# multi_bullet_pixel_mod

<file path="config.mk">
export PLATFORM = sky130hd
export DESIGN_NAME = multi_bullet_pixel_mod
export DESIGN_NICKNAME = d
export VERILOG_FILES = /design/src/rtl/bullet_pkg.sv /design/src/rtl/bullet_slot.sv /design/src/rtl/multi_bullet_pixel_mod.sv
export SDC_FILE = /design/constraint.sdc
export NUM_CORES = 1
export LEC_CHECK = 0
export ABC_AREA = 1
export ABC_CLOCK_PERIOD_IN_PS = 7500
export CAP_MARGIN = 15
export CORE_MARGIN = 1.5
export CORE_UTILIZATION = 40
export CTS_CLUSTER_SIZE = 25
export DETAILED_ROUTE_END_ITERATION = 10
export PLACE_DENSITY = 0.57
export SLEW_MARGIN = 20
export SYNTH_ARGS = -nofsm -noshare
export SYNTH_HDL_FRONTEND = slang
export SYNTH_SLANG_ARGS = --single-unit
</file>
<file path="constraint.sdc">
create_clock -name clk -period 7.5 [get_ports clk]
set_clock_uncertainty 0.05 [all_clocks]
set_input_delay 0.75 -clock clk [delete_from_list [all_inputs] [get_ports clk]]
set_output_delay 0.75 -clock clk [all_outputs]
set_load 0.02 [all_outputs]
</file>
<file path="src/rtl/bullet_pkg.sv">
// Shared types and helpers for the bullet engine: coordinate width, RGB type,
// direction encoding and the clamped x-advance rule.
package bullet_pkg;

    localparam int COORD_W = 12;
    localparam int EXT_W   = COORD_W + 1;

    typedef logic [23:0] rgb_t;

    localparam rgb_t COLOR_BLACK  = 24'h000000;
    localparam rgb_t COLOR_BULLET = 24'h171E1A;

    typedef enum logic {
        DIR_DEC = 1'b0,
        DIR_INC = 1'b1
    } dir_e;

    // Move x by step toward x_end without ever passing it; sums use one extra
    // bit so neither direction can wrap.
    function automatic logic [COORD_W-1:0] advance_x(
        input logic [COORD_W-1:0] x,
        input dir_e               dir,
        input logic [COORD_W-1:0] step,
        input logic [COORD_W-1:0] x_end
    );
        logic [COORD_W-1:0] result;
        if (dir == DIR_DEC) begin
            if ({1'b0, x} < ({1'b0, x_end} + {1'b0, step}))
                result = x_end;
            else
                result = x - step;
        end else begin
            if (({1'b0, x} + {1'b0, step}) > {1'b0, x_end})
                result = x_end;
            else
                result = x + step;
        end
        return result;
    endfunction

endpackage

</file>
<file path="src/rtl/bullet_slot.sv">
// One projectile slot: position/live state, per-step motion with retire at the
// terminal x, and the rectangle hit test against the delayed scan position.
module bullet_slot
    import bullet_pkg::*;
#(
    parameter int DIR        = 0,
    parameter int FIG_X0     = 715,
    parameter int X_END      = 60,
    parameter int STEP       = 1,
    parameter int FIG_WIDTH  = 27,
    parameter int FIG_HEIGHT = 4
) (
    input  logic               clk,
    input  logic               rst,
    input  logic               clear,
    input  logic               spawn,
    input  logic               step,
    input  logic               collision,
    input  logic [COORD_W-1:0] spawn_y,
    input  logic [COORD_W-1:0] lcd_x,
    input  logic [COORD_W-1:0] lcd_y,
    output logic               active,
    output logic               hit
);

    localparam logic [COORD_W-1:0] X0_C     = COORD_W'(FIG_X0);
    localparam logic [COORD_W-1:0] X_END_C  = COORD_W'(X_END);
    localparam logic [COORD_W-1:0] STEP_C   = COORD_W'(STEP);
    localparam logic [EXT_W-1:0]   WIDTH_C  = EXT_W'(FIG_WIDTH);
    localparam logic [EXT_W-1:0]   HEIGHT_C = EXT_W'(FIG_HEIGHT);
    localparam dir_e               DIR_C    = (DIR != 0) ? DIR_INC : DIR_DEC;

    logic [COORD_W-1:0] x_reg;
    logic [COORD_W-1:0] y_reg;
    logic               active_reg;

    // A hit overrides motion; spawning only ever targets an idle slot.
    always_ff @(posedge clk or posedge rst) begin
        if (rst) begin
            x_reg      <= X0_C;
            y_reg      <= '0;
            active_reg <= 1'b0;
        end else if (clear) begin
            x_reg      <= X0_C;
            y_reg      <= '0;
            active_reg <= 1'b0;
        end else if (collision && active_reg) begin
            x_reg      <= X0_C;
            active_reg <= 1'b0;
        end else if (active_reg && step) begin
            if (x_reg == X_END_C) begin
                x_reg      <= X0_C;
                active_reg <= 1'b0;
            end else begin
                x_reg <= advance_x(x_reg, DIR_C, STEP_C, X_END_C);
            end
        end else if (spawn && !active_reg) begin
            x_reg      <= X0_C;
            y_reg      <= spawn_y;
            active_reg <= 1'b1;
        end
    end

    logic in_x;
    logic in_y;

    assign in_x   = ({1'b0, x_reg} <= {1'b0, lcd_x}) &&
                    ({1'b0, lcd_x} <  ({1'b0, x_reg} + WIDTH_C));
    assign in_y   = ({1'b0, y_reg} <= {1'b0, lcd_y}) &&
                    ({1'b0, lcd_y} <  ({1'b0, y_reg} + HEIGHT_C));
    assign hit    = active_reg && in_x && in_y;
    assign active = active_reg;

endmodule

</file>
<file path="src/rtl/multi_bullet_pixel_mod.sv">
// Bullet engine top: shot cooldown, animation frame divider, lowest-free-slot
// spawn encoder, slot array and the registered bullet pixel layer.
module multi_bullet_pixel_mod
    import bullet_pkg::*;
#(
    parameter int   N_SLOTS     = 3,
    parameter int   DIR         = 0,
    parameter int   FIG_X0      = 715,
    parameter int   X_END       = 60,
    parameter int   STEP        = 1,
    parameter int   Y_OFFSET    = 9,
    parameter int   FIG_WIDTH   = 27,
    parameter int   FIG_HEIGHT  = 4,
    parameter int   ANIM_FRAMES = 1,
    parameter int   MIN_WAIT    = 30000000,
    parameter rgb_t COLOR       = COLOR_BULLET
) (
    input  logic               clk,
    input  logic               rst,
    input  logic [COORD_W-1:0] lcd_xpos,
    input  logic [COORD_W-1:0] lcd_ypos,
    input  logic [COORD_W-1:0] y_pos,
    input  logic               enable,
    input  logic               shoot,
    input  logic               freeze,
    input  logic [N_SLOTS-1:0] collision,
    output rgb_t               bullet_pixel,
    output logic               pixel_valid,
    output logic [N_SLOTS-1:0] slot_active
);

    localparam int CD_W = (MIN_WAIT < 1) ? 1 : $clog2(MIN_WAIT + 1);
    localparam int FC_W = (ANIM_FRAMES <= 1) ? 1 : $clog2(ANIM_FRAMES);
    localparam logic [CD_W-1:0]    CD_MAX  = CD_W'(MIN_WAIT);
    localparam logic [FC_W-1:0]    FC_LAST = FC_W'(ANIM_FRAMES - 1);
    localparam logic [COORD_W-1:0] Y_OFF_C = COORD_W'(Y_OFFSET);

    logic [CD_W-1:0]    cd_reg;
    logic [FC_W-1:0]    fc_reg;
    logic [COORD_W-1:0] lcd_x_reg;
    logic [COORD_W-1:0] lcd_y_reg;
    logic               valid_reg;
    rgb_t               pixel_reg;

    logic               frame_tick;
    logic               cd_ready;
    logic               step_pulse;
    logic               spawn_fire;
    logic [N_SLOTS-1:0] active_vec;
    logic [N_SLOTS-1:0] free_vec;
    logic [N_SLOTS-1:0] lowest_free;
    logic [N_SLOTS-1:0] spawn_vec;
    logic [N_SLOTS-1:0] hit_vec;
    logic [COORD_W-1:0] spawn_y;

    assign frame_tick = (lcd_xpos == '0) && (lcd_ypos == '0);
    assign cd_ready   = (cd_reg == CD_MAX);
    assign step_pulse = frame_tick && !freeze && (fc_reg == FC_LAST);
    assign spawn_y    = y_pos + Y_OFF_C;

    // Free mask comes from current state, so a slot retiring this cycle is
    // still seen as busy; x & -x isolates the lowest free index.
    assign free_vec    = ~active_vec;
    assign lowest_free = free_vec & (~free_vec + 1'b1);
    assign spawn_fire  = enable && shoot && cd_ready && !freeze && (|free_vec);
    assign spawn_vec   = spawn_fire ? lowest_free : '0;

    always_ff @(posedge clk or posedge rst) begin
        if (rst) begin
            cd_reg <= '0;
        end else if (!enable || spawn_fire) begin
            cd_reg <= '0;
        end else if (!cd_ready) begin
            cd_reg <= cd_reg + 1'b1;
        end
    end

    always_ff @(posedge clk or posedge rst) begin
        if (rst) begin
            fc_reg <= '0;
        end else if (!enable || freeze) begin
            fc_reg <= '0;
        end else if (frame_tick) begin
            if (fc_reg == FC_LAST)
                fc_reg <= '0;
            else
                fc_reg <= fc_reg + 1'b1;
        end
    end

    genvar gi;
    generate
        for (gi = 0; gi < N_SLOTS; gi++) begin : g_slot
            bullet_slot #(
                .DIR        (DIR),
                .FIG_X0     (FIG_X0),
                .X_END      (X_END),
                .STEP       (STEP),
                .FIG_WIDTH  (FIG_WIDTH),
                .FIG_HEIGHT (FIG_HEIGHT)
            ) u_slot (
                .clk       (clk),
                .rst       (rst),
                .clear     (!enable),
                .spawn     (spawn_vec[gi]),
                .step      (step_pulse),
                .collision (collision[gi]),
                .spawn_y   (spawn_y),
                .lcd_x     (lcd_x_reg),
                .lcd_y     (lcd_y_reg),
                .active    (active_vec[gi]),
                .hit       (hit_vec[gi])
            );
        end
    endgenerate

    // Scan position is registered once, the hit test is registered once more.
    always_ff @(posedge clk or posedge rst) begin
        if (rst) begin
            lcd_x_reg <= '0;
            lcd_y_reg <= '0;
            valid_reg <= 1'b0;
            pixel_reg <= COLOR_BLACK;
        end else if (!enable) begin
            lcd_x_reg <= '0;
            lcd_y_reg <= '0;
            valid_reg <= 1'b0;
            pixel_reg <= COLOR_BLACK;
        end else begin
            lcd_x_reg <= lcd_xpos;
            lcd_y_reg <= lcd_ypos;
            valid_reg <= |hit_vec;
            pixel_reg <= (|hit_vec) ? COLOR : COLOR_BLACK;
        end
    end

    assign pixel_valid  = valid_reg;
    assign bullet_pixel = pixel_reg;
    assign slot_active  = active_vec;

endmodule
</file>
==> results.json <==
{
  "r2r_cells": 18,
  "hold_ws_ns": 0.449,
  "ys_cells": 1593,
  "ys_sh_adder_pct": 17.1,
  "syn_inst": 1593,
  "top_usage_layer": "met2",
  "gr-usage-met3_pct": 3.40,
  "timing.final.crit_share_pct": 40.2,
  "crit_end": "bullet_pixel[18]",
  "postCtsSetupBuffers": 0,
  "power_leakage_nw": 6.36,
  "hold_buffers": 0,
  "powerDensity_nw_per_um2": 168,
  "max_cap_viol_count": 0,
  "reg2reg_slack_ns": 4.48,
  "portBuffers": 58,
  "cts_buffers": 17,
  "cts_tree": "built",
  "grt_pass1_wl_um": 52100,
  "holdPathStages": 2,
  "hold_class": "reg -> reg",
  "drcViolationCount": 0,
  "crit_chain": "inv_1 > ha_1 > inv_1 > nand2_1 > nand2_1 > nand2_1 > nor3_1 > xor2_1 > ha_1 > a21oi_1 > nor2_1 > nor2_1 > nand2_1 > nor2_1 > nand3_1 > nand3_1 > nand2_1 > inv_1",
  "final_nets": 1832,
  "worstSetupStartpoint": "g_slot[1].u_slot.x_reg[0]",
  "status": "complete, no violations",
  "dieWidth_um": 171,
  "drt_first_pass_iters": 5,
  "final_core_util_pct": 45.6,
  "design_area_um2": 12600,
  "synthesis.area_um2": 11200,
  "ys_types": 47,
  "numSynthFlops": 125,
  "worstSkewPairLatency_ns": 0.44,
  "grt_pass1_vias": 9913
}
power by group:
group	switching [W]	internal [W]	total (W)
combinational	0.000269	0.000169	0.000438
clock	0.000371	0.000535	0.000906
sequential	0.0000641	0.000714	0.000778
total	0.000704	0.00142	0.00212
layout make-up:
class                   instances  area [µm²]
repair buffers                 60         591
multi-input cells            1198        6920
clock inverters                15         198
fillers                      2861       15100
flip-flops and latches        125        3150
inverters                     233         880
clock buffers                  17         425
well taps                     378         473
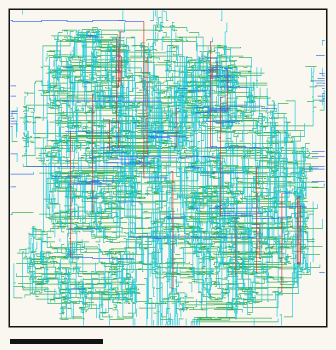
multi_bullet_pixel_mod: metal layers overlaid
Scale bar: 50 µm.
| color | layer | wire length |
|---|---|---|
| red | M4 | 908 µm |
| cyan | M2 | 15100 µm |
| blue | M3 | 1240 µm |
| green | M1 | 15000 µm |

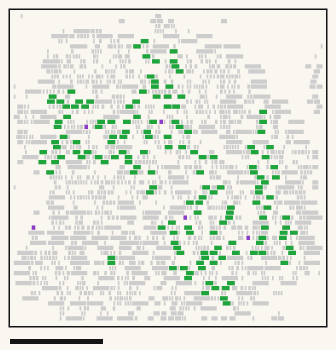
multi_bullet_pixel_mod: selected gate families
Scale bar: 50 µm.
| color | family | cells |
|---|---|---|
| green | fa/ha/maj cells | 153 |
| purple | and/or cells | 5 |


# xdot_ctrl

File: config.mk
export PLATFORM = sky130hd
export DESIGN_NAME = xdot_ctrl
export DESIGN_NICKNAME = d
export VERILOG_FILES = /design/src/rtl/xdot_ctrl.sv
export SDC_FILE = /design/constraint.sdc
export NUM_CORES = 1
export LEC_CHECK = 0
export ABC_AREA = 1
export CORE_UTILIZATION = 38
export CTS_BUF_LIST = sky130_fd_sc_hd__clkbuf_4
export CTS_CLUSTER_SIZE = 12
export DETAILED_ROUTE_END_ITERATION = 10
export PLACE_DENSITY = 0.81
export SYNTH_ARGS = -nofsm -noshare
export SYNTH_HDL_FRONTEND = slang
export SYNTH_SLANG_ARGS = --single-unit
export TNS_END_PERCENT = 5
File: constraint.sdc
create_clock -name clk -period 2.3 [get_ports clk]
set_clock_uncertainty 0.1 [all_clocks]
set_input_delay 0.46 -clock clk [delete_from_list [all_inputs] [get_ports clk]]
set_output_delay 0.46 -clock clk [all_outputs]
set_load 0.03 [all_outputs]
File: src/rtl/xdot_ctrl.sv
// Job controller for a shared vector dot-product unit: accepts a beat count, accumulates dp_z per beat, returns the sum.
// Define XDOT_CTRL_SAT_EN to saturate the accumulator on overflow; otherwise it wraps. Overflow is flagged either way.
module xdot_ctrl #(
  parameter int unsigned INPUT_WIDTH = 16,
  parameter int unsigned VEC_WIDTH   = 4,
  parameter int unsigned ACC_WIDTH   = 48,
  parameter int unsigned LEN_WIDTH   = 16
) (
  input  logic                             clk,
  input  logic                             rst,
  input  logic                             cmd_valid,
  output logic                             cmd_ready,
  input  logic [LEN_WIDTH-1:0]             cmd_len,
  input  logic                             in_valid,
  output logic                             in_ready,
  input  logic [INPUT_WIDTH*VEC_WIDTH-1:0] x_in,
  input  logic [INPUT_WIDTH*VEC_WIDTH-1:0] y_in,
  output logic [INPUT_WIDTH*VEC_WIDTH-1:0] dp_x,
  output logic [INPUT_WIDTH*VEC_WIDTH-1:0] dp_y,
  input  logic [2*INPUT_WIDTH-1:0]         dp_z,
  output logic                             res_valid,
  input  logic                             res_ready,
  output logic [ACC_WIDTH-1:0]             res_data,
  output logic                             res_ovf,
  output logic                             busy
);

  typedef enum logic [1:0] {
    S_IDLE,
    S_RUN,
    S_DONE
  } state_e;

  state_e                 state_q, state_d;
  logic [ACC_WIDTH-1:0]   acc_q, acc_d;
  logic [LEN_WIDTH-1:0]   cnt_q, cnt_d;
  logic                   ovf_q, ovf_d;
  logic [ACC_WIDTH:0]     sum;

  // One extra bit captures the carry out of the accumulator.
  assign sum = {1'b0, acc_q} + {{(ACC_WIDTH + 1 - 2*INPUT_WIDTH){1'b0}}, dp_z};

  always_ff @(posedge clk or posedge rst) begin
    if (rst) begin
      state_q <= S_IDLE;
      acc_q   <= '0;
      cnt_q   <= '0;
      ovf_q   <= 1'b0;
    end else begin
      state_q <= state_d;
      acc_q   <= acc_d;
      cnt_q   <= cnt_d;
      ovf_q   <= ovf_d;
    end
  end

  always_comb begin
    state_d   = state_q;
    acc_d     = acc_q;
    cnt_d     = cnt_q;
    ovf_d     = ovf_q;
    cmd_ready = 1'b0;
    in_ready  = 1'b0;
    res_valid = 1'b0;
    dp_x      = '0;
    dp_y      = '0;
    case (state_q)
      S_IDLE: begin
        cmd_ready = 1'b1;
        if (cmd_valid) begin
          acc_d   = '0;
          ovf_d   = 1'b0;
          cnt_d   = cmd_len;
          state_d = (cmd_len != '0) ? S_RUN : S_DONE;
        end
      end
      S_RUN: begin
        in_ready = 1'b1;
        dp_x     = x_in;
        dp_y     = y_in;
        if (in_valid) begin
          cnt_d = cnt_q - 1'b1;
`ifdef XDOT_CTRL_SAT_EN
          // Once pinned at all-ones, every further nonzero beat carries again, so it stays pinned.
          if (sum[ACC_WIDTH]) begin
            acc_d = '1;
            ovf_d = 1'b1;
          end else begin
            acc_d = sum[ACC_WIDTH-1:0];
          end
`else
          acc_d = sum[ACC_WIDTH-1:0];
          ovf_d = ovf_q | sum[ACC_WIDTH];
`endif
          if (cnt_q == LEN_WIDTH'(1)) begin
            state_d = S_DONE;
          end
        end
      end
      S_DONE: begin
        res_valid = 1'b1;
        if (res_ready) begin
          state_d = S_IDLE;
        end
      end
      default: state_d = S_IDLE;
    endcase
  end

  assign res_data = acc_q;
  assign res_ovf  = ovf_q;
  assign busy     = (state_q != S_IDLE);

endmodule

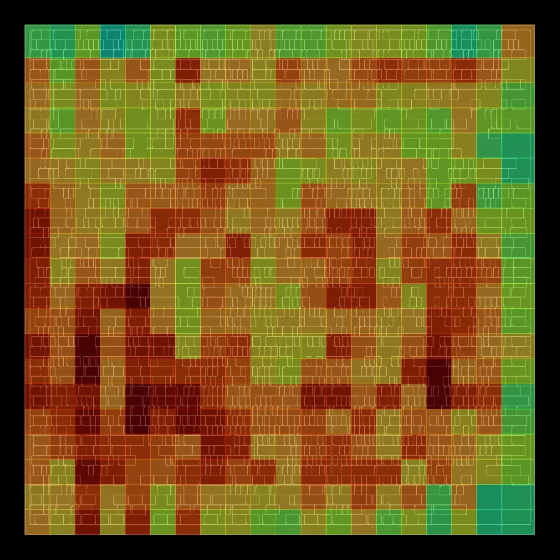
xdot_ctrl: routing congestion map
GRT Resource Usage Total: 35.9%
global-route track usage on met2: 60.2%
fin util: 67.5%
met1 Use GR: 41.4%

==> results.json <==
{
  "syn_inst": 1305,
  "comb_share_pct": 36.7,
  "endpoint_kind": "output port",
  "ys_sh_adder_pct": 6.15,
  "nClkBuffers": 9,
  "rows": 50,
  "crit_cells": 5,
  "routed.top_layer": "met4",
  "top_area_share_pct": 23.1,
  "ys.flop_type": "dfrtp_1",
  "worst_slew_pin_slew_ns": 0.553,
  "edf_count": 0,
  "powerDensity_nw_per_um2": 1160,
  "area_growth_pct": 74.2,
  "simple_gate_share_pct": 42.2,
  "startpoint_type": "flip-flop",
  "antenna_cells": 3,
  "vias_per_cell": 4.87,
  "clkCellAreaFrac_pct": 1.19,
  "drive_above_1_share_pct": 21.5,
  "vdd_ir_drop_max_v": 0.000996,
  "wl_um": 35400,
  "top_logic_kind": "simple AND/OR/NAND/NOR gates",
  "max_cap_viol_count": 0,
  "cp.arrival_ns": 1.79,
  "vias": 9788,
  "openroad.warnings": 29,
  "dr_wl_met3_um": 2330,
  "instances_no_fill": 2008,
  "sh_seq_area_pct": 13.3,
  "die_h_um": 140,
  "ff_count": 67,
  "postSynth.asyncResetShare_pct": 100,
  "finalSetupViolations": 12,
  "ios": 362,
  "crit_family": "flip-flops",
  "cts_tree": "built",
  "design_area_um2": 12600,
  "synthesis.area_um2": 7250,
  "mostFrequentLayoutCells": "nand2_1 (357), inv_1 (283), clkdlybuf4s50_1 (210)",
  "timing.final.crit_share_pct": 102,
  "fp_util_pct": 38.7,
  "logic_gate_count": 913,
  "status": "complete, but fails checks",
  "hold_buffers": 0,
  "violations": "setup timing",
  "hold_ws_ns": 0.121,
  "top_usage_layer": "met2",
  "ys_chip_area_um2": 7250,
  "clock_path_buffers": 2,
  "nonClockBufferCount": 479,
  "grt-ovfl-total": 0,
  "ys_sh_aoi_pct": 10.1,
  "crit_slowest_cell": "dfrtp_1",
  "relSlewSlack_pct": 63.1,
  "drtAntennaViolNets": 0,
  "drtIter0Drc": 799,
  "bufAreaShareNonClock_pct": 37.5,
  "r2r_cells": 11,
  "synth_top_cell_by_count": "nand2_1",
  "setup_slack_ns": -0.0521,
  "slew_violations": 0,
  "dp_cells": 1986,
  "grt_pass1_wl_um": 52800,
  "ctsResizeCount": 23,
  "wl_met1_um": 13800,
  "num-nonclk-inverters": 296,
  "grt_max_degree": 64,
  "wl_per_cell_um": 17.6,
  "drcViolationCount": 0
}
==> final timing paths <==
path | from | slack (ns) | end
max | state_q[1] | -0.05 | dp_x[45]
min | rst | 0.12 | res_data[31]
max reg2reg | res_data[9] | 0.06 | res_data[45]
min reg2reg | cnt_q[15] | 0.42 | cnt_q[15]
max in group asynchronous | rst | 1.33 | res_data[10]
min in group clk | cnt_q[15] | 0.42 | cnt_q[15]
==> power by group <==
group | switching (W) | leakage (nW) | internal, W
registers | 0.000400 | 0.865 | 0.00159
clock network | 0.000525 | 0.0846 | 0.000427
logic | 0.00699 | 6.11 | 0.00466
total | 0.00792 | 7.06 | 0.00668

# seq_divider

## src/rtl/seq_divider.sv

```systemverilog
// -----------------------------------------------------------------------------
// seq_divider
//
// Multi-cycle unsigned restoring divider. It is the companion to the
// combinational multiplier datapath. The design has a start/busy/done
// handshake and produces one quotient bit per clock. Results are held in
// output registers until the next result is ready.
//
// Optional feature macro: SEQ_DIVIDER_DIV_ZERO_FLAG_EN
//   When this macro is defined, the module has an extra output div_zero. The
//   flag is loaded together with QUOTIENT/REMAINDER and is set when the
//   captured divisor was zero.
//
// Ports:
//   clk        rising-edge clock
//   reset      synchronous, active-high reset
//   start      request, sampled only while busy is low
//   DIVIDEND   n_DIVIDEND-bit unsigned dividend, captured with start
//   DIVISOR    n_DIVISOR-bit unsigned divisor, captured with start
//   busy       high whenever the FSM is not in IDLE
//   done       one-cycle pulse, QUOTIENT/REMAINDER valid
//   div_zero   (macro only) last result came from a zero divisor
//   QUOTIENT   registered quotient, n_DIVIDEND bits
//   REMAINDER  registered remainder, n_DIVISOR bits
//
// State table:
//   state | meaning
//   IDLE  | waiting for start
//   CALC  | one restoring iteration per cycle, n_DIVIDEND cycles
//   DONE  | done pulse, results loaded on entry, back to IDLE
// -----------------------------------------------------------------------------
module seq_divider #(
    parameter int n_DIVIDEND = 16,
    parameter int n_DIVISOR  = 8,
    parameter int n_CNT      = 5
) (
    input  logic                  clk,
    input  logic                  reset,
    input  logic                  start,
    input  logic [n_DIVIDEND-1:0] DIVIDEND,
    input  logic [n_DIVISOR-1:0]  DIVISOR,
    output logic                  busy,
    output logic                  done,
`ifdef SEQ_DIVIDER_DIV_ZERO_FLAG_EN
    output logic                  div_zero,
`endif
    output logic [n_DIVIDEND-1:0] QUOTIENT,
    output logic [n_DIVISOR-1:0]  REMAINDER
);

    localparam logic [n_CNT-1:0] CNT_LAST = n_CNT'(n_DIVIDEND - 1);

    typedef enum logic [1:0] {
        S_IDLE = 2'd0,
        S_CALC = 2'd1,
        S_DONE = 2'd2
    } state_t;

    state_t                r_state;
    logic [n_DIVIDEND-1:0] r_dividend;   // dividend bits shift out, quotient bits shift in
    logic [n_DIVISOR-1:0]  r_divisor;
    // After each step the stored partial remainder is always < divisor, so
    // n_DIVISOR bits hold it. Only the shifted value P' needs the extra bit.
    logic [n_DIVISOR-1:0]  r_prem;
    logic [n_CNT-1:0]      r_cnt;

    logic [n_DIVISOR:0]    w_p_shift;
    logic [n_DIVISOR:0]    w_p_diff;
    logic                  w_ge;
    logic [n_DIVISOR-1:0]  w_p_next;
    logic [n_DIVIDEND-1:0] w_q_next;

    // The stored P is < divisor, so P' <= 2*divisor-1. The difference
    // P' - divisor therefore fits in n_DIVISOR bits when P' >= divisor. When
    // P' < divisor the difference wraps and sets its top bit. That top bit is
    // exactly the borrow of the P' >= {1'b0, divisor} compare.
    always_comb begin
        w_p_shift = {r_prem, r_dividend[n_DIVIDEND-1]};
        w_p_diff  = w_p_shift - {1'b0, r_divisor};
        w_ge      = ~w_p_diff[n_DIVISOR];
        w_p_next  = w_ge ? w_p_diff[n_DIVISOR-1:0] : w_p_shift[n_DIVISOR-1:0];
        w_q_next  = {r_dividend[n_DIVIDEND-2:0], w_ge};
    end

    always_ff @(posedge clk) begin
        if (reset) begin
            r_state    <= S_IDLE;
            r_dividend <= '0;
            r_divisor  <= '0;
            r_prem     <= '0;
            r_cnt      <= '0;
            busy       <= 1'b0;
            done       <= 1'b0;
            QUOTIENT   <= '0;
            REMAINDER  <= '0;
`ifdef SEQ_DIVIDER_DIV_ZERO_FLAG_EN
            div_zero   <= 1'b0;
`endif
        end else begin
            done <= 1'b0;
            case (r_state)
                S_IDLE: begin
                    if (start) begin
                        busy <= 1'b1;
                        if (DIVISOR == '0) begin
                            // Divide by zero skips CALC and publishes a saturated
                            // quotient. The remainder is the low dividend bits.
                            r_state   <= S_DONE;
                            done      <= 1'b1;
                            QUOTIENT  <= '1;
                            REMAINDER <= DIVIDEND[n_DIVISOR-1:0];
`ifdef SEQ_DIVIDER_DIV_ZERO_FLAG_EN
                            div_zero  <= 1'b1;
`endif
                        end else begin
                            r_state    <= S_CALC;
                            r_dividend <= DIVIDEND;
                            r_divisor  <= DIVISOR;
                            r_prem     <= '0;
                            r_cnt      <= '0;
                        end
                    end
                end

                S_CALC: begin
                    r_dividend <= w_q_next;
                    r_prem     <= w_p_next;
                    r_cnt      <= r_cnt + n_CNT'(1);
                    if (r_cnt == CNT_LAST) begin
                        r_state   <= S_DONE;
                        done      <= 1'b1;
                        QUOTIENT  <= w_q_next;
                        REMAINDER <= w_p_next;
`ifdef SEQ_DIVIDER_DIV_ZERO_FLAG_EN
                        div_zero  <= 1'b0;
`endif
                    end
                end

                S_DONE: begin
                    r_state <= S_IDLE;
                    busy    <= 1'b0;
                end

                default: begin
                    r_state <= S_IDLE;
                    busy    <= 1'b0;
                end
            endcase
        end
    end

endmodule

```

## config.mk

```make
export PLATFORM = sky130hd
export DESIGN_NAME = seq_divider
export DESIGN_NICKNAME = d
export VERILOG_FILES = /design/src/rtl/seq_divider.sv
export SDC_FILE = /design/constraint.sdc
export NUM_CORES = 1
export LEC_CHECK = 0
export CAP_MARGIN = 10
export CELL_PAD_IN_SITES_DETAIL_PLACEMENT = 1
export CELL_PAD_IN_SITES_GLOBAL_PLACEMENT = 1
export CORE_MARGIN = 8
export CORE_UTILIZATION = 36
export DETAILED_ROUTE_END_ITERATION = 6
export GPL_TIMING_DRIVEN = 0
export PLACE_DENSITY_LB_ADDON = 0.1
export SLEW_MARGIN = 10
export SYNTH_ARGS = -nofsm -noshare
export SYNTH_HDL_FRONTEND = slang
export SYNTH_SLANG_ARGS = --single-unit
```

## constraint.sdc

```tcl
create_clock -name clk -period 2.35 [get_ports clk]
set_clock_uncertainty 0.1 [all_clocks]
set_input_delay 0.235 -clock clk [delete_from_list [all_inputs] [get_ports clk]]
set_output_delay 0.235 -clock clk [all_outputs]
set_load 0.05 [all_outputs]
```

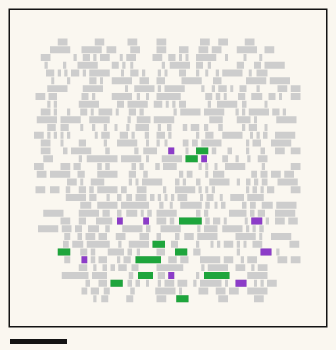
seq_divider: selected gate families
Scale bar: 20 µm.
| color | family | cells |
|---|---|---|
| purple | and/or cells | 9 |
| green | fa/ha/maj cells | 11 |

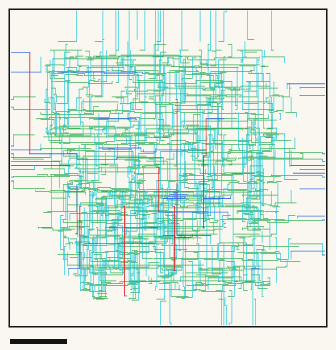
seq_divider: metal layers overlaid
Scale bar: 20 µm.
| color | layer | wire length |
|---|---|---|
| green | M1 | 5090 µm |
| blue | M3 | 451 µm |
| red | M4 | 229 µm |
| cyan | M2 | 4720 µm |

==> results.json <==
{
  "synth_top_cell_by_count": "dfxtp_1",
  "dr_wl_met2_um": 4720,
  "setup_slack_ns": -0.154,
  "startpoint_type": "flip-flop",
  "grt_max_degree": 11,
  "max_stage_delay_ns": 0.38,
  "grt-ovfl-total": 0,
  "grt_setup_unrepaired": "yes",
  "top_area_cell": "dfxtp_1",
  "dieWidth_um": 110,
  "top_logic_kind": "AND-OR/OR-AND gates",
  "status": "complete, but fails checks",
  "top_usage_layer": "met2",
  "area_growth_pct": 35.0,
  "crit_slowest_cell": "fa_2",
  "finalSetupViolations": 14,
  "worst_slew_pin_slew_ns": 0.711,
  "ctsResizeCount": 34,
  "violations": "setup timing",
  "final_nets": 500,
  "antenna_cells": 0,
  "layout_top_cell": "nor2_1",
  "simple_gate_share_pct": 21.3,
  "cts_sinks": 65
}
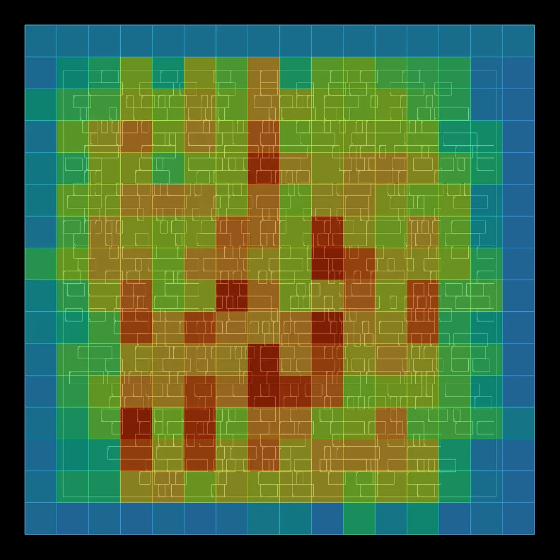
seq_divider: routing congestion map
Routed WL per cell: 18.3 µm
GRT Resource Usage Total: 17.0%
fin util: 49.9%

==> registers in the layout (all words and copies together) (netlist names) <==
name / cells
r_state: 2
r_prem: 8
busy: 1
QUOTIENT: 16
r_dividend: 16
r_divisor: 8
r_cnt: 5
done: 1
REMAINDER: 8
==> cell type report <==
cell class                      instances  share of cell area [%]
Multi-Input combinational cell        286                    44.3
Sequential cell                        65                    30.2
Timing Repair Buffer                   62                    14.3
Clock buffer                           10                    3.18
Tap cell                              108                    3.12
Buffer                                 21                    2.37
Inverter                               17                    1.53
Clock inverter                          4                    1.04

# op_read_hazard_ctrl

--- config.mk ---
export PLATFORM = sky130hd
export DESIGN_NAME = op_read_hazard_ctrl
export DESIGN_NICKNAME = d
export VERILOG_FILES = /design/src/rtl/op_read_hazard_ctrl.sv
export SDC_FILE = /design/constraint.sdc
export NUM_CORES = 1
export LEC_CHECK = 0
export ABC_AREA = 1
export ABC_CLOCK_PERIOD_IN_PS = 2890
export CORE_AREA = 3 3 84 54
export CTS_BUF_LIST = sky130_fd_sc_hd__clkbuf_16
export DETAILED_ROUTE_END_ITERATION = 12
export DIE_AREA = 0 0 87 57
export DONT_BUFFER_PORTS = 1
export HOLD_SLACK_MARGIN = 0.08
export PLACE_DENSITY = 0.66
export SETUP_SLACK_MARGIN = 0.05
export SYNTH_ARGS = -nofsm -noshare
export SYNTH_HDL_FRONTEND = slang
export SYNTH_SLANG_ARGS = --single-unit
--- constraint.sdc ---
create_clock -name clk -period 2.89 [get_ports clk]
set_clock_uncertainty 0.1 [all_clocks]
set_input_delay 0.867 -clock clk [delete_from_list [all_inputs] [get_ports clk]]
set_output_delay 0.867 -clock clk [all_outputs]
set_load 0.02 [all_outputs]
--- src/rtl/op_read_hazard_ctrl.sv ---
// ----------------------------------------------------------------------------
// op_read_hazard_ctrl
//   Producer-side control for the op-read -> execute pipeline latch. Each
//   cycle it decides whether the decoded instruction is loaded into the latch
//   or a bubble is inserted. A 3-deep destination scoreboard (EX, MEM, WB)
//   tracks issued instructions for RAW hazard detection. Forwarding selects
//   are registered so they line up with the latch outputs.
//
// Ports
//   clk, rst_n          clock (rising edge), async active-low reset
//   dec_valid_i         decode holds a valid instruction
//   rs1_i/rs2_i         source register indices
//   use_rs1_i/use_rs2_i instruction reads rs1 / rs2
//   rd_i, rd_wr_i       destination index and write enable
//   is_load_i           instruction is a load
//   flush_i             decoded instruction is wrong-path
//   latch_ena_o         op-read latch enable (combinational)
//   stall_out_o         hold fetch/decode (combinational)
//   fwd_sel_rs1_o/rs2_o registered forwarding select: 0 RF, 1 MEM, 2 WB
//   stall_cnt_o         saturating count of hazard stall cycles
// ----------------------------------------------------------------------------
module op_read_hazard_ctrl #(
    parameter bit          FWD_EN = 1'b1,
    parameter int unsigned CNT_W  = 16
) (
    input  logic             clk,
    input  logic             rst_n,
    input  logic             dec_valid_i,
    input  logic [4:0]       rs1_i,
    input  logic [4:0]       rs2_i,
    input  logic             use_rs1_i,
    input  logic             use_rs2_i,
    input  logic [4:0]       rd_i,
    input  logic             rd_wr_i,
    input  logic             is_load_i,
    input  logic             flush_i,
    output logic             latch_ena_o,
    output logic             stall_out_o,
    output logic [1:0]       fwd_sel_rs1_o,
    output logic [1:0]       fwd_sel_rs2_o,
    output logic [CNT_W-1:0] stall_cnt_o
);

    localparam int unsigned REG_W = 5;
    localparam int unsigned FWD_W = 2;

    localparam logic [FWD_W-1:0] FWD_RF  = FWD_W'(0);
    localparam logic [FWD_W-1:0] FWD_MEM = FWD_W'(1);
    localparam logic [FWD_W-1:0] FWD_WB  = FWD_W'(2);

    // Scoreboard entry; the load flag is only needed in EX, kept separately.
    typedef struct packed {
        logic             v;
        logic [REG_W-1:0] rd;
    } sb_entry_t;

    sb_entry_t sb_ex_q,  sb_ex_d;
    sb_entry_t sb_mem_q;
    sb_entry_t sb_wb_q;
    logic      ex_ld_q,  ex_ld_d;

    logic [FWD_W-1:0] fwd_sel_rs1_q, fwd_sel_rs1_d;
    logic [FWD_W-1:0] fwd_sel_rs2_q, fwd_sel_rs2_d;
    logic [CNT_W-1:0] stall_cnt_q,   stall_cnt_d;

    logic m_ex1_c, m_ex2_c, m_mem1_c, m_mem2_c, m_wb1_c, m_wb2_c;
    logic hazard_c;
    logic latch_ena_c;
    logic stall_c;

    function automatic logic src_match(input sb_entry_t e, input logic use_r,
                                       input logic [REG_W-1:0] r);
        return use_r && (r != '0) && e.v && (e.rd == r);
    endfunction

    // Hazard detection and issue decision
    always_comb begin
        m_ex1_c  = src_match(sb_ex_q,  use_rs1_i, rs1_i);
        m_ex2_c  = src_match(sb_ex_q,  use_rs2_i, rs2_i);
        m_mem1_c = src_match(sb_mem_q, use_rs1_i, rs1_i);
        m_mem2_c = src_match(sb_mem_q, use_rs2_i, rs2_i);
        m_wb1_c  = src_match(sb_wb_q,  use_rs1_i, rs1_i);
        m_wb2_c  = src_match(sb_wb_q,  use_rs2_i, rs2_i);

        if (FWD_EN) begin
            // Only a load in EX cannot be forwarded in time.
            hazard_c = ex_ld_q && (m_ex1_c || m_ex2_c);
        end else begin
            hazard_c = m_ex1_c || m_ex2_c || m_mem1_c || m_mem2_c || m_wb1_c || m_wb2_c;
        end

        // flush dominates the hazard: no stall, no issue.
        stall_c     = dec_valid_i && hazard_c && !flush_i;
        latch_ena_c = dec_valid_i && !hazard_c && !flush_i;
    end

    // Next-state for scoreboard, forwarding selects and stall counter
    always_comb begin
        sb_ex_d       = '0;
        ex_ld_d       = 1'b0;
        fwd_sel_rs1_d = FWD_RF;
        fwd_sel_rs2_d = FWD_RF;
        stall_cnt_d   = stall_cnt_q;

        if (latch_ena_c) begin
            sb_ex_d.v  = rd_wr_i && (rd_i != '0);
            sb_ex_d.rd = rd_i;
            ex_ld_d    = is_load_i;
        end

        // Youngest producer (EX) takes priority over MEM.
        if (latch_ena_c && FWD_EN) begin
            if (m_ex1_c)       fwd_sel_rs1_d = FWD_MEM;
            else if (m_mem1_c) fwd_sel_rs1_d = FWD_WB;
            if (m_ex2_c)       fwd_sel_rs2_d = FWD_MEM;
            else if (m_mem2_c) fwd_sel_rs2_d = FWD_WB;
        end

        if (stall_c && (stall_cnt_q != '1)) begin
            stall_cnt_d = stall_cnt_q + CNT_W'(1);
        end
    end

    // State registers; the scoreboard advances every cycle.
    always_ff @(posedge clk or negedge rst_n) begin
        if (!rst_n) begin
            sb_ex_q       <= '0;
            sb_mem_q      <= '0;
            sb_wb_q       <= '0;
            ex_ld_q       <= 1'b0;
            fwd_sel_rs1_q <= FWD_RF;
            fwd_sel_rs2_q <= FWD_RF;
            stall_cnt_q   <= '0;
        end else begin
            sb_wb_q       <= sb_mem_q;
            sb_mem_q      <= sb_ex_q;
            sb_ex_q       <= sb_ex_d;
            ex_ld_q       <= ex_ld_d;
            fwd_sel_rs1_q <= fwd_sel_rs1_d;
            fwd_sel_rs2_q <= fwd_sel_rs2_d;
            stall_cnt_q   <= stall_cnt_d;
        end
    end

    assign latch_ena_o   = latch_ena_c;
    assign stall_out_o   = stall_c;
    assign fwd_sel_rs1_o = fwd_sel_rs1_q;
    assign fwd_sel_rs2_o = fwd_sel_rs2_q;
    assign stall_cnt_o   = stall_cnt_q;

endmodule

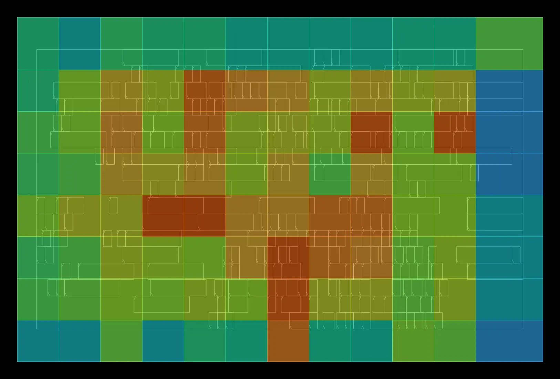
op_read_hazard_ctrl: routing congestion map
fin util: 57.0%
global-route track usage on met2: 19.4%
Most Crowded Layer GR: met1

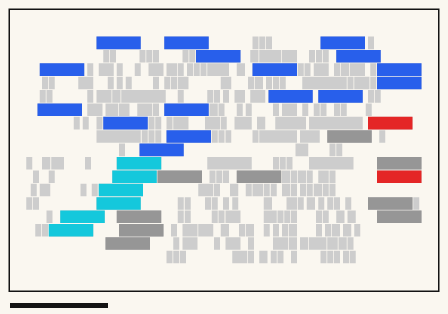
op_read_hazard_ctrl: sequential cells colored by netlist name
Scale bar: 20 µm.
| color | name in the netlist | sequential cells |
|---|---|---|
| cyan | `sb_ex_q` | 6 |
| blue | `stall_cnt_o` | 16 |
| red | `fwd_sel_rs1_o` | 2 |
not colored: 9

==> results.json <==
{
  "status": "complete, no violations",
  "ys_types": 30,
  "fillers": 334,
  "vias_per_cell": 5.05,
  "relSlewSlack_pct": 73.0,
  "antenna_found_initial": 0,
  "openroad.warnings": 26,
  "placed_area_um2": 1960,
  "dieWidth_um": 87,
  "path_common_cell": "nand2_1",
  "p_sw_w": 0.000219,
  "nWellTaps": 47,
  "drt_first_pass_iters": 4,
  "dr_wl_met3_um": 523,
  "dominant_cells": "combinational gates",
  "ios": 45,
  "timing.final.crit_share_pct": 94.2,
  "grt_setup_unrepaired": "no",
  "hold_ws_ns": 0.188,
  "syn_inst": 253,
  "routed.top_layer": "met4"
}
worst max-delay path by stage:
stage | from | to | slack, ns | depth (start not counted)
2_1_floorplan | rs2_i[1] | latch_ena_o | 0.14 | 10
3_3_place_gp | rs2_i[1] | stall_out_o | 0.14 | 9
3_5_place_dp | rs2_i[1] | stall_out_o | 0.14 | 9
4_1_cts | rs2_i[1] | stall_out_o | 0.13 | 9
5_1_grt | rs1_i[2] | latch_ena_o | 0.09 | 9
6_report | rs1_i[2] | latch_ena_o | 0.17 | 9

# dispense_controller

`src/rtl/dispense_controller.sv`:
```
// Round-robin kiosk arbiter and litre-metered valve sequencer for the shared dispenser.
// Owns the three fluid stocks, with saturating refill merged with in-flight litre decrements.
module dispense_controller #(
  parameter int unsigned NUM_REQ      = 4,
  parameter int unsigned LITRE_CYCLES = 4,
  parameter logic [15:0] WATER_INIT   = 16'd100,
  parameter logic [15:0] JUICE_INIT   = 16'd80,
  parameter logic [15:0] CHEM_INIT    = 16'd60,
  localparam int unsigned IDW         = $clog2(NUM_REQ)
) (
  input  logic                 clk,
  input  logic                 reset,
  input  logic [NUM_REQ-1:0]   req,
  input  logic [2*NUM_REQ-1:0] req_fluid,
  input  logic [8*NUM_REQ-1:0] req_vol,
  input  logic                 abort,
  input  logic                 refill_valid,
  input  logic [1:0]           refill_fluid,
  input  logic [15:0]          refill_qty,
  output logic [NUM_REQ-1:0]   gnt,
  output logic                 busy,
  output logic                 valve_open,
  output logic [1:0]           valve_sel,
  output logic [7:0]           litres_done,
  output logic                 done,
  output logic [IDW-1:0]       done_id,
  output logic [1:0]           status,
  output logic [15:0]          water_stock,
  output logic [15:0]          juice_stock,
  output logic [15:0]          chem_stock
);

  localparam int unsigned CW = (LITRE_CYCLES > 1) ? $clog2(LITRE_CYCLES) : 1;

  typedef enum logic [1:0] {S_IDLE, S_CHECK, S_DISPENSE, S_DONE} state_t;

  state_t         state, state_nxt;
  logic [IDW-1:0] ptr, idx, pick_idx;
  logic           pick_valid;
  logic [1:0]     fluid;
  logic [7:0]     vol;
  logic [CW-1:0]  cnt;
  logic [15:0]    sel_stock;
  logic           insufficient, litre_tick, last_litre;

  // First requester at or after ptr, wrapping; the modulo is unrolled as a conditional subtract.
  always_comb begin
    int unsigned cand;
    pick_valid = 1'b0;
    pick_idx   = '0;
    cand       = 0;
    for (int unsigned i = 0; i < NUM_REQ; i++) begin
      cand = 32'(ptr) + i;
      if (cand >= NUM_REQ) cand = cand - NUM_REQ;
      if (!pick_valid && req[cand[IDW-1:0]]) begin
        pick_valid = 1'b1;
        pick_idx   = cand[IDW-1:0];
      end
    end
  end

  always_comb begin
    case (fluid)
      2'd0:    sel_stock = water_stock;
      2'd1:    sel_stock = juice_stock;
      2'd2:    sel_stock = chem_stock;
      default: sel_stock = '0;
    endcase
  end

  assign insufficient = sel_stock < {8'd0, vol};
  assign litre_tick   = (state == S_DISPENSE) && (cnt == CW'(LITRE_CYCLES - 1));
  assign last_litre   = (litres_done + 8'd1) == vol;

  always_ff @(posedge clk) begin
    if (reset) state <= S_IDLE;
    else       state <= state_nxt;
  end

  always_comb begin
    state_nxt = state;
    case (state)
      S_IDLE:     if (pick_valid) state_nxt = S_CHECK;
      S_CHECK:    if (fluid == 2'b11 || insufficient || vol == 8'd0) state_nxt = S_DONE;
                  else state_nxt = S_DISPENSE;
      S_DISPENSE: if (abort || (litre_tick && last_litre)) state_nxt = S_DONE;
      S_DONE:     state_nxt = S_IDLE;
      default:    state_nxt = S_IDLE;
    endcase
  end

  always_comb begin
    gnt = '0;
    if (state == S_CHECK) gnt[idx] = 1'b1;
    busy       = (state != S_IDLE);
    valve_open = (state == S_DISPENSE);
    valve_sel  = fluid;
    done       = (state == S_DONE);
    done_id    = (state == S_DONE) ? idx : '0;
  end

  // A refill and a litre decrement on the same fluid in the same cycle net out before saturation.
  function automatic logic [15:0] stock_next(input logic [15:0] cur, input logic add_en,
                                             input logic [15:0] qty, input logic dec);
    logic [16:0] sum;
    sum = {1'b0, cur} + (add_en ? {1'b0, qty} : 17'd0) - {16'd0, dec};
    return sum[16] ? 16'hFFFF : sum[15:0];
  endfunction

  always_ff @(posedge clk) begin
    if (reset) begin
      ptr         <= '0;
      idx         <= '0;
      fluid       <= '0;
      vol         <= '0;
      cnt         <= '0;
      litres_done <= '0;
      status      <= '0;
      water_stock <= WATER_INIT;
      juice_stock <= JUICE_INIT;
      chem_stock  <= CHEM_INIT;
    end else begin
      case (state)
        S_IDLE: if (pick_valid) begin
          idx   <= pick_idx;
          fluid <= req_fluid[{pick_idx, 1'b0} +: 2];
          vol   <= req_vol[{pick_idx, 3'b000} +: 8];
          ptr   <= (pick_idx == IDW'(NUM_REQ - 1)) ? '0 : pick_idx + 1'b1;
        end
        S_CHECK: begin
          litres_done <= '0;
          cnt         <= '0;
          if (fluid == 2'b11)   status <= 2'b10;
          else if (insufficient) status <= 2'b01;
          else                   status <= 2'b00;
        end
        S_DISPENSE: begin
          cnt <= litre_tick ? '0 : cnt + 1'b1;
          if (litre_tick) litres_done <= litres_done + 8'd1;
          if (abort) status <= 2'b11;
        end
        default: ;
      endcase
      water_stock <= stock_next(water_stock, refill_valid && refill_fluid == 2'd0, refill_qty,
                                litre_tick && fluid == 2'd0);
      juice_stock <= stock_next(juice_stock, refill_valid && refill_fluid == 2'd1, refill_qty,
                                litre_tick && fluid == 2'd1);
      chem_stock  <= stock_next(chem_stock, refill_valid && refill_fluid == 2'd2, refill_qty,
                                litre_tick && fluid == 2'd2);
    end
  end

endmodule

```
`config.mk`:
```
export PLATFORM = sky130hd
export DESIGN_NAME = dispense_controller
export DESIGN_NICKNAME = d
export VERILOG_FILES = /design/src/rtl/dispense_controller.sv
export SDC_FILE = /design/constraint.sdc
export NUM_CORES = 1
export LEC_CHECK = 0
export CAP_MARGIN = 25
export CORE_MARGIN = 5
export CORE_UTILIZATION = 57
export CTS_CLUSTER_SIZE = 14
export DETAILED_ROUTE_END_ITERATION = 7
export PLACE_DENSITY = 0.86
export SLEW_MARGIN = 20
export SYNTH_ARGS = -nofsm -noshare
export SYNTH_HDL_FRONTEND = slang
export SYNTH_SLANG_ARGS = --single-unit
```
`constraint.sdc`:
```
create_clock -name clk -period 11.1 [get_ports clk]
set_clock_uncertainty 0.05 [all_clocks]
set_input_delay 1.665 -clock clk [delete_from_list [all_inputs] [get_ports clk]]
set_output_delay 1.665 -clock clk [all_outputs]
set_load 0.005 [all_outputs]
```
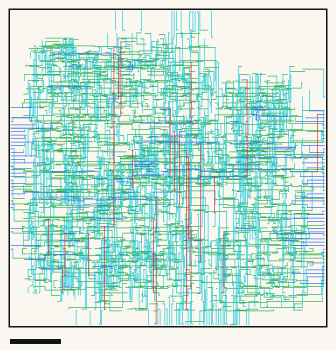
dispense_controller: metal layers overlaid
Scale bar: 20 µm.
| color | layer | wire length |
|---|---|---|
| red | M4 | 654 µm |
| green | M1 | 8260 µm |
| blue | M3 | 1110 µm |
| cyan | M2 | 9700 µm |

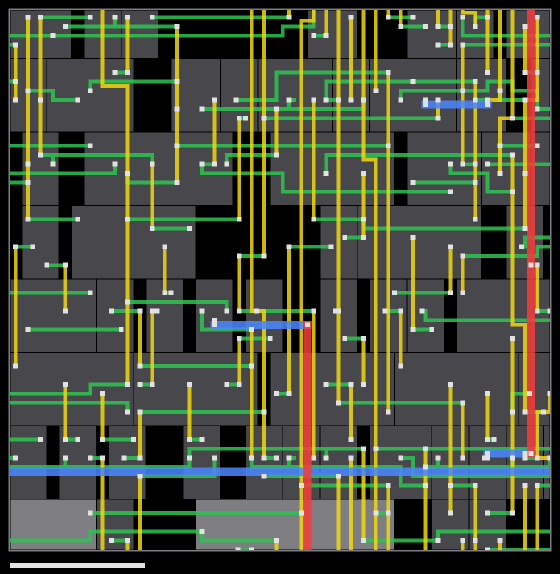
dispense_controller: close-up of the layout
Scale bar: 5 µm. Region (52, 77) to (72, 97) µm. Cells in gray, sequential cells in the stronger gray; small squares are vias.
| color | layer |
|---|---|
| green | M1 |
| red | M4 |
| yellow | M2 |
| blue | M3 |
sequential cells in the window: 1
cells with their middle in the window: 53
netlist names of flops here include: `juice_stock` (1)
most frequent: inv_1 (14), nand2_1 (10), ha_1 (9)

==> results.json <==
{
  "clock_path_buffers": 2,
  "grt_pass1_wl_um": 33100,
  "top_area_share_pct": 20.4,
  "postCtsSetupBuffers": 0,
  "setup_slack_ns": 5.29,
  "clkCellAreaFrac_pct": 3.53,
  "syn_avg_cell_area_um2": 7.68,
  "root_buffer": "clkbuf_16",
  "ys_cells": 972,
  "drt_first_pass_iters": 5,
  "crit_slowest_cell": "xor2_2",
  "antenna_found_initial": 0,
  "drcViolationCount": 0,
  "grt_usage_pct": 25.2,
  "nClkBuffers": 10,
  "wl_um": 19700,
  "fp.coreArea_um2": 12700,
  "status": "complete, no violations",
  "cp.arrival_ns": 5.96,
  "placed_area_um2": 8890,
  "max_cap_viol_count": 0,
  "nWellTaps": 172,
  "gp_congestion": 0.891,
  "fin_tns_setup_ns": 0,
  "holdPathStages": 2,
  "drtAntennaViolNets": 0,
  "ys.flop_type": "dfxtp_1",
  "comb_share_pct": 55.9,
  "ys_types": 73,
  "holdPathEnd": "cnt[1]",
  "path_class": "in -> reg",
  "p_comb_w": 0.00228,
  "nonClockBufferCount": 138,
  "slew_violations": 0,
  "swShare_pct": 47.9,
  "relSlewSlack_pct": 35.9,
  "p_sw_w": 0.00149,
  "yosysWarnings": 0,
  "powerDensity_nw_per_um2": 338,
  "top_logic_kind": "AND-OR/OR-AND gates",
  "hold_class": "reg -> reg",
  "worstSkewPairLatency_ns": 0.35,
  "antenna_cells": 0,
  "numSynthFlops": 76,
  "synth_top_cell_by_count": "inv_1",
  "timing.final.crit_share_pct": 52.4,
  "bufAreaShareNonClock_pct": 14.8,
  "final_core_util_pct": 72.4,
  "hold_buffers": 0,
  "hold_ws_ns": 0.418,
  "power_leakage_nw": 4.23,
  "final-comb-area_um2": 5150,
  "cts.clk_slew.worst_paths_ns": 0.06,
  "p_comb_share_pct": 73.1,
  "crit_fanout": 16,
  "max_stage_delay_ns": 0.75,
  "ys_top_cells_by_area": "dfxtp_1 (20%), ha_1 (19%), inv_1 (8.5%)",
  "hold_violations": 0,
  "r2r_start": "state[0]",
  "grt-ovfl-total": 0,
  "cts_tree": "built"
}
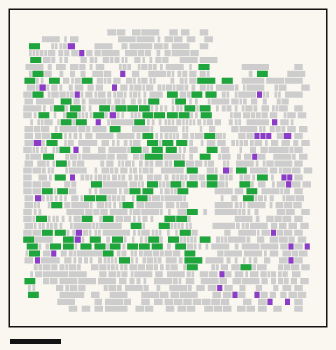
dispense_controller: selected gate families
Scale bar: 20 µm.
| color | family | cells |
|---|---|---|
| purple | and/or cells | 37 |
| green | fa/ha/maj cells | 114 |

registers in the layout (all words and copies together), names as in the netlist:
signal / count
chem_stock: 16
ptr: 2
status: 2
idx: 2
valve_sel: 2
cnt: 2
water_stock: 16
juice_stock: 16
vol: 8
state: 2
litres_done: 8
routing by layer:
| metal | global-route usage [%] | share of wire, % | vias to the layer above |
|---|---|---|---|
| met5 | 0 | 0 | - |
| met4 | 11.0 | 3.3 | 0 |
| met3 | 4.07 | 5.6 | 53 |
| met2 | 45.5 | 49 | 245 |
| met1 | 29.1 | 42 | 3342 |
| li1 | - | - | 3537 |

# prsg_arb_flat

prsg_arb_flat, selected gate families:
Scale bar: 20 µm.
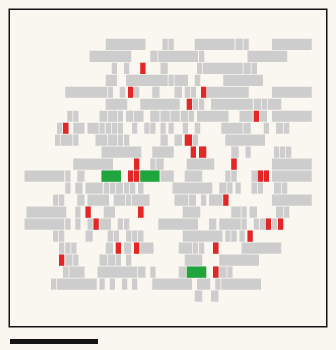
==> src/rtl/prsg_arb_if.sv <==
// Bus bundle between the prsg_arb controller and its requesters/consumers.
// With PRSG_STEP_CNT_EN defined the bundle also carries the 16-bit step_cnt.
interface prsg_arb_if #(
    parameter int DIV_W = 4
);
    logic             seed_ld;
    logic [4:0]       seed;
    logic [1:0]       req;
    logic [DIV_W-1:0] tick_div;
    logic [1:0]       gnt;
    logic [4:0]       rnd;
    logic             rnd_vld;
    logic             busy;
    logic             lockup_err;
`ifdef PRSG_STEP_CNT_EN
    logic [15:0]      step_cnt;

    modport master (output seed_ld, seed, req, tick_div,
                    input  gnt, rnd, rnd_vld, busy, lockup_err, step_cnt);
    modport slave  (input  seed_ld, seed, req, tick_div,
                    output gnt, rnd, rnd_vld, busy, lockup_err, step_cnt);
`else
    modport master (output seed_ld, seed, req, tick_div,
                    input  gnt, rnd, rnd_vld, busy, lockup_err);
    modport slave  (input  seed_ld, seed, req, tick_div,
                    output gnt, rnd, rnd_vld, busy, lockup_err);
`endif
endinterface

==> src/rtl/prsg_arb.sv <==
// Round-robin burst arbiter and sequencer for a shared 5-bit LFSR (x^5+x^3+1).
// Optional PRSG_STEP_CNT_EN adds a wrapping 16-bit count of delivered words.
module prsg_arb #(
    parameter int BURST_LEN = 8,
    parameter int DIV_W     = 4
) (
    input  logic       clk,
    input  logic       rst_n,
    prsg_arb_if.slave  bus,
    output logic       dbg_state
);
    // Handshake: req is level-held by the winner for the whole burst; each
    // rnd_vld strobe marks one new rnd word, no back-pressure from consumers.
    typedef enum logic {ST_IDLE = 1'b0, ST_RUN = 1'b1} state_t;

    localparam logic [7:0] BURST_CNT = 8'(BURST_LEN);

    state_t           state_q, state_d;
    logic [4:0]       lfsr_q, lfsr_d;
    logic [4:0]       rnd_q, rnd_d;
    logic             rnd_vld_q, rnd_vld_d;
    logic [1:0]       gnt_q, gnt_d;
    logic             busy_q, busy_d;
    logic             lockup_q, lockup_d;
    logic             rr_q, rr_d;
    logic [DIV_W-1:0] presc_q, presc_d;
    logic [DIV_W-1:0] div_q, div_d;
    logic [7:0]       cnt_q, cnt_d;
    logic [4:0]       lfsr_nxt;
    logic             win_idle;
    logic             win_run;
`ifdef PRSG_STEP_CNT_EN
    logic [15:0]      step_q, step_d;
`endif

    assign lfsr_nxt = {lfsr_q[3:0], lfsr_q[2] ^ lfsr_q[4]};
    assign win_run  = gnt_q[1];
    assign win_idle = (bus.req == 2'b11) ? rr_q : bus.req[1];

    always_comb begin
        state_d   = state_q;
        lfsr_d    = lfsr_q;
        rnd_d     = rnd_q;
        rnd_vld_d = 1'b0;
        gnt_d     = gnt_q;
        busy_d    = busy_q;
        lockup_d  = 1'b0;
        rr_d      = rr_q;
        presc_d   = presc_q;
        div_d     = div_q;
        cnt_d     = cnt_q;
`ifdef PRSG_STEP_CNT_EN
        step_d    = step_q;
`endif
        case (state_q)
            ST_IDLE: begin
                if (bus.seed_ld) begin
                    lfsr_d   = (bus.seed != 5'd0) ? bus.seed : 5'h1F;
                    lockup_d = (bus.seed == 5'd0);
`ifdef PRSG_STEP_CNT_EN
                    step_d   = 16'd0;
`endif
                end else if (bus.req != 2'b00) begin
                    gnt_d   = win_idle ? 2'b10 : 2'b01;
                    busy_d  = 1'b1;
                    presc_d = '0;
                    cnt_d   = 8'd0;
                    div_d   = bus.tick_div;
                    state_d = ST_RUN;
                end
            end
            ST_RUN: begin
                // Abort and burst completion release the grant identically.
                if (!bus.req[win_run] || cnt_q == BURST_CNT) begin
                    gnt_d   = 2'b00;
                    busy_d  = 1'b0;
                    rr_d    = ~win_run;
                    state_d = ST_IDLE;
                end else if (presc_q == div_q) begin
                    presc_d   = '0;
                    lfsr_d    = lfsr_nxt;
                    rnd_d     = lfsr_nxt;
                    rnd_vld_d = 1'b1;
                    cnt_d     = cnt_q + 8'd1;
`ifdef PRSG_STEP_CNT_EN
                    step_d    = step_q + 16'd1;
`endif
                end else begin
                    presc_d = presc_q + 1'b1;
                end
            end
            default: state_d = ST_IDLE;
        endcase
        // All-zero is the LFSR's stuck state; never let it persist.
        if (lfsr_q == 5'd0) begin
            lfsr_d   = 5'h1F;
            lockup_d = 1'b1;
        end
    end

    always_ff @(posedge clk or negedge rst_n) begin
        if (!rst_n) begin
            state_q   <= ST_IDLE;
            lfsr_q    <= 5'h1F;
            rnd_q     <= 5'd0;
            rnd_vld_q <= 1'b0;
            gnt_q     <= 2'b00;
            busy_q    <= 1'b0;
            lockup_q  <= 1'b0;
            rr_q      <= 1'b0;
            presc_q   <= '0;
            div_q     <= '0;
            cnt_q     <= 8'd0;
`ifdef PRSG_STEP_CNT_EN
            step_q    <= 16'd0;
`endif
        end else begin
            state_q   <= state_d;
            lfsr_q    <= lfsr_d;
            rnd_q     <= rnd_d;
            rnd_vld_q <= rnd_vld_d;
            gnt_q     <= gnt_d;
            busy_q    <= busy_d;
            lockup_q  <= lockup_d;
            rr_q      <= rr_d;
            presc_q   <= presc_d;
            div_q     <= div_d;
            cnt_q     <= cnt_d;
`ifdef PRSG_STEP_CNT_EN
            step_q    <= step_d;
`endif
        end
    end

    assign bus.gnt        = gnt_q;
    assign bus.rnd        = rnd_q;
    assign bus.rnd_vld    = rnd_vld_q;
    assign bus.busy       = busy_q;
    assign bus.lockup_err = lockup_q;
`ifdef PRSG_STEP_CNT_EN
    assign bus.step_cnt   = step_q;
`endif
    assign dbg_state      = logic'(state_q);

endmodule

==> src/flat_wrapper.sv <==
// flat-port wrapper written by rule: the top's interface ports become plain ports
module prsg_arb_flat 
#(
    parameter int BURST_LEN = 8,
    parameter int DIV_W     = 4
)
  (clk, rst_n, dbg_state, bus_seed_ld, bus_seed, bus_req, bus_tick_div, bus_gnt, bus_rnd, bus_rnd_vld, bus_busy, bus_lockup_err);
  prsg_arb_if #(.DIV_W(DIV_W)) bus_i ();
  input  logic clk;
  input  logic rst_n;
  output logic dbg_state;
  input wire logic [$bits(bus_i.seed_ld)-1:0] bus_seed_ld;
  input wire logic [$bits(bus_i.seed)-1:0] bus_seed;
  input wire logic [$bits(bus_i.req)-1:0] bus_req;
  input wire logic [$bits(bus_i.tick_div)-1:0] bus_tick_div;
  output wire logic [$bits(bus_i.gnt)-1:0] bus_gnt;
  output wire logic [$bits(bus_i.rnd)-1:0] bus_rnd;
  output wire logic [$bits(bus_i.rnd_vld)-1:0] bus_rnd_vld;
  output wire logic [$bits(bus_i.busy)-1:0] bus_busy;
  output wire logic [$bits(bus_i.lockup_err)-1:0] bus_lockup_err;
  assign bus_i.seed_ld = bus_seed_ld;
  assign bus_i.seed = bus_seed;
  assign bus_i.req = bus_req;
  assign bus_i.tick_div = bus_tick_div;
  assign bus_gnt = bus_i.gnt;
  assign bus_rnd = bus_i.rnd;
  assign bus_rnd_vld = bus_i.rnd_vld;
  assign bus_busy = bus_i.busy;
  assign bus_lockup_err = bus_i.lockup_err;
  prsg_arb #(.BURST_LEN(BURST_LEN), .DIV_W(DIV_W)) u_core (.clk(clk), .rst_n(rst_n), .bus(bus_i), .dbg_state(dbg_state));
endmodule
==> config.mk <==
export PLATFORM = sky130hd
export DESIGN_NAME = prsg_arb_flat
export DESIGN_NICKNAME = d
export VERILOG_FILES = /design/src/rtl/prsg_arb_if.sv /design/src/rtl/prsg_arb.sv /design/src/flat_wrapper.sv
export SDC_FILE = /design/constraint.sdc
export NUM_CORES = 1
export LEC_CHECK = 0
export ABC_AREA = 1
export ABC_CLOCK_PERIOD_IN_PS = 3600
export CORE_MARGIN = 3
export CORE_UTILIZATION = 43
export CTS_CLUSTER_SIZE = 25
export DETAILED_ROUTE_END_ITERATION = 6
export DONT_BUFFER_PORTS = 1
export SETUP_SLACK_MARGIN = 0.4
export SLEW_MARGIN = 20
export SYNTH_ARGS = -nofsm -noshare
export SYNTH_HDL_FRONTEND = slang
export SYNTH_SLANG_ARGS = --single-unit
==> constraint.sdc <==
create_clock -name clk -period 3.6 [get_ports clk]
set_input_delay 0.72 -clock clk [delete_from_list [all_inputs] [get_ports clk]]
set_output_delay 0.72 -clock clk [all_outputs]
set_load 0.01 [all_outputs]
==> results.json <==
{
  "ios": 25,
  "dp_cells": 284,
  "simple_gate_share_pct": 36.5,
  "ys_top_cells_by_area": "dfrtp_1 (38%), nand2_1 (17%), dfstp_2 (7.1%)",
  "power_leakage_nw": 1.00,
  "r2r_cells": 5,
  "die_h_um": 71.7,
  "ys_cells": 239,
  "status": "complete, no violations",
  "final_nets": 258,
  "endpoint_kind": "output port",
  "fillers": 425,
  "nonClockBufferCount": 0,
  "dpl.hpwl_um": 2740,
  "crit_fanout": 18,
  "top_area_share_pct": 37.7,
  "p_clk_share_pct": 20.8,
  "startpoint_type": "flip-flop",
  "pwr-share-seq_pct": 47.6,
  "drive_above_1_share_pct": 12.8,
  "grt_setup_unrepaired": "no",
  "ys_sh_adder_pct": 2.02,
  "mostFrequentLayoutCells": "nand2_1 (83), dfrtp_1 (28), inv_1 (24)",
  "top_usage_layer": "met1",
  "fp.coreArea_um2": 4090,
  "sh_seq_area_pct": 42.2
}
Notes on 'selected gate families' of prsg_arb_flat above:
| color | family | cells |
|---|---|---|
| red | inv cells | 27 |
| green | fa/ha/maj cells | 3 |

==> power groups by stage <==
stage	combinational, W	sequential [W]	clock (W)
final	0.000415	0.000625	0.000273
after global routing	0.000480	0.000643	0.000297
after CTS	0.000417	0.000627	0.000282
after detailed placement	0.000416	0.000631	0
after global placement	0.000410	0.000633	0
after floorplan	0.000382	0.000587	0
==> through the flow <==
stage	utilization, %	setup slack, ns	cell area, µm²
5_1_grt	48.3	1.50	1970
3_5_place_dp	46.1	1.74	1890
3_3_place_gp	46.1	1.80	1890
4_1_cts	48.3	1.72	1970
6_report	48.3	1.75	1970
2_1_floorplan	-	2.09	1860

# contador_ms_bcd

**src/rtl/contador_pkg.sv**
```systemverilog
// Shared encodings and the BCD step function for the millisecond stopwatch.
// The state codes are visible on the estado port.
package contador_pkg;

    localparam int DW   = 4;
    localparam int NDIG = 4;
    localparam logic [DW-1:0] BCD_MAX = 4'd9;

    typedef enum logic [1:0] {
        REPOSO   = 2'b00,
        CONTANDO = 2'b01,
        PAUSADO  = 2'b10
    } estado_t;

    // Four BCD digits, index 0 = units of ms.
    typedef logic [NDIG-1:0][DW-1:0] tiempo_t;

    // The >= comparison also pulls an out-of-range value back to 0.
    function automatic logic [DW-1:0] bcd_siguiente(input logic [DW-1:0] v, input logic inc);
        if (!inc)
            return v;
        return (v >= BCD_MAX) ? '0 : v + DW'(1);
    endfunction

endpackage

```
**src/rtl/digito_bcd.sv**
```systemverilog
// One BCD decade counter (0..9) with synchronous clear and ripple carry.
// Latency: valor updates on the edge that samples inc; acarreo is combinational from inc.
// Backpressure: none, inc is honoured on every edge.
module digito_bcd
    import contador_pkg::*;
(
    input  logic          clk,
    input  logic          rst_n,
    input  logic          clr,
    input  logic          inc,
    output logic [DW-1:0] valor,
    output logic          acarreo
);

    always_ff @(posedge clk or negedge rst_n) begin
        if (!rst_n)
            valor <= '0;
        else if (clr)
            valor <= '0;
        else
            valor <= bcd_siguiente(valor, inc);
    end

    assign acarreo = inc && (valor == BCD_MAX);

endmodule

```
**src/rtl/contador_ms_bcd.sv**
```systemverilog
// Millisecond stopwatch: prescaler to a 1 ms tick feeding four cascaded BCD digits.
// Latency: digits, tick_ms and desborde change on the same edge, DIV cycles after entering CONTANDO.
// Backpressure: none; commands are level-sampled. Lap capture is built with CONTADOR_CAPTURA_EN.
module contador_ms_bcd
    import contador_pkg::*;
#(
    parameter int CLK_HZ  = 100_000_000,
    parameter int TICK_HZ = 1000
) (
    input  logic          clk,
    input  logic          rst_n,
    input  logic          inicio,
    input  logic          pausa,
    input  logic          borrar,
`ifdef CONTADOR_CAPTURA_EN
    input  logic          captura,
    output logic [DW-1:0] cap0,
    output logic [DW-1:0] cap1,
    output logic [DW-1:0] cap2,
    output logic [DW-1:0] cap3,
`endif
    output logic [DW-1:0] digito0,
    output logic [DW-1:0] digito1,
    output logic [DW-1:0] digito2,
    output logic [DW-1:0] digito3,
    output logic          tick_ms,
    output logic          desborde,
    output logic [1:0]    estado
);

    localparam int DIV = CLK_HZ / TICK_HZ;
    localparam int PW  = $clog2(DIV);
    localparam logic [PW-1:0] PRE_FIN = PW'(DIV - 1);

    estado_t       est_q;
    estado_t       est_d;
    logic [PW-1:0] pre_q;
    logic          avanza;
    logic          fin_ms;
    logic [DW-1:0] valor [NDIG];
    logic [NDIG:0] carry;

    // ---------------- control FSM ----------------
    always_ff @(posedge clk or negedge rst_n) begin
        if (!rst_n)
            est_q <= REPOSO;
        else
            est_q <= est_d;
    end

    // Only the highest-priority asserted command is considered each edge.
    always_comb begin
        est_d = est_q;
        if (borrar)
            est_d = REPOSO;
        else if (pausa) begin
            if (est_q == CONTANDO)
                est_d = PAUSADO;
        end else if (inicio) begin
            if (est_q != CONTANDO)
                est_d = CONTANDO;
        end
    end

    // ---------------- prescaler ----------------
    // A pausa on the terminal count blocks the increment and keeps DIV-1,
    // so the millisecond completes on the first counting edge after resume.
    assign avanza = (est_q == CONTANDO) && !pausa && !borrar;
    assign fin_ms = avanza && (pre_q == PRE_FIN);

    always_ff @(posedge clk or negedge rst_n) begin
        if (!rst_n)
            pre_q <= '0;
        else if (borrar || est_q == REPOSO || fin_ms)
            pre_q <= '0;
        else if (avanza)
            pre_q <= pre_q + PW'(1);
    end

    // ---------------- BCD digit chain ----------------
    assign carry[0] = fin_ms;

    for (genvar i = 0; i < NDIG; i++) begin : g_dig
        digito_bcd u_dig (
            .clk     (clk),
            .rst_n   (rst_n),
            .clr     (borrar),
            .inc     (carry[i]),
            .valor   (valor[i]),
            .acarreo (carry[i+1])
        );
    end

    always_ff @(posedge clk or negedge rst_n) begin
        if (!rst_n) begin
            tick_ms  <= 1'b0;
            desborde <= 1'b0;
        end else if (borrar) begin
            tick_ms  <= 1'b0;
            desborde <= 1'b0;
        end else begin
            tick_ms  <= fin_ms;
            desborde <= carry[NDIG];
        end
    end

    assign digito0 = valor[0];
    assign digito1 = valor[1];
    assign digito2 = valor[2];
    assign digito3 = valor[3];
    assign estado  = est_q;

`ifdef CONTADOR_CAPTURA_EN
    // ---------------- lap capture ----------------
    // Latch the post-update digits so an increment on the capture edge is included.
    tiempo_t sig;
    tiempo_t cap_q;

    always_comb begin
        sig = '0;
        for (int i = 0; i < NDIG; i++)
            sig[i] = bcd_siguiente(valor[i], carry[i]);
    end

    always_ff @(posedge clk or negedge rst_n) begin
        if (!rst_n)
            cap_q <= '0;
        else if (borrar)
            cap_q <= '0;
        else if (captura && est_q != REPOSO)
            cap_q <= sig;
    end

    assign cap0 = cap_q[0];
    assign cap1 = cap_q[1];
    assign cap2 = cap_q[2];
    assign cap3 = cap_q[3];
`endif

endmodule

```
**config.mk**
```make
export PLATFORM = sky130hd
export DESIGN_NAME = contador_ms_bcd
export DESIGN_NICKNAME = d
export VERILOG_FILES = /design/src/rtl/contador_pkg.sv /design/src/rtl/digito_bcd.sv /design/src/rtl/contador_ms_bcd.sv
export SDC_FILE = /design/constraint.sdc
export NUM_CORES = 1
export LEC_CHECK = 0
export ABC_AREA = 1
export CAP_MARGIN = 10
export CELL_PAD_IN_SITES_DETAIL_PLACEMENT = 0
export CELL_PAD_IN_SITES_GLOBAL_PLACEMENT = 1
export CORE_AREA = 5 5 81 83
export CTS_CLUSTER_SIZE = 10
export DETAILED_ROUTE_END_ITERATION = 8
export DIE_AREA = 0 0 86 88
export GPL_TIMING_DRIVEN = 0
export PLACE_DENSITY_LB_ADDON = 0.1
export SLEW_MARGIN = 5
export SYNTH_ARGS = -nofsm -noshare
export SYNTH_HDL_FRONTEND = slang
export SYNTH_SLANG_ARGS = --single-unit
export TNS_END_PERCENT = 1
```
**constraint.sdc**
```tcl
create_clock -name clk -period 1.9 [get_ports clk]
set_input_delay 0.57 -clock clk [delete_from_list [all_inputs] [get_ports clk]]
set_output_delay 0.57 -clock clk [all_outputs]
set_load 0.02 [all_outputs]
```
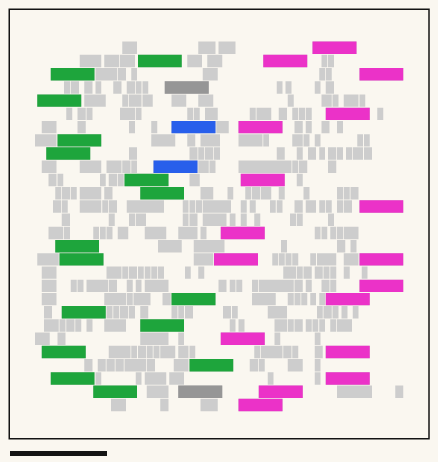
contador_ms_bcd: sequential cells colored by netlist name
Scale bar: 20 µm.
| color | name in the netlist | sequential cells |
|---|---|---|
| green | `g_dig.u_dig.valor` | 16 |
| blue | `estado` | 2 |
| magenta | `pre_q` | 17 |
not colored: 2

==> results.json <==
{
  "top_area_share_pct": 39.9,
  "worst_slew_pin_slew_ns": 0.453,
  "yosysWarnings": 0,
  "portBuffers": 23,
  "ctsResizeCount": 19,
  "htree_levels": 2,
  "vdd_ir_drop_max_v": 0.000281,
  "cp_num_buf_inv": 1,
  "ys_seq_share_pct": 39.9,
  "timing.final.crit_share_pct": 93.6,
  "r2r-end": "pre_q[16]",
  "p_int_w": 0.00127,
  "hold_buffers": 0,
  "r2r_start": "pre_q[0]",
  "top_logic_kind": "simple AND/OR/NAND/NOR gates",
  "drtIter0Drc": 43,
  "grt_pass1_vias": 1985,
  "synthesis.area_um2": 2320,
  "placed_area_um2": 2660,
  "path_class": "reg -> out",
  "common_cells": "nand2_1 (63), nor2_1 (46), inv_1 (41), dfrtp_1 (37), nand3_1 (29)",
  "dr_wl_met2_um": 2710,
  "ys_sh_aoi_pct": 5.71,
  "grt_usage_pct": 15.8,
  "antenna_found_initial": 0,
  "postCtsSetupBuffers": 3,
  "max_cap_viol_count": 0,
  "nonClockBufferCount": 31,
  "crit_chain": "clkdlybuf4s50_1",
  "reg2reg_slack_ns": 0.14,
  "crit_slowest_cell": "clkdlybuf4s50_1",
  "dieWidth_um": 86,
  "max_stage_delay_ns": 0.60,
  "drive_above_1_share_pct": 9.41,
  "grt_setup_unrepaired": "no",
  "final-comb-area_um2": 1230,
  "syn_avg_cell_area_um2": 7.64,
  "instances_no_fill": 415,
  "gr-usage-met3_pct": 2.92,
  "rows": 28,
  "chipArea_um2": 7570,
  "edf_count": 0,
  "crit_end": "tick_ms",
  "vias_per_cell": 4.77,
  "nClkBuffers": 7,
  "logic_gate_count": 220,
  "fin_tns_setup_ns": 0,
  "clkCellAreaFrac_pct": 4.13,
  "swShare_pct": 23.3,
  "final_nets": 357,
  "top_usage_layer": "met2",
  "power_leakage_nw": 1.38,
  "dominant_cells": "combinational gates",
  "dp_cells": 403,
  "ys_cells": 304,
  "status": "complete, no violations",
  "p_clk_share_pct": 42.8,
  "worstSetupStartpoint": "tick_ms",
  "drtAntennaViolNets": 0,
  "dpl.hpwl_um": 4010,
  "routed.top_layer": "met4",
  "comb_share_pct": 43.7
}
==> power by group through the flow <==
stage	combinational [W]	sequential (W)	clock (W)
final	0.000143	0.000805	0.000708
after global placement	0.000136	0.000820	0
after global routing	0.000159	0.000807	0.000769
after CTS	0.000146	0.000805	0.000744
after floorplan	0.0000667	0.000827	0
after detailed placement	0.000140	0.000820	0

# sync_fifo_ctrl

<file path="src/rtl/fifo_pkg.sv">
// Shared types and helpers for the single-clock FIFO.
package fifo_pkg;

  typedef struct packed {
    logic full;
    logic empty;
    logic almost_full;
    logic almost_empty;
    logic overflow;
    logic underflow;
  } fifo_status_t;

  // Number of address bits needed to index 'depth' entries.
  function automatic int unsigned clog2_depth(input int unsigned depth);
    int unsigned w;
    w = 0;
    for (int unsigned i = 0; i < 32; i++) begin
      if ((64'(1) << i) < 64'(depth)) w = i + 1;
    end
    return w;
  endfunction

endpackage

</file>
<file path="src/rtl/fifo_mem.sv">
// Simple dual-port storage array: one write port, one registered read port.
// The array itself carries no reset so it can map onto block or distributed RAM.
module fifo_mem #(
  parameter int DATA_W = 8,
  parameter int ADDR_W = 2
) (
  input  logic              clk,
  input  logic              rst,
  input  logic              we,
  input  logic [ADDR_W-1:0] waddr,
  input  logic [DATA_W-1:0] wdata,
  input  logic              re,
  input  logic [ADDR_W-1:0] raddr,
  output logic [DATA_W-1:0] rdata
);

  localparam int DEPTH = 1 << ADDR_W;

  logic [DATA_W-1:0] mem [DEPTH];

  // Write port; no reset so the array stays RAM-inferable.
  always_ff @(posedge clk) begin
    if (we) mem[waddr] <= wdata;
  end

  // Registered read; holds the last word when no read is accepted.
  always_ff @(posedge clk or posedge rst) begin
    if (rst) rdata <= '0;
    else if (re) rdata <= mem[raddr];
  end

endmodule

</file>
<file path="src/rtl/sync_fifo_ctrl.sv">
// Single-clock FIFO with fill count, programmable almost-full/almost-empty
// thresholds, sticky overflow/underflow and synchronous flush.
// Full/empty come from the occupancy count; pointers simply wrap.
module sync_fifo_ctrl
  import fifo_pkg::*;
#(
  parameter int DATA_W   = 8,
  parameter int ADDR_W   = 2,
  parameter int AF_LEVEL = 3,
  parameter int AE_LEVEL = 1
) (
  input  logic              clk,
  input  logic              rst,
  input  logic              clr,
  input  logic              w_en,
  input  logic [DATA_W-1:0] data_in,
  input  logic              r_en,
  output logic [DATA_W-1:0] data_out,
  output logic              rd_valid,
  output logic              full,
  output logic              empty,
  output logic              almost_full,
  output logic              almost_empty,
  output logic [ADDR_W:0]   count,
  output logic              overflow,
  output logic              underflow
);

  localparam int unsigned DEPTH = 1 << ADDR_W;
  localparam int unsigned CNT_W = clog2_depth(DEPTH) + 1;

  localparam logic [CNT_W-1:0] FULL_CNT = CNT_W'(DEPTH);
  localparam logic [CNT_W-1:0] AF_CNT   = CNT_W'(AF_LEVEL);
  localparam logic [CNT_W-1:0] AE_CNT   = CNT_W'(AE_LEVEL);

  // Flags as they must read with count == 0.
  localparam fifo_status_t STATUS_RST = '{
    full:         1'b0,
    empty:        1'b1,
    almost_full:  (AF_LEVEL == 0),
    almost_empty: 1'b1,
    overflow:     1'b0,
    underflow:    1'b0
  };

  logic [ADDR_W-1:0] wr_ptr_q;
  logic [ADDR_W-1:0] rd_ptr_q;
  logic [CNT_W-1:0]  count_q;
  logic [CNT_W-1:0]  count_nxt;
  fifo_status_t      status_q;
  fifo_status_t      status_nxt;
  logic              rd_valid_q;
  logic              wr_ok;
  logic              rd_ok;
  logic              wr_acc;
  logic              rd_acc;

  // Acceptance, next count and next flags, all from the pre-edge state.
  // A write into a full FIFO is allowed when a read frees a slot the same
  // cycle; a read from an empty FIFO is never bypassed from the write.
  always_comb begin
    wr_ok  = w_en & (~status_q.full | r_en);
    rd_ok  = r_en & ~status_q.empty;
    wr_acc = wr_ok & ~clr;
    rd_acc = rd_ok & ~clr;

    count_nxt = count_q;
    if (clr) count_nxt = '0;
    else if (wr_ok && !rd_ok) count_nxt = count_q + CNT_W'(1);
    else if (rd_ok && !wr_ok) count_nxt = count_q - CNT_W'(1);

    status_nxt              = STATUS_RST;
    status_nxt.full         = (count_nxt == FULL_CNT);
    status_nxt.empty        = (count_nxt == '0);
    status_nxt.almost_full  = (count_nxt >= AF_CNT);
    status_nxt.almost_empty = (count_nxt <= AE_CNT);
    status_nxt.overflow     = ~clr & (status_q.overflow  | (w_en & ~wr_ok));
    status_nxt.underflow    = ~clr & (status_q.underflow | (r_en & ~rd_ok));
  end

  // Pointer, count, flag and read-strobe registers.
  always_ff @(posedge clk or posedge rst) begin
    if (rst) begin
      wr_ptr_q   <= '0;
      rd_ptr_q   <= '0;
      count_q    <= '0;
      status_q   <= STATUS_RST;
      rd_valid_q <= 1'b0;
    end else begin
      if (clr) begin
        wr_ptr_q <= '0;
        rd_ptr_q <= '0;
      end else begin
        if (wr_acc) wr_ptr_q <= wr_ptr_q + ADDR_W'(1);
        if (rd_acc) rd_ptr_q <= rd_ptr_q + ADDR_W'(1);
      end
      count_q    <= count_nxt;
      status_q   <= status_nxt;
      rd_valid_q <= rd_acc;
    end
  end

  fifo_mem #(
    .DATA_W (DATA_W),
    .ADDR_W (ADDR_W)
  ) u_mem (
    .clk   (clk),
    .rst   (rst),
    .we    (wr_acc),
    .waddr (wr_ptr_q),
    .wdata (data_in),
    .re    (rd_acc),
    .raddr (rd_ptr_q),
    .rdata (data_out)
  );

  assign rd_valid     = rd_valid_q;
  assign count        = count_q;
  assign full         = status_q.full;
  assign empty        = status_q.empty;
  assign almost_full  = status_q.almost_full;
  assign almost_empty = status_q.almost_empty;
  assign overflow     = status_q.overflow;
  assign underflow    = status_q.underflow;

endmodule

</file>
<file path="config.mk">
export PLATFORM = sky130hd
export DESIGN_NAME = sync_fifo_ctrl
export DESIGN_NICKNAME = d
export VERILOG_FILES = /design/src/rtl/fifo_pkg.sv /design/src/rtl/fifo_mem.sv /design/src/rtl/sync_fifo_ctrl.sv
export SDC_FILE = /design/constraint.sdc
export NUM_CORES = 1
export LEC_CHECK = 0
export CAP_MARGIN = 5
export CORE_MARGIN = 10
export CORE_UTILIZATION = 40
export DETAILED_ROUTE_END_ITERATION = 10
export PLACE_DENSITY_LB_ADDON = 0.05
export SLEW_MARGIN = 15
export SYNTH_ARGS = -nofsm -noshare
export SYNTH_HDL_FRONTEND = slang
export SYNTH_SLANG_ARGS = --single-unit
</file>
<file path="constraint.sdc">
create_clock -name clk -period 1.8 [get_ports clk]
set_clock_uncertainty 0.1 [all_clocks]
set_input_delay 0.36 -clock clk [delete_from_list [all_inputs] [get_ports clk]]
set_output_delay 0.36 -clock clk [all_outputs]
set_load 0.005 [all_outputs]
</file>
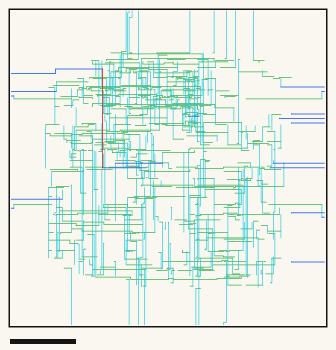
sync_fifo_ctrl: metal layers overlaid
Scale bar: 20 µm.
| color | layer | wire length |
|---|---|---|
| green | M1 | 2070 µm |
| cyan | M2 | 2360 µm |
| blue | M3 | 189 µm |
| red | M4 | 29.9 µm |

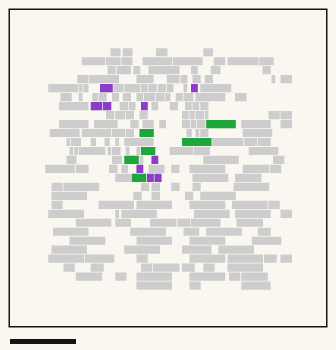
sync_fifo_ctrl: selected gate families
Scale bar: 20 µm.
| color | family | cells |
|---|---|---|
| purple | and/or cells | 9 |
| green | fa/ha/maj cells | 6 |

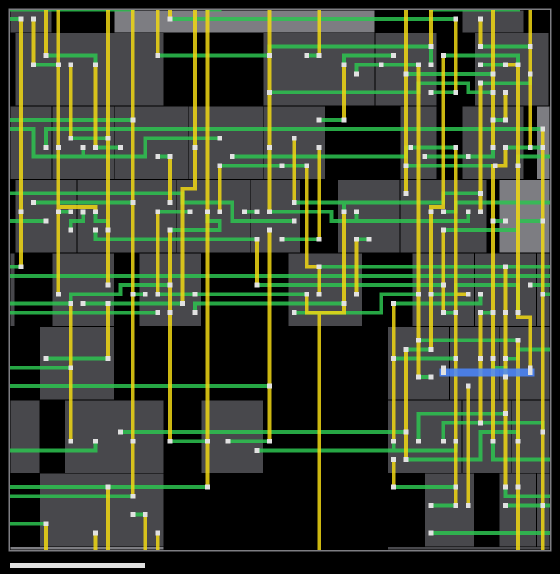
sync_fifo_ctrl: close-up of the layout
Scale bar: 5 µm. Region (38, 57) to (58, 77) µm. Cells in gray, sequential cells in the stronger gray; small squares are vias.
| color | layer |
|---|---|
| blue | M3 |
| green | M1 |
| yellow | M2 |
sequential cells in the window: 0
most frequent: buf_4 (5), a31oi_1 (4), nand4_1 (3)
cells with their middle in the window: 33

==> results.json <==
{
  "vias": 1362,
  "postCtsSetupBuffers": 2,
  "power_leakage_nw": 1.19,
  "ys_sh_aoi_pct": 4.90,
  "regMostFlops": "u_mem.mem",
  "ys_sh_xor_pct": 1.14,
  "power_leader": "sequential cells",
  "synth_top_cell_by_count": "edfxtp_1",
  "layout_top_cell": "edfxtp_1",
  "timing.final.crit_share_pct": 98.1,
  "crit_cells": 5,
  "bufAreaShareNonClock_pct": 17.8,
  "swShare_pct": 25.3,
  "path_class": "reg -> reg",
  "status": "complete, no violations",
  "max_cap_viol_count": 0,
  "wl_per_cell_um": 16.7,
  "crit_fanout": 4,
  "area_growth_pct": 33.1,
  "openroad.warnings": 32,
  "ys_types": 39,
  "synthesis.area_um2": 2300,
  "cp.arrival_ns": 1.85,
  "drive_above_1_share_pct": 35.4,
  "p_clk_w": 0.000645,
  "top_logic_kind": "multiplexers",
  "final_core_util_pct": 55.2,
  "numSynthFlops": 54,
  "syn_avg_cell_area_um2": 16.1,
  "crit_required_ns": 1.89,
  "crit_end": "full",
  "ys_cells": 143,
  "powerDensity_nw_per_um2": 1020
}
## metrics by stage
| stage | hold WS (ns) | setup slack, ns |
|---|---|---|
| floorplan | 0.248 | 0.0125 |
| global placement | 0.388 | -0.326 |
| detailed placement | 0.395 | -0.356 |
| CTS | 0.320 | -0.0148 |
| global route | 0.341 | -0.0228 |
| finish | 0.311 | 0.0347 |
## routing by layer
layer  vias up  GRT usage (%)  routed length (µm)
li1        655              -                   -
met1       686           13.6                2070
met2        19           17.2                2360
met3         2           2.96                 189
met4         0           3.69                  29
met5         -              0                   0

# t05_bit_packer

t05_bit_packer, close-up of the layout:
Scale bar: 5 µm. Region (36, 55) to (56, 75) µm. Cells in gray, sequential cells in the stronger gray; small squares are vias.
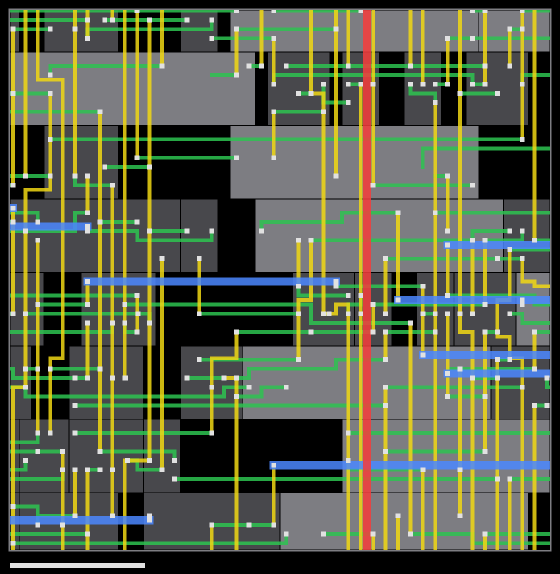
t05_bit_packer, metal layers overlaid:
Scale bar: 20 µm.
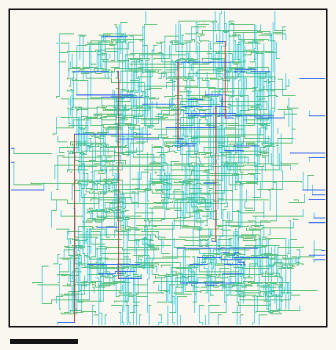
`src/rtl/t05_pkg.sv`:
```
// Shared types and constants for the serial-to-byte packer.
package t05_pkg;

  localparam int BYTE_W = 8;

  typedef enum logic [2:0] {
    IDLE,
    COLLECT,
    PAD,
    DRAIN,
    DONE
  } packer_state_t;

endpackage

```
`src/rtl/t05_byte_fifo.sv`:
```
// Show-ahead synchronous FIFO: rd_data always presents the head entry.
module t05_byte_fifo #(
  parameter int DEPTH = 4,
  parameter int W     = 8,
  localparam int AW   = $clog2(DEPTH)
) (
  input  logic          clk,
  input  logic          rst,
  input  logic          push,
  input  logic [W-1:0]  push_data,
  input  logic          pop,
  output logic [W-1:0]  rd_data,
  output logic          full,
  output logic          empty,
  output logic [AW:0]   count
);

  localparam logic [AW:0] FULL_CNT = (AW+1)'(DEPTH);

  logic [W-1:0]  r_mem [DEPTH];
  logic [AW-1:0] r_wr_ptr;
  logic [AW-1:0] r_rd_ptr;
  logic [AW:0]   r_count;
  logic          w_do_push;
  logic          w_do_pop;

  assign empty   = (r_count == '0);
  assign full    = (r_count == FULL_CNT);
  assign count   = r_count;
  assign rd_data = r_mem[r_rd_ptr];

  // A pop in the same cycle frees a slot, so a push at full still lands.
  assign w_do_pop  = pop && !empty;
  assign w_do_push = push && (!full || w_do_pop);

  always_ff @(posedge clk or posedge rst) begin
    if (rst) begin
      r_mem    <= '{default: '0};
      r_wr_ptr <= '0;
      r_rd_ptr <= '0;
      r_count  <= '0;
    end else begin
      if (w_do_push) begin
        r_mem[r_wr_ptr] <= push_data;
        r_wr_ptr        <= r_wr_ptr + 1'b1;
      end
      if (w_do_pop) begin
        r_rd_ptr <= r_rd_ptr + 1'b1;
      end
      if (w_do_push && !w_do_pop) begin
        r_count <= r_count + 1'b1;
      end else if (w_do_pop && !w_do_push) begin
        r_count <= r_count - 1'b1;
      end
    end
  end

endmodule

```
`src/rtl/t05_bit_packer.sv`:
```
// Packs a 1-bit serial stream MSB-first into bytes, buffers them, and on flush
// zero-pads the last partial byte, drains the FIFO and pulses flush_done.
module t05_bit_packer
  import t05_pkg::*;
#(
  parameter int FIFO_DEPTH = 4,
  parameter int CNT_W      = 24
) (
  input  logic              clk,
  input  logic              rst,
  input  logic              bit_valid,
  input  logic              bit_in,
  input  logic              flush,
  input  logic              byte_ready,
  output logic [BYTE_W-1:0] byte_out,
  output logic              byte_valid,
  output logic              busy,
  output logic              flush_done,
  output logic              overflow,
  output logic              proto_err,
  output logic [CNT_W-1:0]  total_bits,
  output packer_state_t     dbg_state
);

  localparam int AW = $clog2(FIFO_DEPTH);

  packer_state_t     r_state;
  logic [BYTE_W-1:0] r_sh;
  logic [2:0]        r_bit_cnt;
  logic [CNT_W-1:0]  r_total;
  logic              r_busy;
  logic              r_flush_done;
  logic              r_overflow;
  logic              r_proto_err;

  logic              w_full;
  logic              w_empty;
  logic [AW:0]       w_count;
  logic              w_pop;
  logic              w_accept;
  logic              w_byte_done;
  logic              w_space;
  logic              w_push;
  logic [BYTE_W-1:0] w_push_data;
  logic [BYTE_W-1:0] w_pad;
  logic [3:0]        w_shamt;
  logic [2:0]        w_cnt_after;

  // Downstream handshake: byte_valid means byte_out holds the FIFO head; a byte
  // transfers on each clock edge where byte_valid && byte_ready are both high.
  assign byte_valid = !w_empty;
  assign w_pop      = byte_valid && byte_ready;

  always_comb begin
    w_accept    = bit_valid && (r_state == IDLE || r_state == COLLECT);
    w_byte_done = w_accept && (r_bit_cnt == 3'd7);
    w_space     = !w_full || w_pop;
    w_cnt_after = r_bit_cnt + {2'b00, w_accept};
    w_shamt     = 4'd8 - {1'b0, r_bit_cnt};
    w_pad       = r_sh << w_shamt;
    w_push      = (w_byte_done || r_state == PAD) && w_space;
    w_push_data = (r_state == PAD) ? w_pad : {r_sh[6:0], bit_in};
  end

  t05_byte_fifo #(
    .DEPTH (FIFO_DEPTH),
    .W     (BYTE_W)
  ) u_fifo (
    .clk       (clk),
    .rst       (rst),
    .push      (w_push),
    .push_data (w_push_data),
    .pop       (w_pop),
    .rd_data   (byte_out),
    .full      (w_full),
    .empty     (w_empty),
    .count     (w_count)
  );

  always_ff @(posedge clk or posedge rst) begin
    if (rst) begin
      r_state      <= IDLE;
      r_sh         <= '0;
      r_bit_cnt    <= '0;
      r_total      <= '0;
      r_busy       <= 1'b0;
      r_flush_done <= 1'b0;
      r_overflow   <= 1'b0;
      r_proto_err  <= 1'b0;
    end else begin
      r_flush_done <= 1'b0;
      if (w_accept) begin
        r_sh      <= {r_sh[6:0], bit_in};
        r_bit_cnt <= r_bit_cnt + 3'd1;
        r_total   <= r_total + 1'b1;
        if (w_byte_done && !w_space) begin
          r_overflow <= 1'b1;
        end
      end
      case (r_state)
        IDLE, COLLECT: begin
          // A bit arriving with flush is counted before the pad decision.
          if (flush) begin
            r_busy <= 1'b1;
            if (r_state == IDLE && !w_accept) begin
              r_state      <= DONE;
              r_flush_done <= 1'b1;
            end else if (w_cnt_after != 3'd0) begin
              r_state <= PAD;
            end else begin
              r_state <= DRAIN;
            end
          end else if (w_accept) begin
            r_state <= COLLECT;
            r_busy  <= 1'b1;
          end
        end
        PAD: begin
          if (bit_valid) r_proto_err <= 1'b1;
          if (w_space) begin
            r_bit_cnt <= '0;
            r_state   <= DRAIN;
          end
        end
        DRAIN: begin
          if (bit_valid) r_proto_err <= 1'b1;
          if (w_count == '0) begin
            r_state      <= DONE;
            r_flush_done <= 1'b1;
          end
        end
        DONE: begin
          r_state <= IDLE;
          r_busy  <= 1'b0;
          r_total <= '0;
        end
        default: r_state <= IDLE;
      endcase
    end
  end

  assign busy       = r_busy;
  assign flush_done = r_flush_done;
  assign overflow   = r_overflow;
  assign proto_err  = r_proto_err;
  assign total_bits = r_total;
  assign dbg_state  = r_state;

endmodule

```
`config.mk`:
```
export PLATFORM = sky130hd
export DESIGN_NAME = t05_bit_packer
export DESIGN_NICKNAME = d
export VERILOG_FILES = /design/src/rtl/t05_pkg.sv /design/src/rtl/t05_byte_fifo.sv /design/src/rtl/t05_bit_packer.sv
export SDC_FILE = /design/constraint.sdc
export NUM_CORES = 1
export LEC_CHECK = 0
export ABC_CLOCK_PERIOD_IN_PS = 5700
export CAP_MARGIN = 0
export CORE_MARGIN = 2
export CORE_UTILIZATION = 53
export DETAILED_ROUTE_END_ITERATION = 8
export GPL_TIMING_DRIVEN = 0
export PLACE_DENSITY = 0.83
export SLEW_MARGIN = 25
export SYNTH_ARGS = -nofsm -noshare
export SYNTH_HDL_FRONTEND = slang
export SYNTH_SLANG_ARGS = --single-unit
export TNS_END_PERCENT = 5
```
`constraint.sdc`:
```
create_clock -name clk -period 5.7 [get_ports clk]
set_input_delay 0.57 -clock clk [delete_from_list [all_inputs] [get_ports clk]]
set_output_delay 0.57 -clock clk [all_outputs]
set_load 0.02 [all_outputs]
```
==> results.json <==
{
  "crit_fanout": 10,
  "power_leader": "combinational logic",
  "final_core_util_pct": 64.7,
  "postCtsSetupBuffers": 0,
  "relSlewSlack_pct": 30.0,
  "rows": 32,
  "mostFrequentLayoutCells": "dfrtp_1 (81), nand2_1 (54), nor2_1 (49)",
  "drtAntennaViolNets": 0,
  "syn_inst": 417,
  "antenna_found_initial": 0,
  "cts_buffers": 9,
  "num-nonclk-inverters": 14,
  "openroad.warnings": 30,
  "power_leakage_nw": 1.98,
  "comb_share_pct": 40.0,
  "ys_sh_aoi_pct": 12.7,
  "ys_top_cells_by_area": "dfrtp_1 (49%), mux4_2 (6.0%), nand2_1 (4.9%)",
  "ys_cells": 417,
  "design_area_um2": 4950,
  "common_cells": "dfrtp_1 (81), nand2_1 (54), nor2_1 (49), a21oi_1 (38), clkbuf_1 (18)",
  "skew_ns": 0.0139,
  "ys_seq_share_pct": 48.8,
  "holdPathEnd": "overflow",
  "status": "complete, no violations",
  "ys_sh_xor_pct": 3.59,
  "hold_buffers": 0,
  "vdd_ir_drop_max_v": 0.000197,
  "p_seq_w": 0.00107,
  "nClkBuffers": 11,
  "crit_family": "buffers and inverters",
  "crit_slowest_cell": "a221oi_1",
  "p_clk_share_pct": 14.7,
  "top_logic_kind": "simple AND/OR/NAND/NOR gates",
  "worstSkewPairLatency_ns": 0.36
}
## Picture notes: 'close-up of the layout' of t05_bit_packer
| color | layer |
|---|---|
| red | M4 |
| green | M1 |
| blue | M3 |
| yellow | M2 |
most frequent: a31oi_1 (7), dfrtp_1 (7), a22oi_1 (5)
netlist names of flops here include: `u_fifo.r_mem` (7)
cells with their middle in the window: 30
sequential cells in the window: 7

## Picture notes: 'metal layers overlaid' of t05_bit_packer
| color | layer | wire length |
|---|---|---|
| blue | M3 | 441 µm |
| green | M1 | 4180 µm |
| cyan | M2 | 4710 µm |
| red | M4 | 200 µm |

cell families after synthesis:
| family | count (synthesis) |
|---|---|
| simple gates | 164 |
| flops | 81 |
| buf+inv | 37 |
| xor+xnor | 17 |
| mux | 23 |
| compound gates | 84 |
| fa+ha+maj | 11 |
registers in the layout, summed over array words and instances, names as in the netlist:
signal           cells
u_fifo.r_mem        32
r_bit_cnt            3
total_bits          24
overflow             1
u_fifo.count         3
busy                 1
u_fifo.r_wr_ptr      2
r_sh                 8
proto_err            1
flush_done           1
dbg_state            3
u_fifo.r_rd_ptr      2

# vaccine_slots_ctrl

vaccine_slots_ctrl, close-up of the layout:
Scale bar: 5 µm. Region (153, 218) to (173, 238) µm. Cells in gray, sequential cells in the stronger gray; small squares are vias.
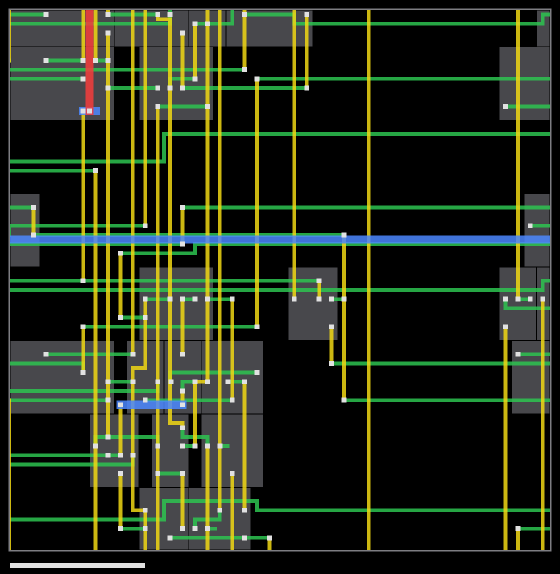
vaccine_slots_ctrl, sequential cells colored by netlist name:
Scale bar: 100 µm.
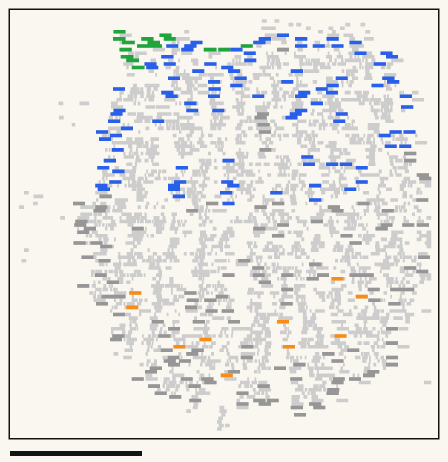
vaccine_slots_ctrl, metal layers overlaid:
Scale bar: 100 µm.
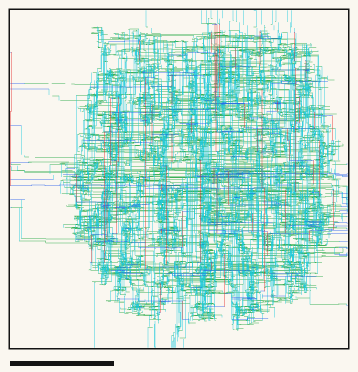
File: config.mk
export PLATFORM = sky130hd
export DESIGN_NAME = vaccine_slots_ctrl
export DESIGN_NICKNAME = d
export VERILOG_FILES = /design/src/rtl/vaccine_slots_ctrl.sv
export SDC_FILE = /design/constraint.sdc
export NUM_CORES = 1
export LEC_CHECK = 0
export CORE_MARGIN = 5
export CORE_UTILIZATION = 23
export CTS_CLUSTER_DIAMETER = 30
export DETAILED_ROUTE_END_ITERATION = 10
export HOLD_SLACK_MARGIN = 0.03
export PLACE_DENSITY = 0.39
export SETUP_SLACK_MARGIN = 0.05
export SLEW_MARGIN = 20
export SYNTH_ARGS = -nofsm -noshare
export SYNTH_HDL_FRONTEND = slang
export SYNTH_SLANG_ARGS = --single-unit
File: constraint.sdc
create_clock -name clk -period 5.32 [get_ports clk]
set_input_delay 1.064 -clock clk [delete_from_list [all_inputs] [get_ports clk]]
set_output_delay 1.064 -clock clk [all_outputs]
set_load 0.03 [all_outputs]
File: src/rtl/vaccine_slots_ctrl.sv
`timescale 1ns/1ps
// Falling vaccine slots: a per-frame walker moves/retires slots, a periodic spawner
// fills the lowest free slot, and every slot reports whether the current pixel hits its box.

module vaccine_slot #(
  parameter int OBJ_W      = 32,
  parameter int OBJ_H      = 32,
  parameter int SCREEN_H   = 480,
  parameter int FALL_SPEED = 2
) (
  input  logic                     clk,
  input  logic                     resetN,
  input  logic                     i_move,
  input  logic                     i_hit,
  input  logic                     i_spawn,
  input  logic [10:0]              i_spawnX,
  input  logic [10:0]              i_pixelX,
  input  logic [10:0]              i_pixelY,
  output logic                     o_active,
  output logic                     o_inBox,
  output logic [$clog2(OBJ_W)-1:0] o_offX,
  output logic [$clog2(OBJ_H)-1:0] o_offY
);
  localparam int XW = $clog2(OBJ_W);
  localparam int YW = $clog2(OBJ_H);

  logic        r_active;
  logic [10:0] r_x, r_y;
  logic [11:0] w_px, w_py, w_x, w_y, w_yNext;

  assign w_px    = {1'b0, i_pixelX};
  assign w_py    = {1'b0, i_pixelY};
  assign w_x     = {1'b0, r_x};
  assign w_y     = {1'b0, r_y};
  assign w_yNext = w_y + 12'(FALL_SPEED);

  // A hit always wins: it clears the slot even if a move or spawn targets it.
  always_ff @(posedge clk or negedge resetN) begin
    if (!resetN) begin
      r_active <= 1'b0;
      r_x      <= '0;
      r_y      <= '0;
    end else if (i_hit) begin
      r_active <= 1'b0;
    end else if (i_spawn) begin
      r_active <= 1'b1;
      r_x      <= i_spawnX;
      r_y      <= '0;
    end else if (i_move && r_active) begin
      if (w_yNext >= 12'(SCREEN_H)) r_active <= 1'b0;
      else                          r_y      <= w_yNext[10:0];
    end
  end

  assign o_active = r_active;
  assign o_inBox  = r_active &&
                    (w_px >= w_x) && (w_px < w_x + 12'(OBJ_W)) &&
                    (w_py >= w_y) && (w_py < w_y + 12'(OBJ_H));
  assign o_offX   = XW'(i_pixelX - r_x);
  assign o_offY   = YW'(i_pixelY - r_y);
endmodule

module vaccine_slots_ctrl #(
  parameter int          NUM_SLOTS    = 10,
  parameter int          OBJ_W        = 32,
  parameter int          OBJ_H        = 32,
  parameter int          SCREEN_H     = 480,
  parameter int          FALL_SPEED   = 2,
  parameter int          SPAWN_PERIOD = 64,
  parameter logic [15:0] LFSR_SEED    = 16'hACE1
) (
  input  logic                     clk,
  input  logic                     resetN,
  input  logic                     startOfFrame,
  input  logic                     enable,
  input  logic [10:0]              pixelX,
  input  logic [10:0]              pixelY,
  input  logic                     hitValid,
  input  logic [3:0]               hitSlot,
  output logic [NUM_SLOTS-1:0]     vaccineRectDR,
  output logic [$clog2(OBJ_W)-1:0] offsetX,
  output logic [$clog2(OBJ_H)-1:0] offsetY,
  output logic [NUM_SLOTS-1:0]     activeMask,
  output logic                     busy
);
  localparam int XW  = $clog2(OBJ_W);
  localparam int YW  = $clog2(OBJ_H);
  localparam int IW  = (NUM_SLOTS > 1) ? $clog2(NUM_SLOTS) : 1;
  localparam int FCW = $clog2(SPAWN_PERIOD);

  typedef enum logic [1:0] {S_IDLE, S_MOVE, S_SPAWN} state_t;

  state_t                         r_state;
  logic [IW-1:0]                  r_idx;
  logic [FCW-1:0]                 r_frameCnt;
  logic [15:0]                    r_lfsr;
  logic                           r_busy;

  logic [NUM_SLOTS-1:0]           w_active, w_inBox, w_move, w_hit, w_free, w_spawnVec;
  logic [NUM_SLOTS-1:0][XW-1:0]   w_offX;
  logic [NUM_SLOTS-1:0][YW-1:0]   w_offY;
  logic [XW-1:0]                  w_selX;
  logic [YW-1:0]                  w_selY;
  logic                           w_spawnDue, w_lfsrFb;
  logic [10:0]                    w_spawnX;

  assign w_lfsrFb   = r_lfsr[0] ^ r_lfsr[2] ^ r_lfsr[3] ^ r_lfsr[5];
  assign w_spawnX   = {2'b00, r_lfsr[8:0]} + 11'd32;
  assign w_spawnDue = (r_state == S_SPAWN) && (r_frameCnt == FCW'(SPAWN_PERIOD-1));
  // Lowest free slot as a one-hot, taken from the pre-hit active bits.
  assign w_free     = ~w_active;
  assign w_spawnVec = w_spawnDue ? (w_free & (~w_free + NUM_SLOTS'(1))) : '0;

  for (genvar g = 0; g < NUM_SLOTS; g++) begin : g_slot
    assign w_move[g] = (r_state == S_MOVE) && (r_idx == IW'(g));
    assign w_hit[g]  = hitValid && (hitSlot == 4'(g));

    vaccine_slot #(
      .OBJ_W      (OBJ_W),
      .OBJ_H      (OBJ_H),
      .SCREEN_H   (SCREEN_H),
      .FALL_SPEED (FALL_SPEED)
    ) u_slot (
      .clk      (clk),
      .resetN   (resetN),
      .i_move   (w_move[g]),
      .i_hit    (w_hit[g]),
      .i_spawn  (w_spawnVec[g]),
      .i_spawnX (w_spawnX),
      .i_pixelX (pixelX),
      .i_pixelY (pixelY),
      .o_active (w_active[g]),
      .o_inBox  (w_inBox[g]),
      .o_offX   (w_offX[g]),
      .o_offY   (w_offY[g])
    );
  end

  // Descending scan so the lowest-index hitting slot supplies the offsets.
  always_comb begin
    w_selX = '0;
    w_selY = '0;
    for (int i = NUM_SLOTS-1; i >= 0; i--) begin
      if (w_inBox[i]) begin
        w_selX = w_offX[i];
        w_selY = w_offY[i];
      end
    end
  end

  always_ff @(posedge clk or negedge resetN) begin
    if (!resetN) r_lfsr <= LFSR_SEED;
    else         r_lfsr <= {w_lfsrFb, r_lfsr[15:1]};
  end

  always_ff @(posedge clk or negedge resetN) begin
    if (!resetN) begin
      r_state    <= S_IDLE;
      r_idx      <= '0;
      r_frameCnt <= '0;
      r_busy     <= 1'b0;
    end else begin
      case (r_state)
        S_IDLE: begin
          if (startOfFrame && enable) begin
            r_state <= S_MOVE;
            r_idx   <= '0;
            r_busy  <= 1'b1;
          end
        end
        S_MOVE: begin
          if (r_idx == IW'(NUM_SLOTS-1)) r_state <= S_SPAWN;
          else                           r_idx   <= r_idx + IW'(1);
        end
        S_SPAWN: begin
          r_frameCnt <= (r_frameCnt == FCW'(SPAWN_PERIOD-1)) ? '0 : r_frameCnt + FCW'(1);
          r_state    <= S_IDLE;
          r_busy     <= 1'b0;
        end
        default: begin
          r_state <= S_IDLE;
          r_busy  <= 1'b0;
        end
      endcase
    end
  end

  always_ff @(posedge clk or negedge resetN) begin
    if (!resetN) begin
      vaccineRectDR <= '0;
      offsetX       <= '0;
      offsetY       <= '0;
    end else begin
      vaccineRectDR <= w_inBox;
      offsetX       <= w_selX;
      offsetY       <= w_selY;
    end
  end

  assign activeMask = w_active;
  assign busy       = r_busy;
endmodule

==> results.json <==
{
  "ys_sh_xor_pct": 4.83,
  "status": "complete, no violations",
  "hold_class": "reg -> reg",
  "hold_ws_ns": 0.351,
  "ctsResizeCount": 0,
  "htree_levels": 3,
  "finalSetupViolations": 0,
  "ys_sh_adder_pct": 21.2,
  "grt_pass1_vias": 21000,
  "cts_buffers": 90,
  "common_cells": "ha_1 (356), inv_1 (259), dfrtp_1 (251), o21ai_0 (208), nand2_1 (168)",
  "p_comb_w": 0.00226,
  "setup_slack_ns": 0.788,
  "swShare_pct": 32.7,
  "grt-ovfl-total": 0,
  "p_clk_w": 0.00528,
  "postSynth.asyncResetShare_pct": 100,
  "p_seq_w": 0.00251,
  "power_leader": "clock",
  "wl_per_cell_um": 20.4,
  "grt_usage_pct": 15.7
}
## Picture notes: 'close-up of the layout' of vaccine_slots_ctrl
| color | layer |
|---|---|
| blue | M3 |
| yellow | M2 |
| red | M4 |
| green | M1 |
cells with their middle in the window: 14
sequential cells in the window: 0
most frequent: nor2_1 (3), nand2b_1 (3), ha_1 (2)

## Picture notes: 'sequential cells colored by netlist name' of vaccine_slots_ctrl
| color | name in the netlist | sequential cells |
|---|---|---|
| blue | `g_slot.u_slot.r_x` | 100 |
| orange | `g_slot.u_slot.o_active` | 10 |
| green | `r_lfsr` | 16 |
not colored: 133

## Picture notes: 'metal layers overlaid' of vaccine_slots_ctrl
| color | layer | wire length |
|---|---|---|
| red | M4 | 2390 µm |
| cyan | M2 | 39.7 mm |
| green | M1 | 38.9 mm |
| blue | M3 | 3380 µm |

==> state kept, by name, summed over array words and instances, names as in the netlist <==
name	count
g_slot.u_slot.r_y	100
r_state	2
r_lfsr	16
g_slot.u_slot.o_active	10
r_idx	4
r_frameCnt	6
vaccineRectDR	10
offsetX	5
offsetY	5
g_slot.u_slot.r_x	100
busy	1
==> cell type report <==
class,count,area (µm²)
Antenna cell,1,2.50
Clock buffer,125,2560
Clock inverter,40,526
Fill cell,10300,70100
Inverter,260,976
Multi-Input combinational cell,2030,15100
Sequential cell,259,6490
Tap cell,1287,1610
Timing Repair Buffer,129,1280

# cpu_ctrl_fsm_flat

cpu_ctrl_fsm_flat, close-up of the layout:
Scale bar: 5 µm. Region (40, 60) to (60, 80) µm. Cells in gray, sequential cells in the stronger gray; small squares are vias.
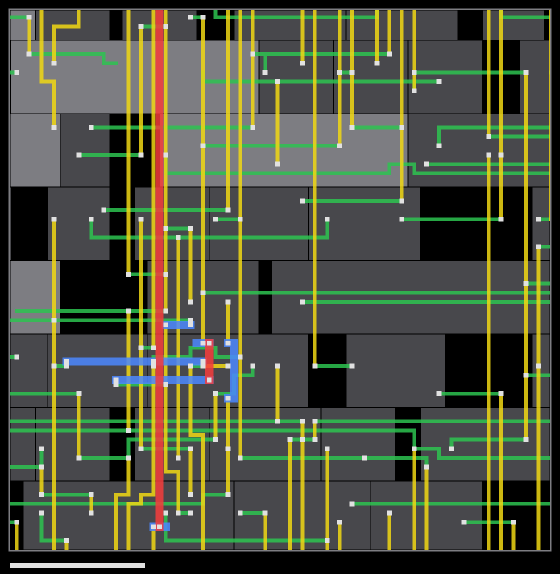
cpu_ctrl_fsm_flat, selected gate families:
Scale bar: 20 µm.
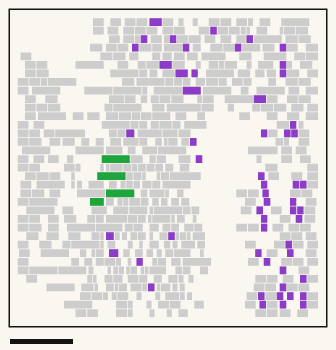
`src/rtl/cpu_ctrl_if.sv`:
```
// Control-unit <-> fetch/datapath signal bundle for cpu_ctrl_fsm.
// master = the control unit, slave = fetch stage / datapath side.
interface cpu_ctrl_if #(
  parameter int IW = 32
);
  logic [IW-1:0] Inst_code;
  logic [IW-1:0] rs_data;
  logic          ZF;
  logic          PC_en;
  logic [1:0]    PC_s;
  logic [IW-1:0] in_1;
  logic [IW-1:0] in_2;
  logic [25:0]   in_3;
  logic [IW-1:0] IR_out;
  logic [2:0]    ALU_OP;
  logic          rt_imm_s;
  logic          imm_s;
  logic [1:0]    w_r_s;
  logic [1:0]    wr_data_s;
  logic          Write_Reg;
  logic          Mem_Write;
  logic          illegal;

  modport master (
    input  Inst_code, rs_data, ZF,
    output PC_en, PC_s, in_1, in_2, in_3, IR_out, ALU_OP, rt_imm_s, imm_s,
           w_r_s, wr_data_s, Write_Reg, Mem_Write, illegal
  );

  modport slave (
    output Inst_code, rs_data, ZF,
    input  PC_en, PC_s, in_1, in_2, in_3, IR_out, ALU_OP, rt_imm_s, imm_s,
           w_r_s, wr_data_s, Write_Reg, Mem_Write, illegal
  );
endinterface

```
`src/rtl/cpu_ctrl_fsm.sv`:
```
// Multi-cycle MIPS-subset control unit (IF/ID/EX/MEM/WB) driving fetch and datapath selects.
// Define CTRL_ILLEGAL_TRAP_EN to halt on unknown instructions; otherwise they execute as NOPs.
module cpu_ctrl_fsm #(
  parameter int IW   = 32,
  parameter int LINK = 31
) (
  input  logic      clk,
  input  logic      rst,
  cpu_ctrl_if.master bus
);

  typedef enum logic [2:0] {
    S_IF   = 3'd0,
    S_ID   = 3'd1,
    S_EX   = 3'd2,
    S_MEM  = 3'd3,
    S_WB   = 3'd4,
    S_HALT = 3'd5
  } state_t;

  if (LINK < 0 || LINK > 31 || IW < 26) begin : g_param_range
    $error("cpu_ctrl_fsm: LINK must be a 5-bit register index and IW >= 26");
  end

  state_t        r_state;
  state_t        w_next;
  logic [IW-1:0] r_ir;

  logic [5:0] w_op;
  logic [5:0] w_funct;
  logic [2:0] w_alu_op;
  logic       w_alu_ok;
  logic       w_is_j, w_is_jal, w_is_jr, w_is_br, w_is_bne, w_is_lw, w_is_sw;
  logic       w_legal, w_writes, w_imm_s, w_rt_imm_s, w_taken;

  assign w_op    = r_ir[31:26];
  assign w_funct = r_ir[5:0];

  // ALU-bearing instructions: R-type ALU functs plus every I-type that reaches EX
  always_comb begin
    w_alu_op = '0;
    w_alu_ok = 1'b0;
    if (w_op == 6'h00) begin
      w_alu_ok = 1'b1;
      case (w_funct)
        6'h24:   w_alu_op = 3'b000;
        6'h25:   w_alu_op = 3'b001;
        6'h26:   w_alu_op = 3'b010;
        6'h27:   w_alu_op = 3'b011;
        6'h20:   w_alu_op = 3'b100;
        6'h22:   w_alu_op = 3'b101;
        6'h2A:   w_alu_op = 3'b110;
        6'h04:   w_alu_op = 3'b111;
        default: w_alu_ok = 1'b0;
      endcase
    end else begin
      w_alu_ok = 1'b1;
      case (w_op)
        6'h0C:               w_alu_op = 3'b000;
        6'h0D:               w_alu_op = 3'b001;
        6'h0E:               w_alu_op = 3'b010;
        6'h08, 6'h23, 6'h2B: w_alu_op = 3'b100;
        6'h04, 6'h05:        w_alu_op = 3'b101;
        6'h0A:               w_alu_op = 3'b110;
        default:             w_alu_ok = 1'b0;
      endcase
    end
  end

  assign w_is_j     = (w_op == 6'h02);
  assign w_is_jal   = (w_op == 6'h03);
  assign w_is_jr    = (w_op == 6'h00) && (w_funct == 6'h08);
  assign w_is_br    = (w_op == 6'h04) || (w_op == 6'h05);
  assign w_is_bne   = (w_op == 6'h05);
  assign w_is_lw    = (w_op == 6'h23);
  assign w_is_sw    = (w_op == 6'h2B);
  assign w_legal    = w_alu_ok || w_is_j || w_is_jal || w_is_jr;
  assign w_writes   = w_alu_ok && !w_is_sw && !w_is_br;
  assign w_imm_s    = (w_op == 6'h08) || (w_op == 6'h0A) || w_is_lw || w_is_sw;
  assign w_rt_imm_s = (w_op != 6'h00) && !w_is_br;
  assign w_taken    = bus.ZF ^ w_is_bne;

  always_ff @(posedge clk or negedge rst) begin
    if (!rst) begin
      r_state <= S_IF;
      r_ir    <= '0;
    end else begin
      r_state <= w_next;
      if (r_state == S_IF) r_ir <= bus.Inst_code;
    end
  end

  // All strobes/selects are forced low while reset is held, even though the state is IF
  always_comb begin
    w_next        = r_state;
    bus.PC_en     = 1'b0;
    bus.PC_s      = 2'b00;
    bus.ALU_OP    = '0;
    bus.rt_imm_s  = 1'b0;
    bus.imm_s     = 1'b0;
    bus.w_r_s     = 2'b00;
    bus.wr_data_s = 2'b00;
    bus.Write_Reg = 1'b0;
    bus.Mem_Write = 1'b0;
    if (rst) begin
      case (r_state)
        S_IF: begin
          bus.PC_en = 1'b1;
          w_next    = S_ID;
        end
        S_ID: begin
          w_next = S_IF;
          if (w_is_j) begin
            bus.PC_en = 1'b1;
            bus.PC_s  = 2'b11;
          end else if (w_is_jal) begin
            bus.PC_en     = 1'b1;
            bus.PC_s      = 2'b11;
            bus.Write_Reg = 1'b1;
            bus.w_r_s     = 2'b10;
            bus.wr_data_s = 2'b10;
          end else if (w_is_jr) begin
            bus.PC_en = 1'b1;
            bus.PC_s  = 2'b01;
          end else if (w_legal) begin
            w_next = S_EX;
          end else begin
`ifdef CTRL_ILLEGAL_TRAP_EN
            w_next = S_HALT;
`else
            w_next = S_IF;
`endif
          end
        end
        S_EX, S_MEM, S_WB: begin
          bus.ALU_OP   = w_alu_op;
          bus.rt_imm_s = w_rt_imm_s;
          bus.imm_s    = w_imm_s;
          if (w_writes) begin
            bus.w_r_s     = (w_op == 6'h00) ? 2'b00 : 2'b01;
            bus.wr_data_s = w_is_lw ? 2'b01 : 2'b00;
          end
          if (r_state == S_EX) begin
            if (w_is_br) begin
              bus.PC_en = w_taken;
              bus.PC_s  = w_taken ? 2'b10 : 2'b00;
              w_next    = S_IF;
            end else if (w_is_lw || w_is_sw) begin
              w_next = S_MEM;
            end else begin
              w_next = S_WB;
            end
          end else if (r_state == S_MEM) begin
            bus.Mem_Write = w_is_sw;
            w_next        = w_is_sw ? S_IF : S_WB;
          end else begin
            bus.Write_Reg = 1'b1;
            w_next        = S_IF;
          end
        end
        S_HALT:  w_next = S_HALT;
        default: w_next = S_IF;
      endcase
    end
  end

  assign bus.in_1   = rst ? bus.rs_data : '0;
  assign bus.in_2   = rst ? ({{(IW-16){r_ir[15]}}, r_ir[15:0]} - IW'(1)) : '0;
  assign bus.in_3   = r_ir[25:0];
  assign bus.IR_out = r_ir;

`ifdef CTRL_ILLEGAL_TRAP_EN
  assign bus.illegal = (r_state == S_HALT);
`else
  assign bus.illegal = 1'b0;
`endif

endmodule
```
`src/flat_wrapper.sv`:
```
// flat-port wrapper written by rule: the top's interface ports become plain ports
module cpu_ctrl_fsm_flat 
#(
  parameter int IW   = 32,
  parameter int LINK = 31
)
  (clk, rst, bus_Inst_code, bus_rs_data, bus_ZF, bus_PC_en, bus_PC_s, bus_in_1, bus_in_2, bus_in_3, bus_IR_out, bus_ALU_OP, bus_rt_imm_s, bus_imm_s, bus_w_r_s, bus_wr_data_s, bus_Write_Reg, bus_Mem_Write, bus_illegal);
  cpu_ctrl_if #(.IW(IW)) bus_i ();
  input  logic clk;
  input  logic rst;
  input wire logic [$bits(bus_i.Inst_code)-1:0] bus_Inst_code;
  input wire logic [$bits(bus_i.rs_data)-1:0] bus_rs_data;
  input wire logic [$bits(bus_i.ZF)-1:0] bus_ZF;
  output wire logic [$bits(bus_i.PC_en)-1:0] bus_PC_en;
  output wire logic [$bits(bus_i.PC_s)-1:0] bus_PC_s;
  output wire logic [$bits(bus_i.in_1)-1:0] bus_in_1;
  output wire logic [$bits(bus_i.in_2)-1:0] bus_in_2;
  output wire logic [$bits(bus_i.in_3)-1:0] bus_in_3;
  output wire logic [$bits(bus_i.IR_out)-1:0] bus_IR_out;
  output wire logic [$bits(bus_i.ALU_OP)-1:0] bus_ALU_OP;
  output wire logic [$bits(bus_i.rt_imm_s)-1:0] bus_rt_imm_s;
  output wire logic [$bits(bus_i.imm_s)-1:0] bus_imm_s;
  output wire logic [$bits(bus_i.w_r_s)-1:0] bus_w_r_s;
  output wire logic [$bits(bus_i.wr_data_s)-1:0] bus_wr_data_s;
  output wire logic [$bits(bus_i.Write_Reg)-1:0] bus_Write_Reg;
  output wire logic [$bits(bus_i.Mem_Write)-1:0] bus_Mem_Write;
  output wire logic [$bits(bus_i.illegal)-1:0] bus_illegal;
  assign bus_i.Inst_code = bus_Inst_code;
  assign bus_i.rs_data = bus_rs_data;
  assign bus_i.ZF = bus_ZF;
  assign bus_PC_en = bus_i.PC_en;
  assign bus_PC_s = bus_i.PC_s;
  assign bus_in_1 = bus_i.in_1;
  assign bus_in_2 = bus_i.in_2;
  assign bus_in_3 = bus_i.in_3;
  assign bus_IR_out = bus_i.IR_out;
  assign bus_ALU_OP = bus_i.ALU_OP;
  assign bus_rt_imm_s = bus_i.rt_imm_s;
  assign bus_imm_s = bus_i.imm_s;
  assign bus_w_r_s = bus_i.w_r_s;
  assign bus_wr_data_s = bus_i.wr_data_s;
  assign bus_Write_Reg = bus_i.Write_Reg;
  assign bus_Mem_Write = bus_i.Mem_Write;
  assign bus_illegal = bus_i.illegal;
  cpu_ctrl_fsm #(.IW(IW), .LINK(LINK)) u_core (.clk(clk), .rst(rst), .bus(bus_i));
endmodule
```
`config.mk`:
```
export PLATFORM = sky130hd
export DESIGN_NAME = cpu_ctrl_fsm_flat
export DESIGN_NICKNAME = d
export VERILOG_FILES = /design/src/rtl/cpu_ctrl_if.sv /design/src/rtl/cpu_ctrl_fsm.sv /design/src/flat_wrapper.sv
export SDC_FILE = /design/constraint.sdc
export NUM_CORES = 1
export LEC_CHECK = 0
export CAP_MARGIN = 20
export CORE_MARGIN = 2
export CORE_UTILIZATION = 30
export CTS_CLUSTER_SIZE = 8
export DETAILED_ROUTE_END_ITERATION = 10
export PLACE_DENSITY = 0.75
export SYNTH_ARGS = -nofsm -noshare
export SYNTH_HDL_FRONTEND = slang
export SYNTH_SLANG_ARGS = --single-unit
```
`constraint.sdc`:
```
create_clock -name clk -period 2.35 [get_ports clk]
set_input_delay 0.47 -clock clk [delete_from_list [all_inputs] [get_ports clk]]
set_output_delay 0.47 -clock clk [all_outputs]
set_load 0.01 [all_outputs]
```
==> results.json <==
{
  "cp.arrival_ns": 2.11,
  "pwr-share-seq_pct": 18.0,
  "clock_path_buffers": 2,
  "crit_end": "bus_in_2[14]",
  "simple_gate_share_pct": 26.4,
  "wl_per_cell_um": 15.1,
  "p_comb_w": 0.00497,
  "worstSkewPairLatency_ns": 0.29,
  "setup_slack_ns": -0.227,
  "gp_congestion": 0.855,
  "top_area_cell": "dfrtp_1",
  "dpl.hpwl_um": 7600,
  "ys_seq_share_pct": 31.4,
  "comb_share_pct": 31.1,
  "violations": "setup timing",
  "bufAreaShareNonClock_pct": 47.6,
  "crit_fanout": 2,
  "crit_cells": 7,
  "nWellTaps": 111,
  "status": "complete, but fails checks",
  "crit_required_ns": 1.88,
  "p_sw_w": 0.00265,
  "drcViolationCount": 0,
  "logic_gate_count": 205,
  "cts_buffers": 5,
  "p_int_w": 0.00413,
  "htree_levels": 2,
  "area_growth_pct": 97.5,
  "power_leakage_nw": 2.40,
  "seq_area_um2": 878,
  "cts_tree": "built",
  "finalSetupViolations": 23,
  "fin_tns_setup_ns": -4.24,
  "numSynthFlops": 35
}
Notes on 'close-up of the layout' of cpu_ctrl_fsm_flat above:
| color | layer |
|---|---|
| blue | M3 |
| yellow | M2 |
| green | M1 |
| red | M4 |
cells with their middle in the window: 25
most frequent: buf_4 (8), clkdlybuf4s50_1 (3), buf_6 (3)
sequential cells in the window: 2
netlist names of flops here include: `u_core.bus.IR_out` (2)

Notes on 'selected gate families' of cpu_ctrl_fsm_flat above:
| color | family | cells |
|---|---|---|
| purple | and/or cells | 55 |
| green | fa/ha/maj cells | 4 |

-- worst min-delay path by stage --
stage	endpoint	slack (ns)	cells after the start
global placement	u_core.r_state[2]	0.40	2
finish	u_core.r_state[2]	0.09	2
floorplan	u_core.bus.IR_out[0]	0.17	0
CTS	u_core.r_state[2]	0.09	2
detailed placement	u_core.r_state[2]	0.41	2
global route	u_core.r_state[2]	0.08	2
-- what timing repair did --
item,4_1_cts,5_1_grt
pin swaps,14,22
buffers inserted,10,8
gates resized,177,65
cloned,1,0
setup endpoints to repair,44,40


==> notes/layouts.md <==
Pictures saved along the way, in no particular order.

Selected gate families.
shot_01.png
Scale bar: 50 µm.
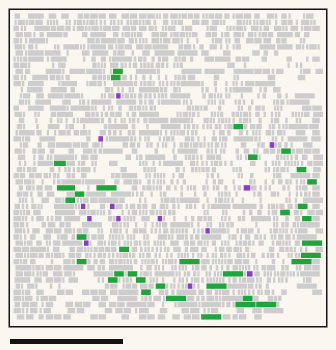
shot_02.png
Scale bar: 20 µm.
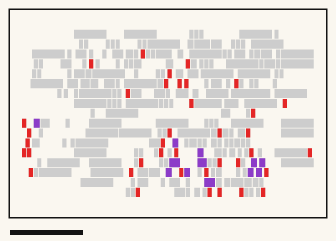
shot_03.png
Scale bar: 20 µm.
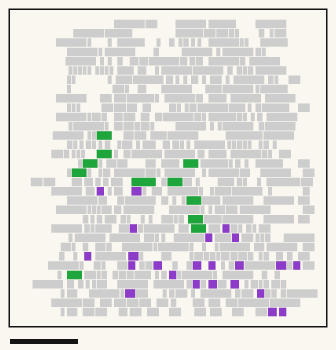
shot_04.png
Scale bar: 20 µm.
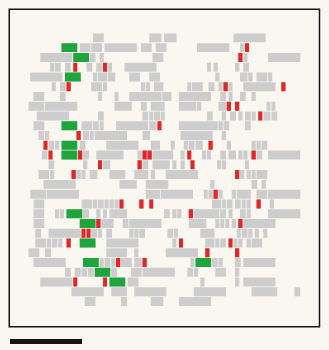
The one with the fewest cells is shot_02.png.
The one with the smallest die is shot_02.png.
| from | picture |
|---|---|
| t05_bit_packer | shot_03.png |
| op_read_hazard_ctrl | shot_02.png |
| contador_ms_bcd | shot_04.png |
| xdot_ctrl | shot_01.png |


## Gallery

Sequential cells colored by netlist name.
Plate I
Scale bar: 50 µm.
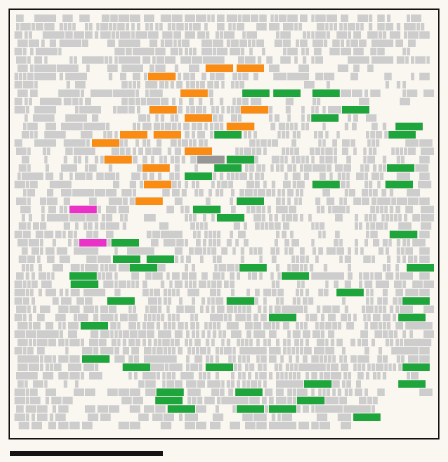
Plate II
Scale bar: 20 µm.
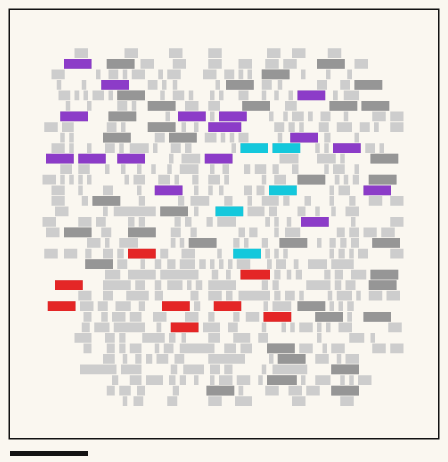
Plate III
Scale bar: 20 µm.
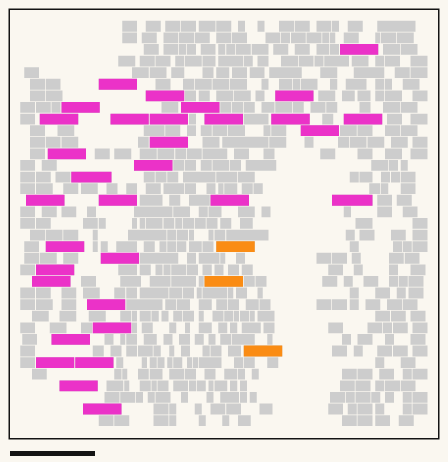
Plate IV
Scale bar: 20 µm.
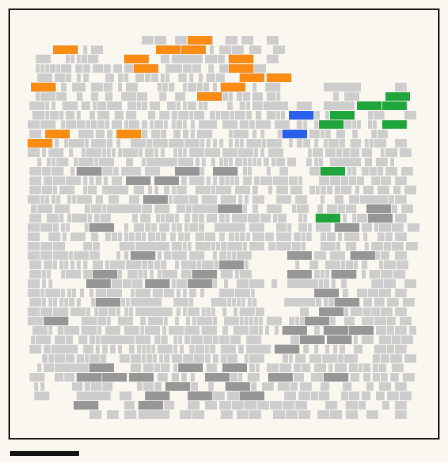
Plate V
Scale bar: 20 µm.
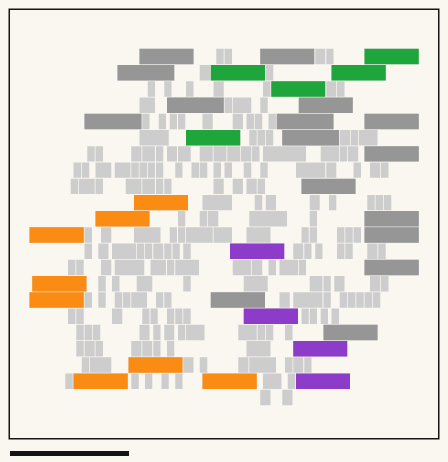
Plate VI
Scale bar: 50 µm.
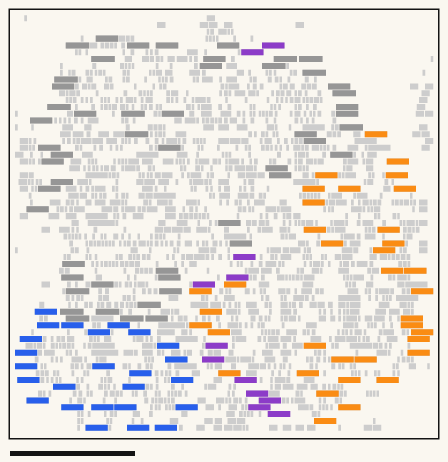
The one with the smallest die is Plate V.
The one with the largest die is Plate VI.
| picture | from |
|---|---|
| Plate IV | dispense_controller |
| Plate I | xdot_ctrl |
| Plate II | seq_divider |
| Plate V | prsg_arb_flat |
| Plate III | cpu_ctrl_fsm_flat |
| Plate VI | multi_bullet_pixel_mod |

Key to Plate IV:
| color | name in the netlist | sequential cells |
|---|---|---|
| green | `litres_done` | 8 |
| blue | `cnt` | 2 |
| orange | `chem_stock` | 16 |
not colored: 50

No activity file was given, so power comes from the tool's default toggle rates.
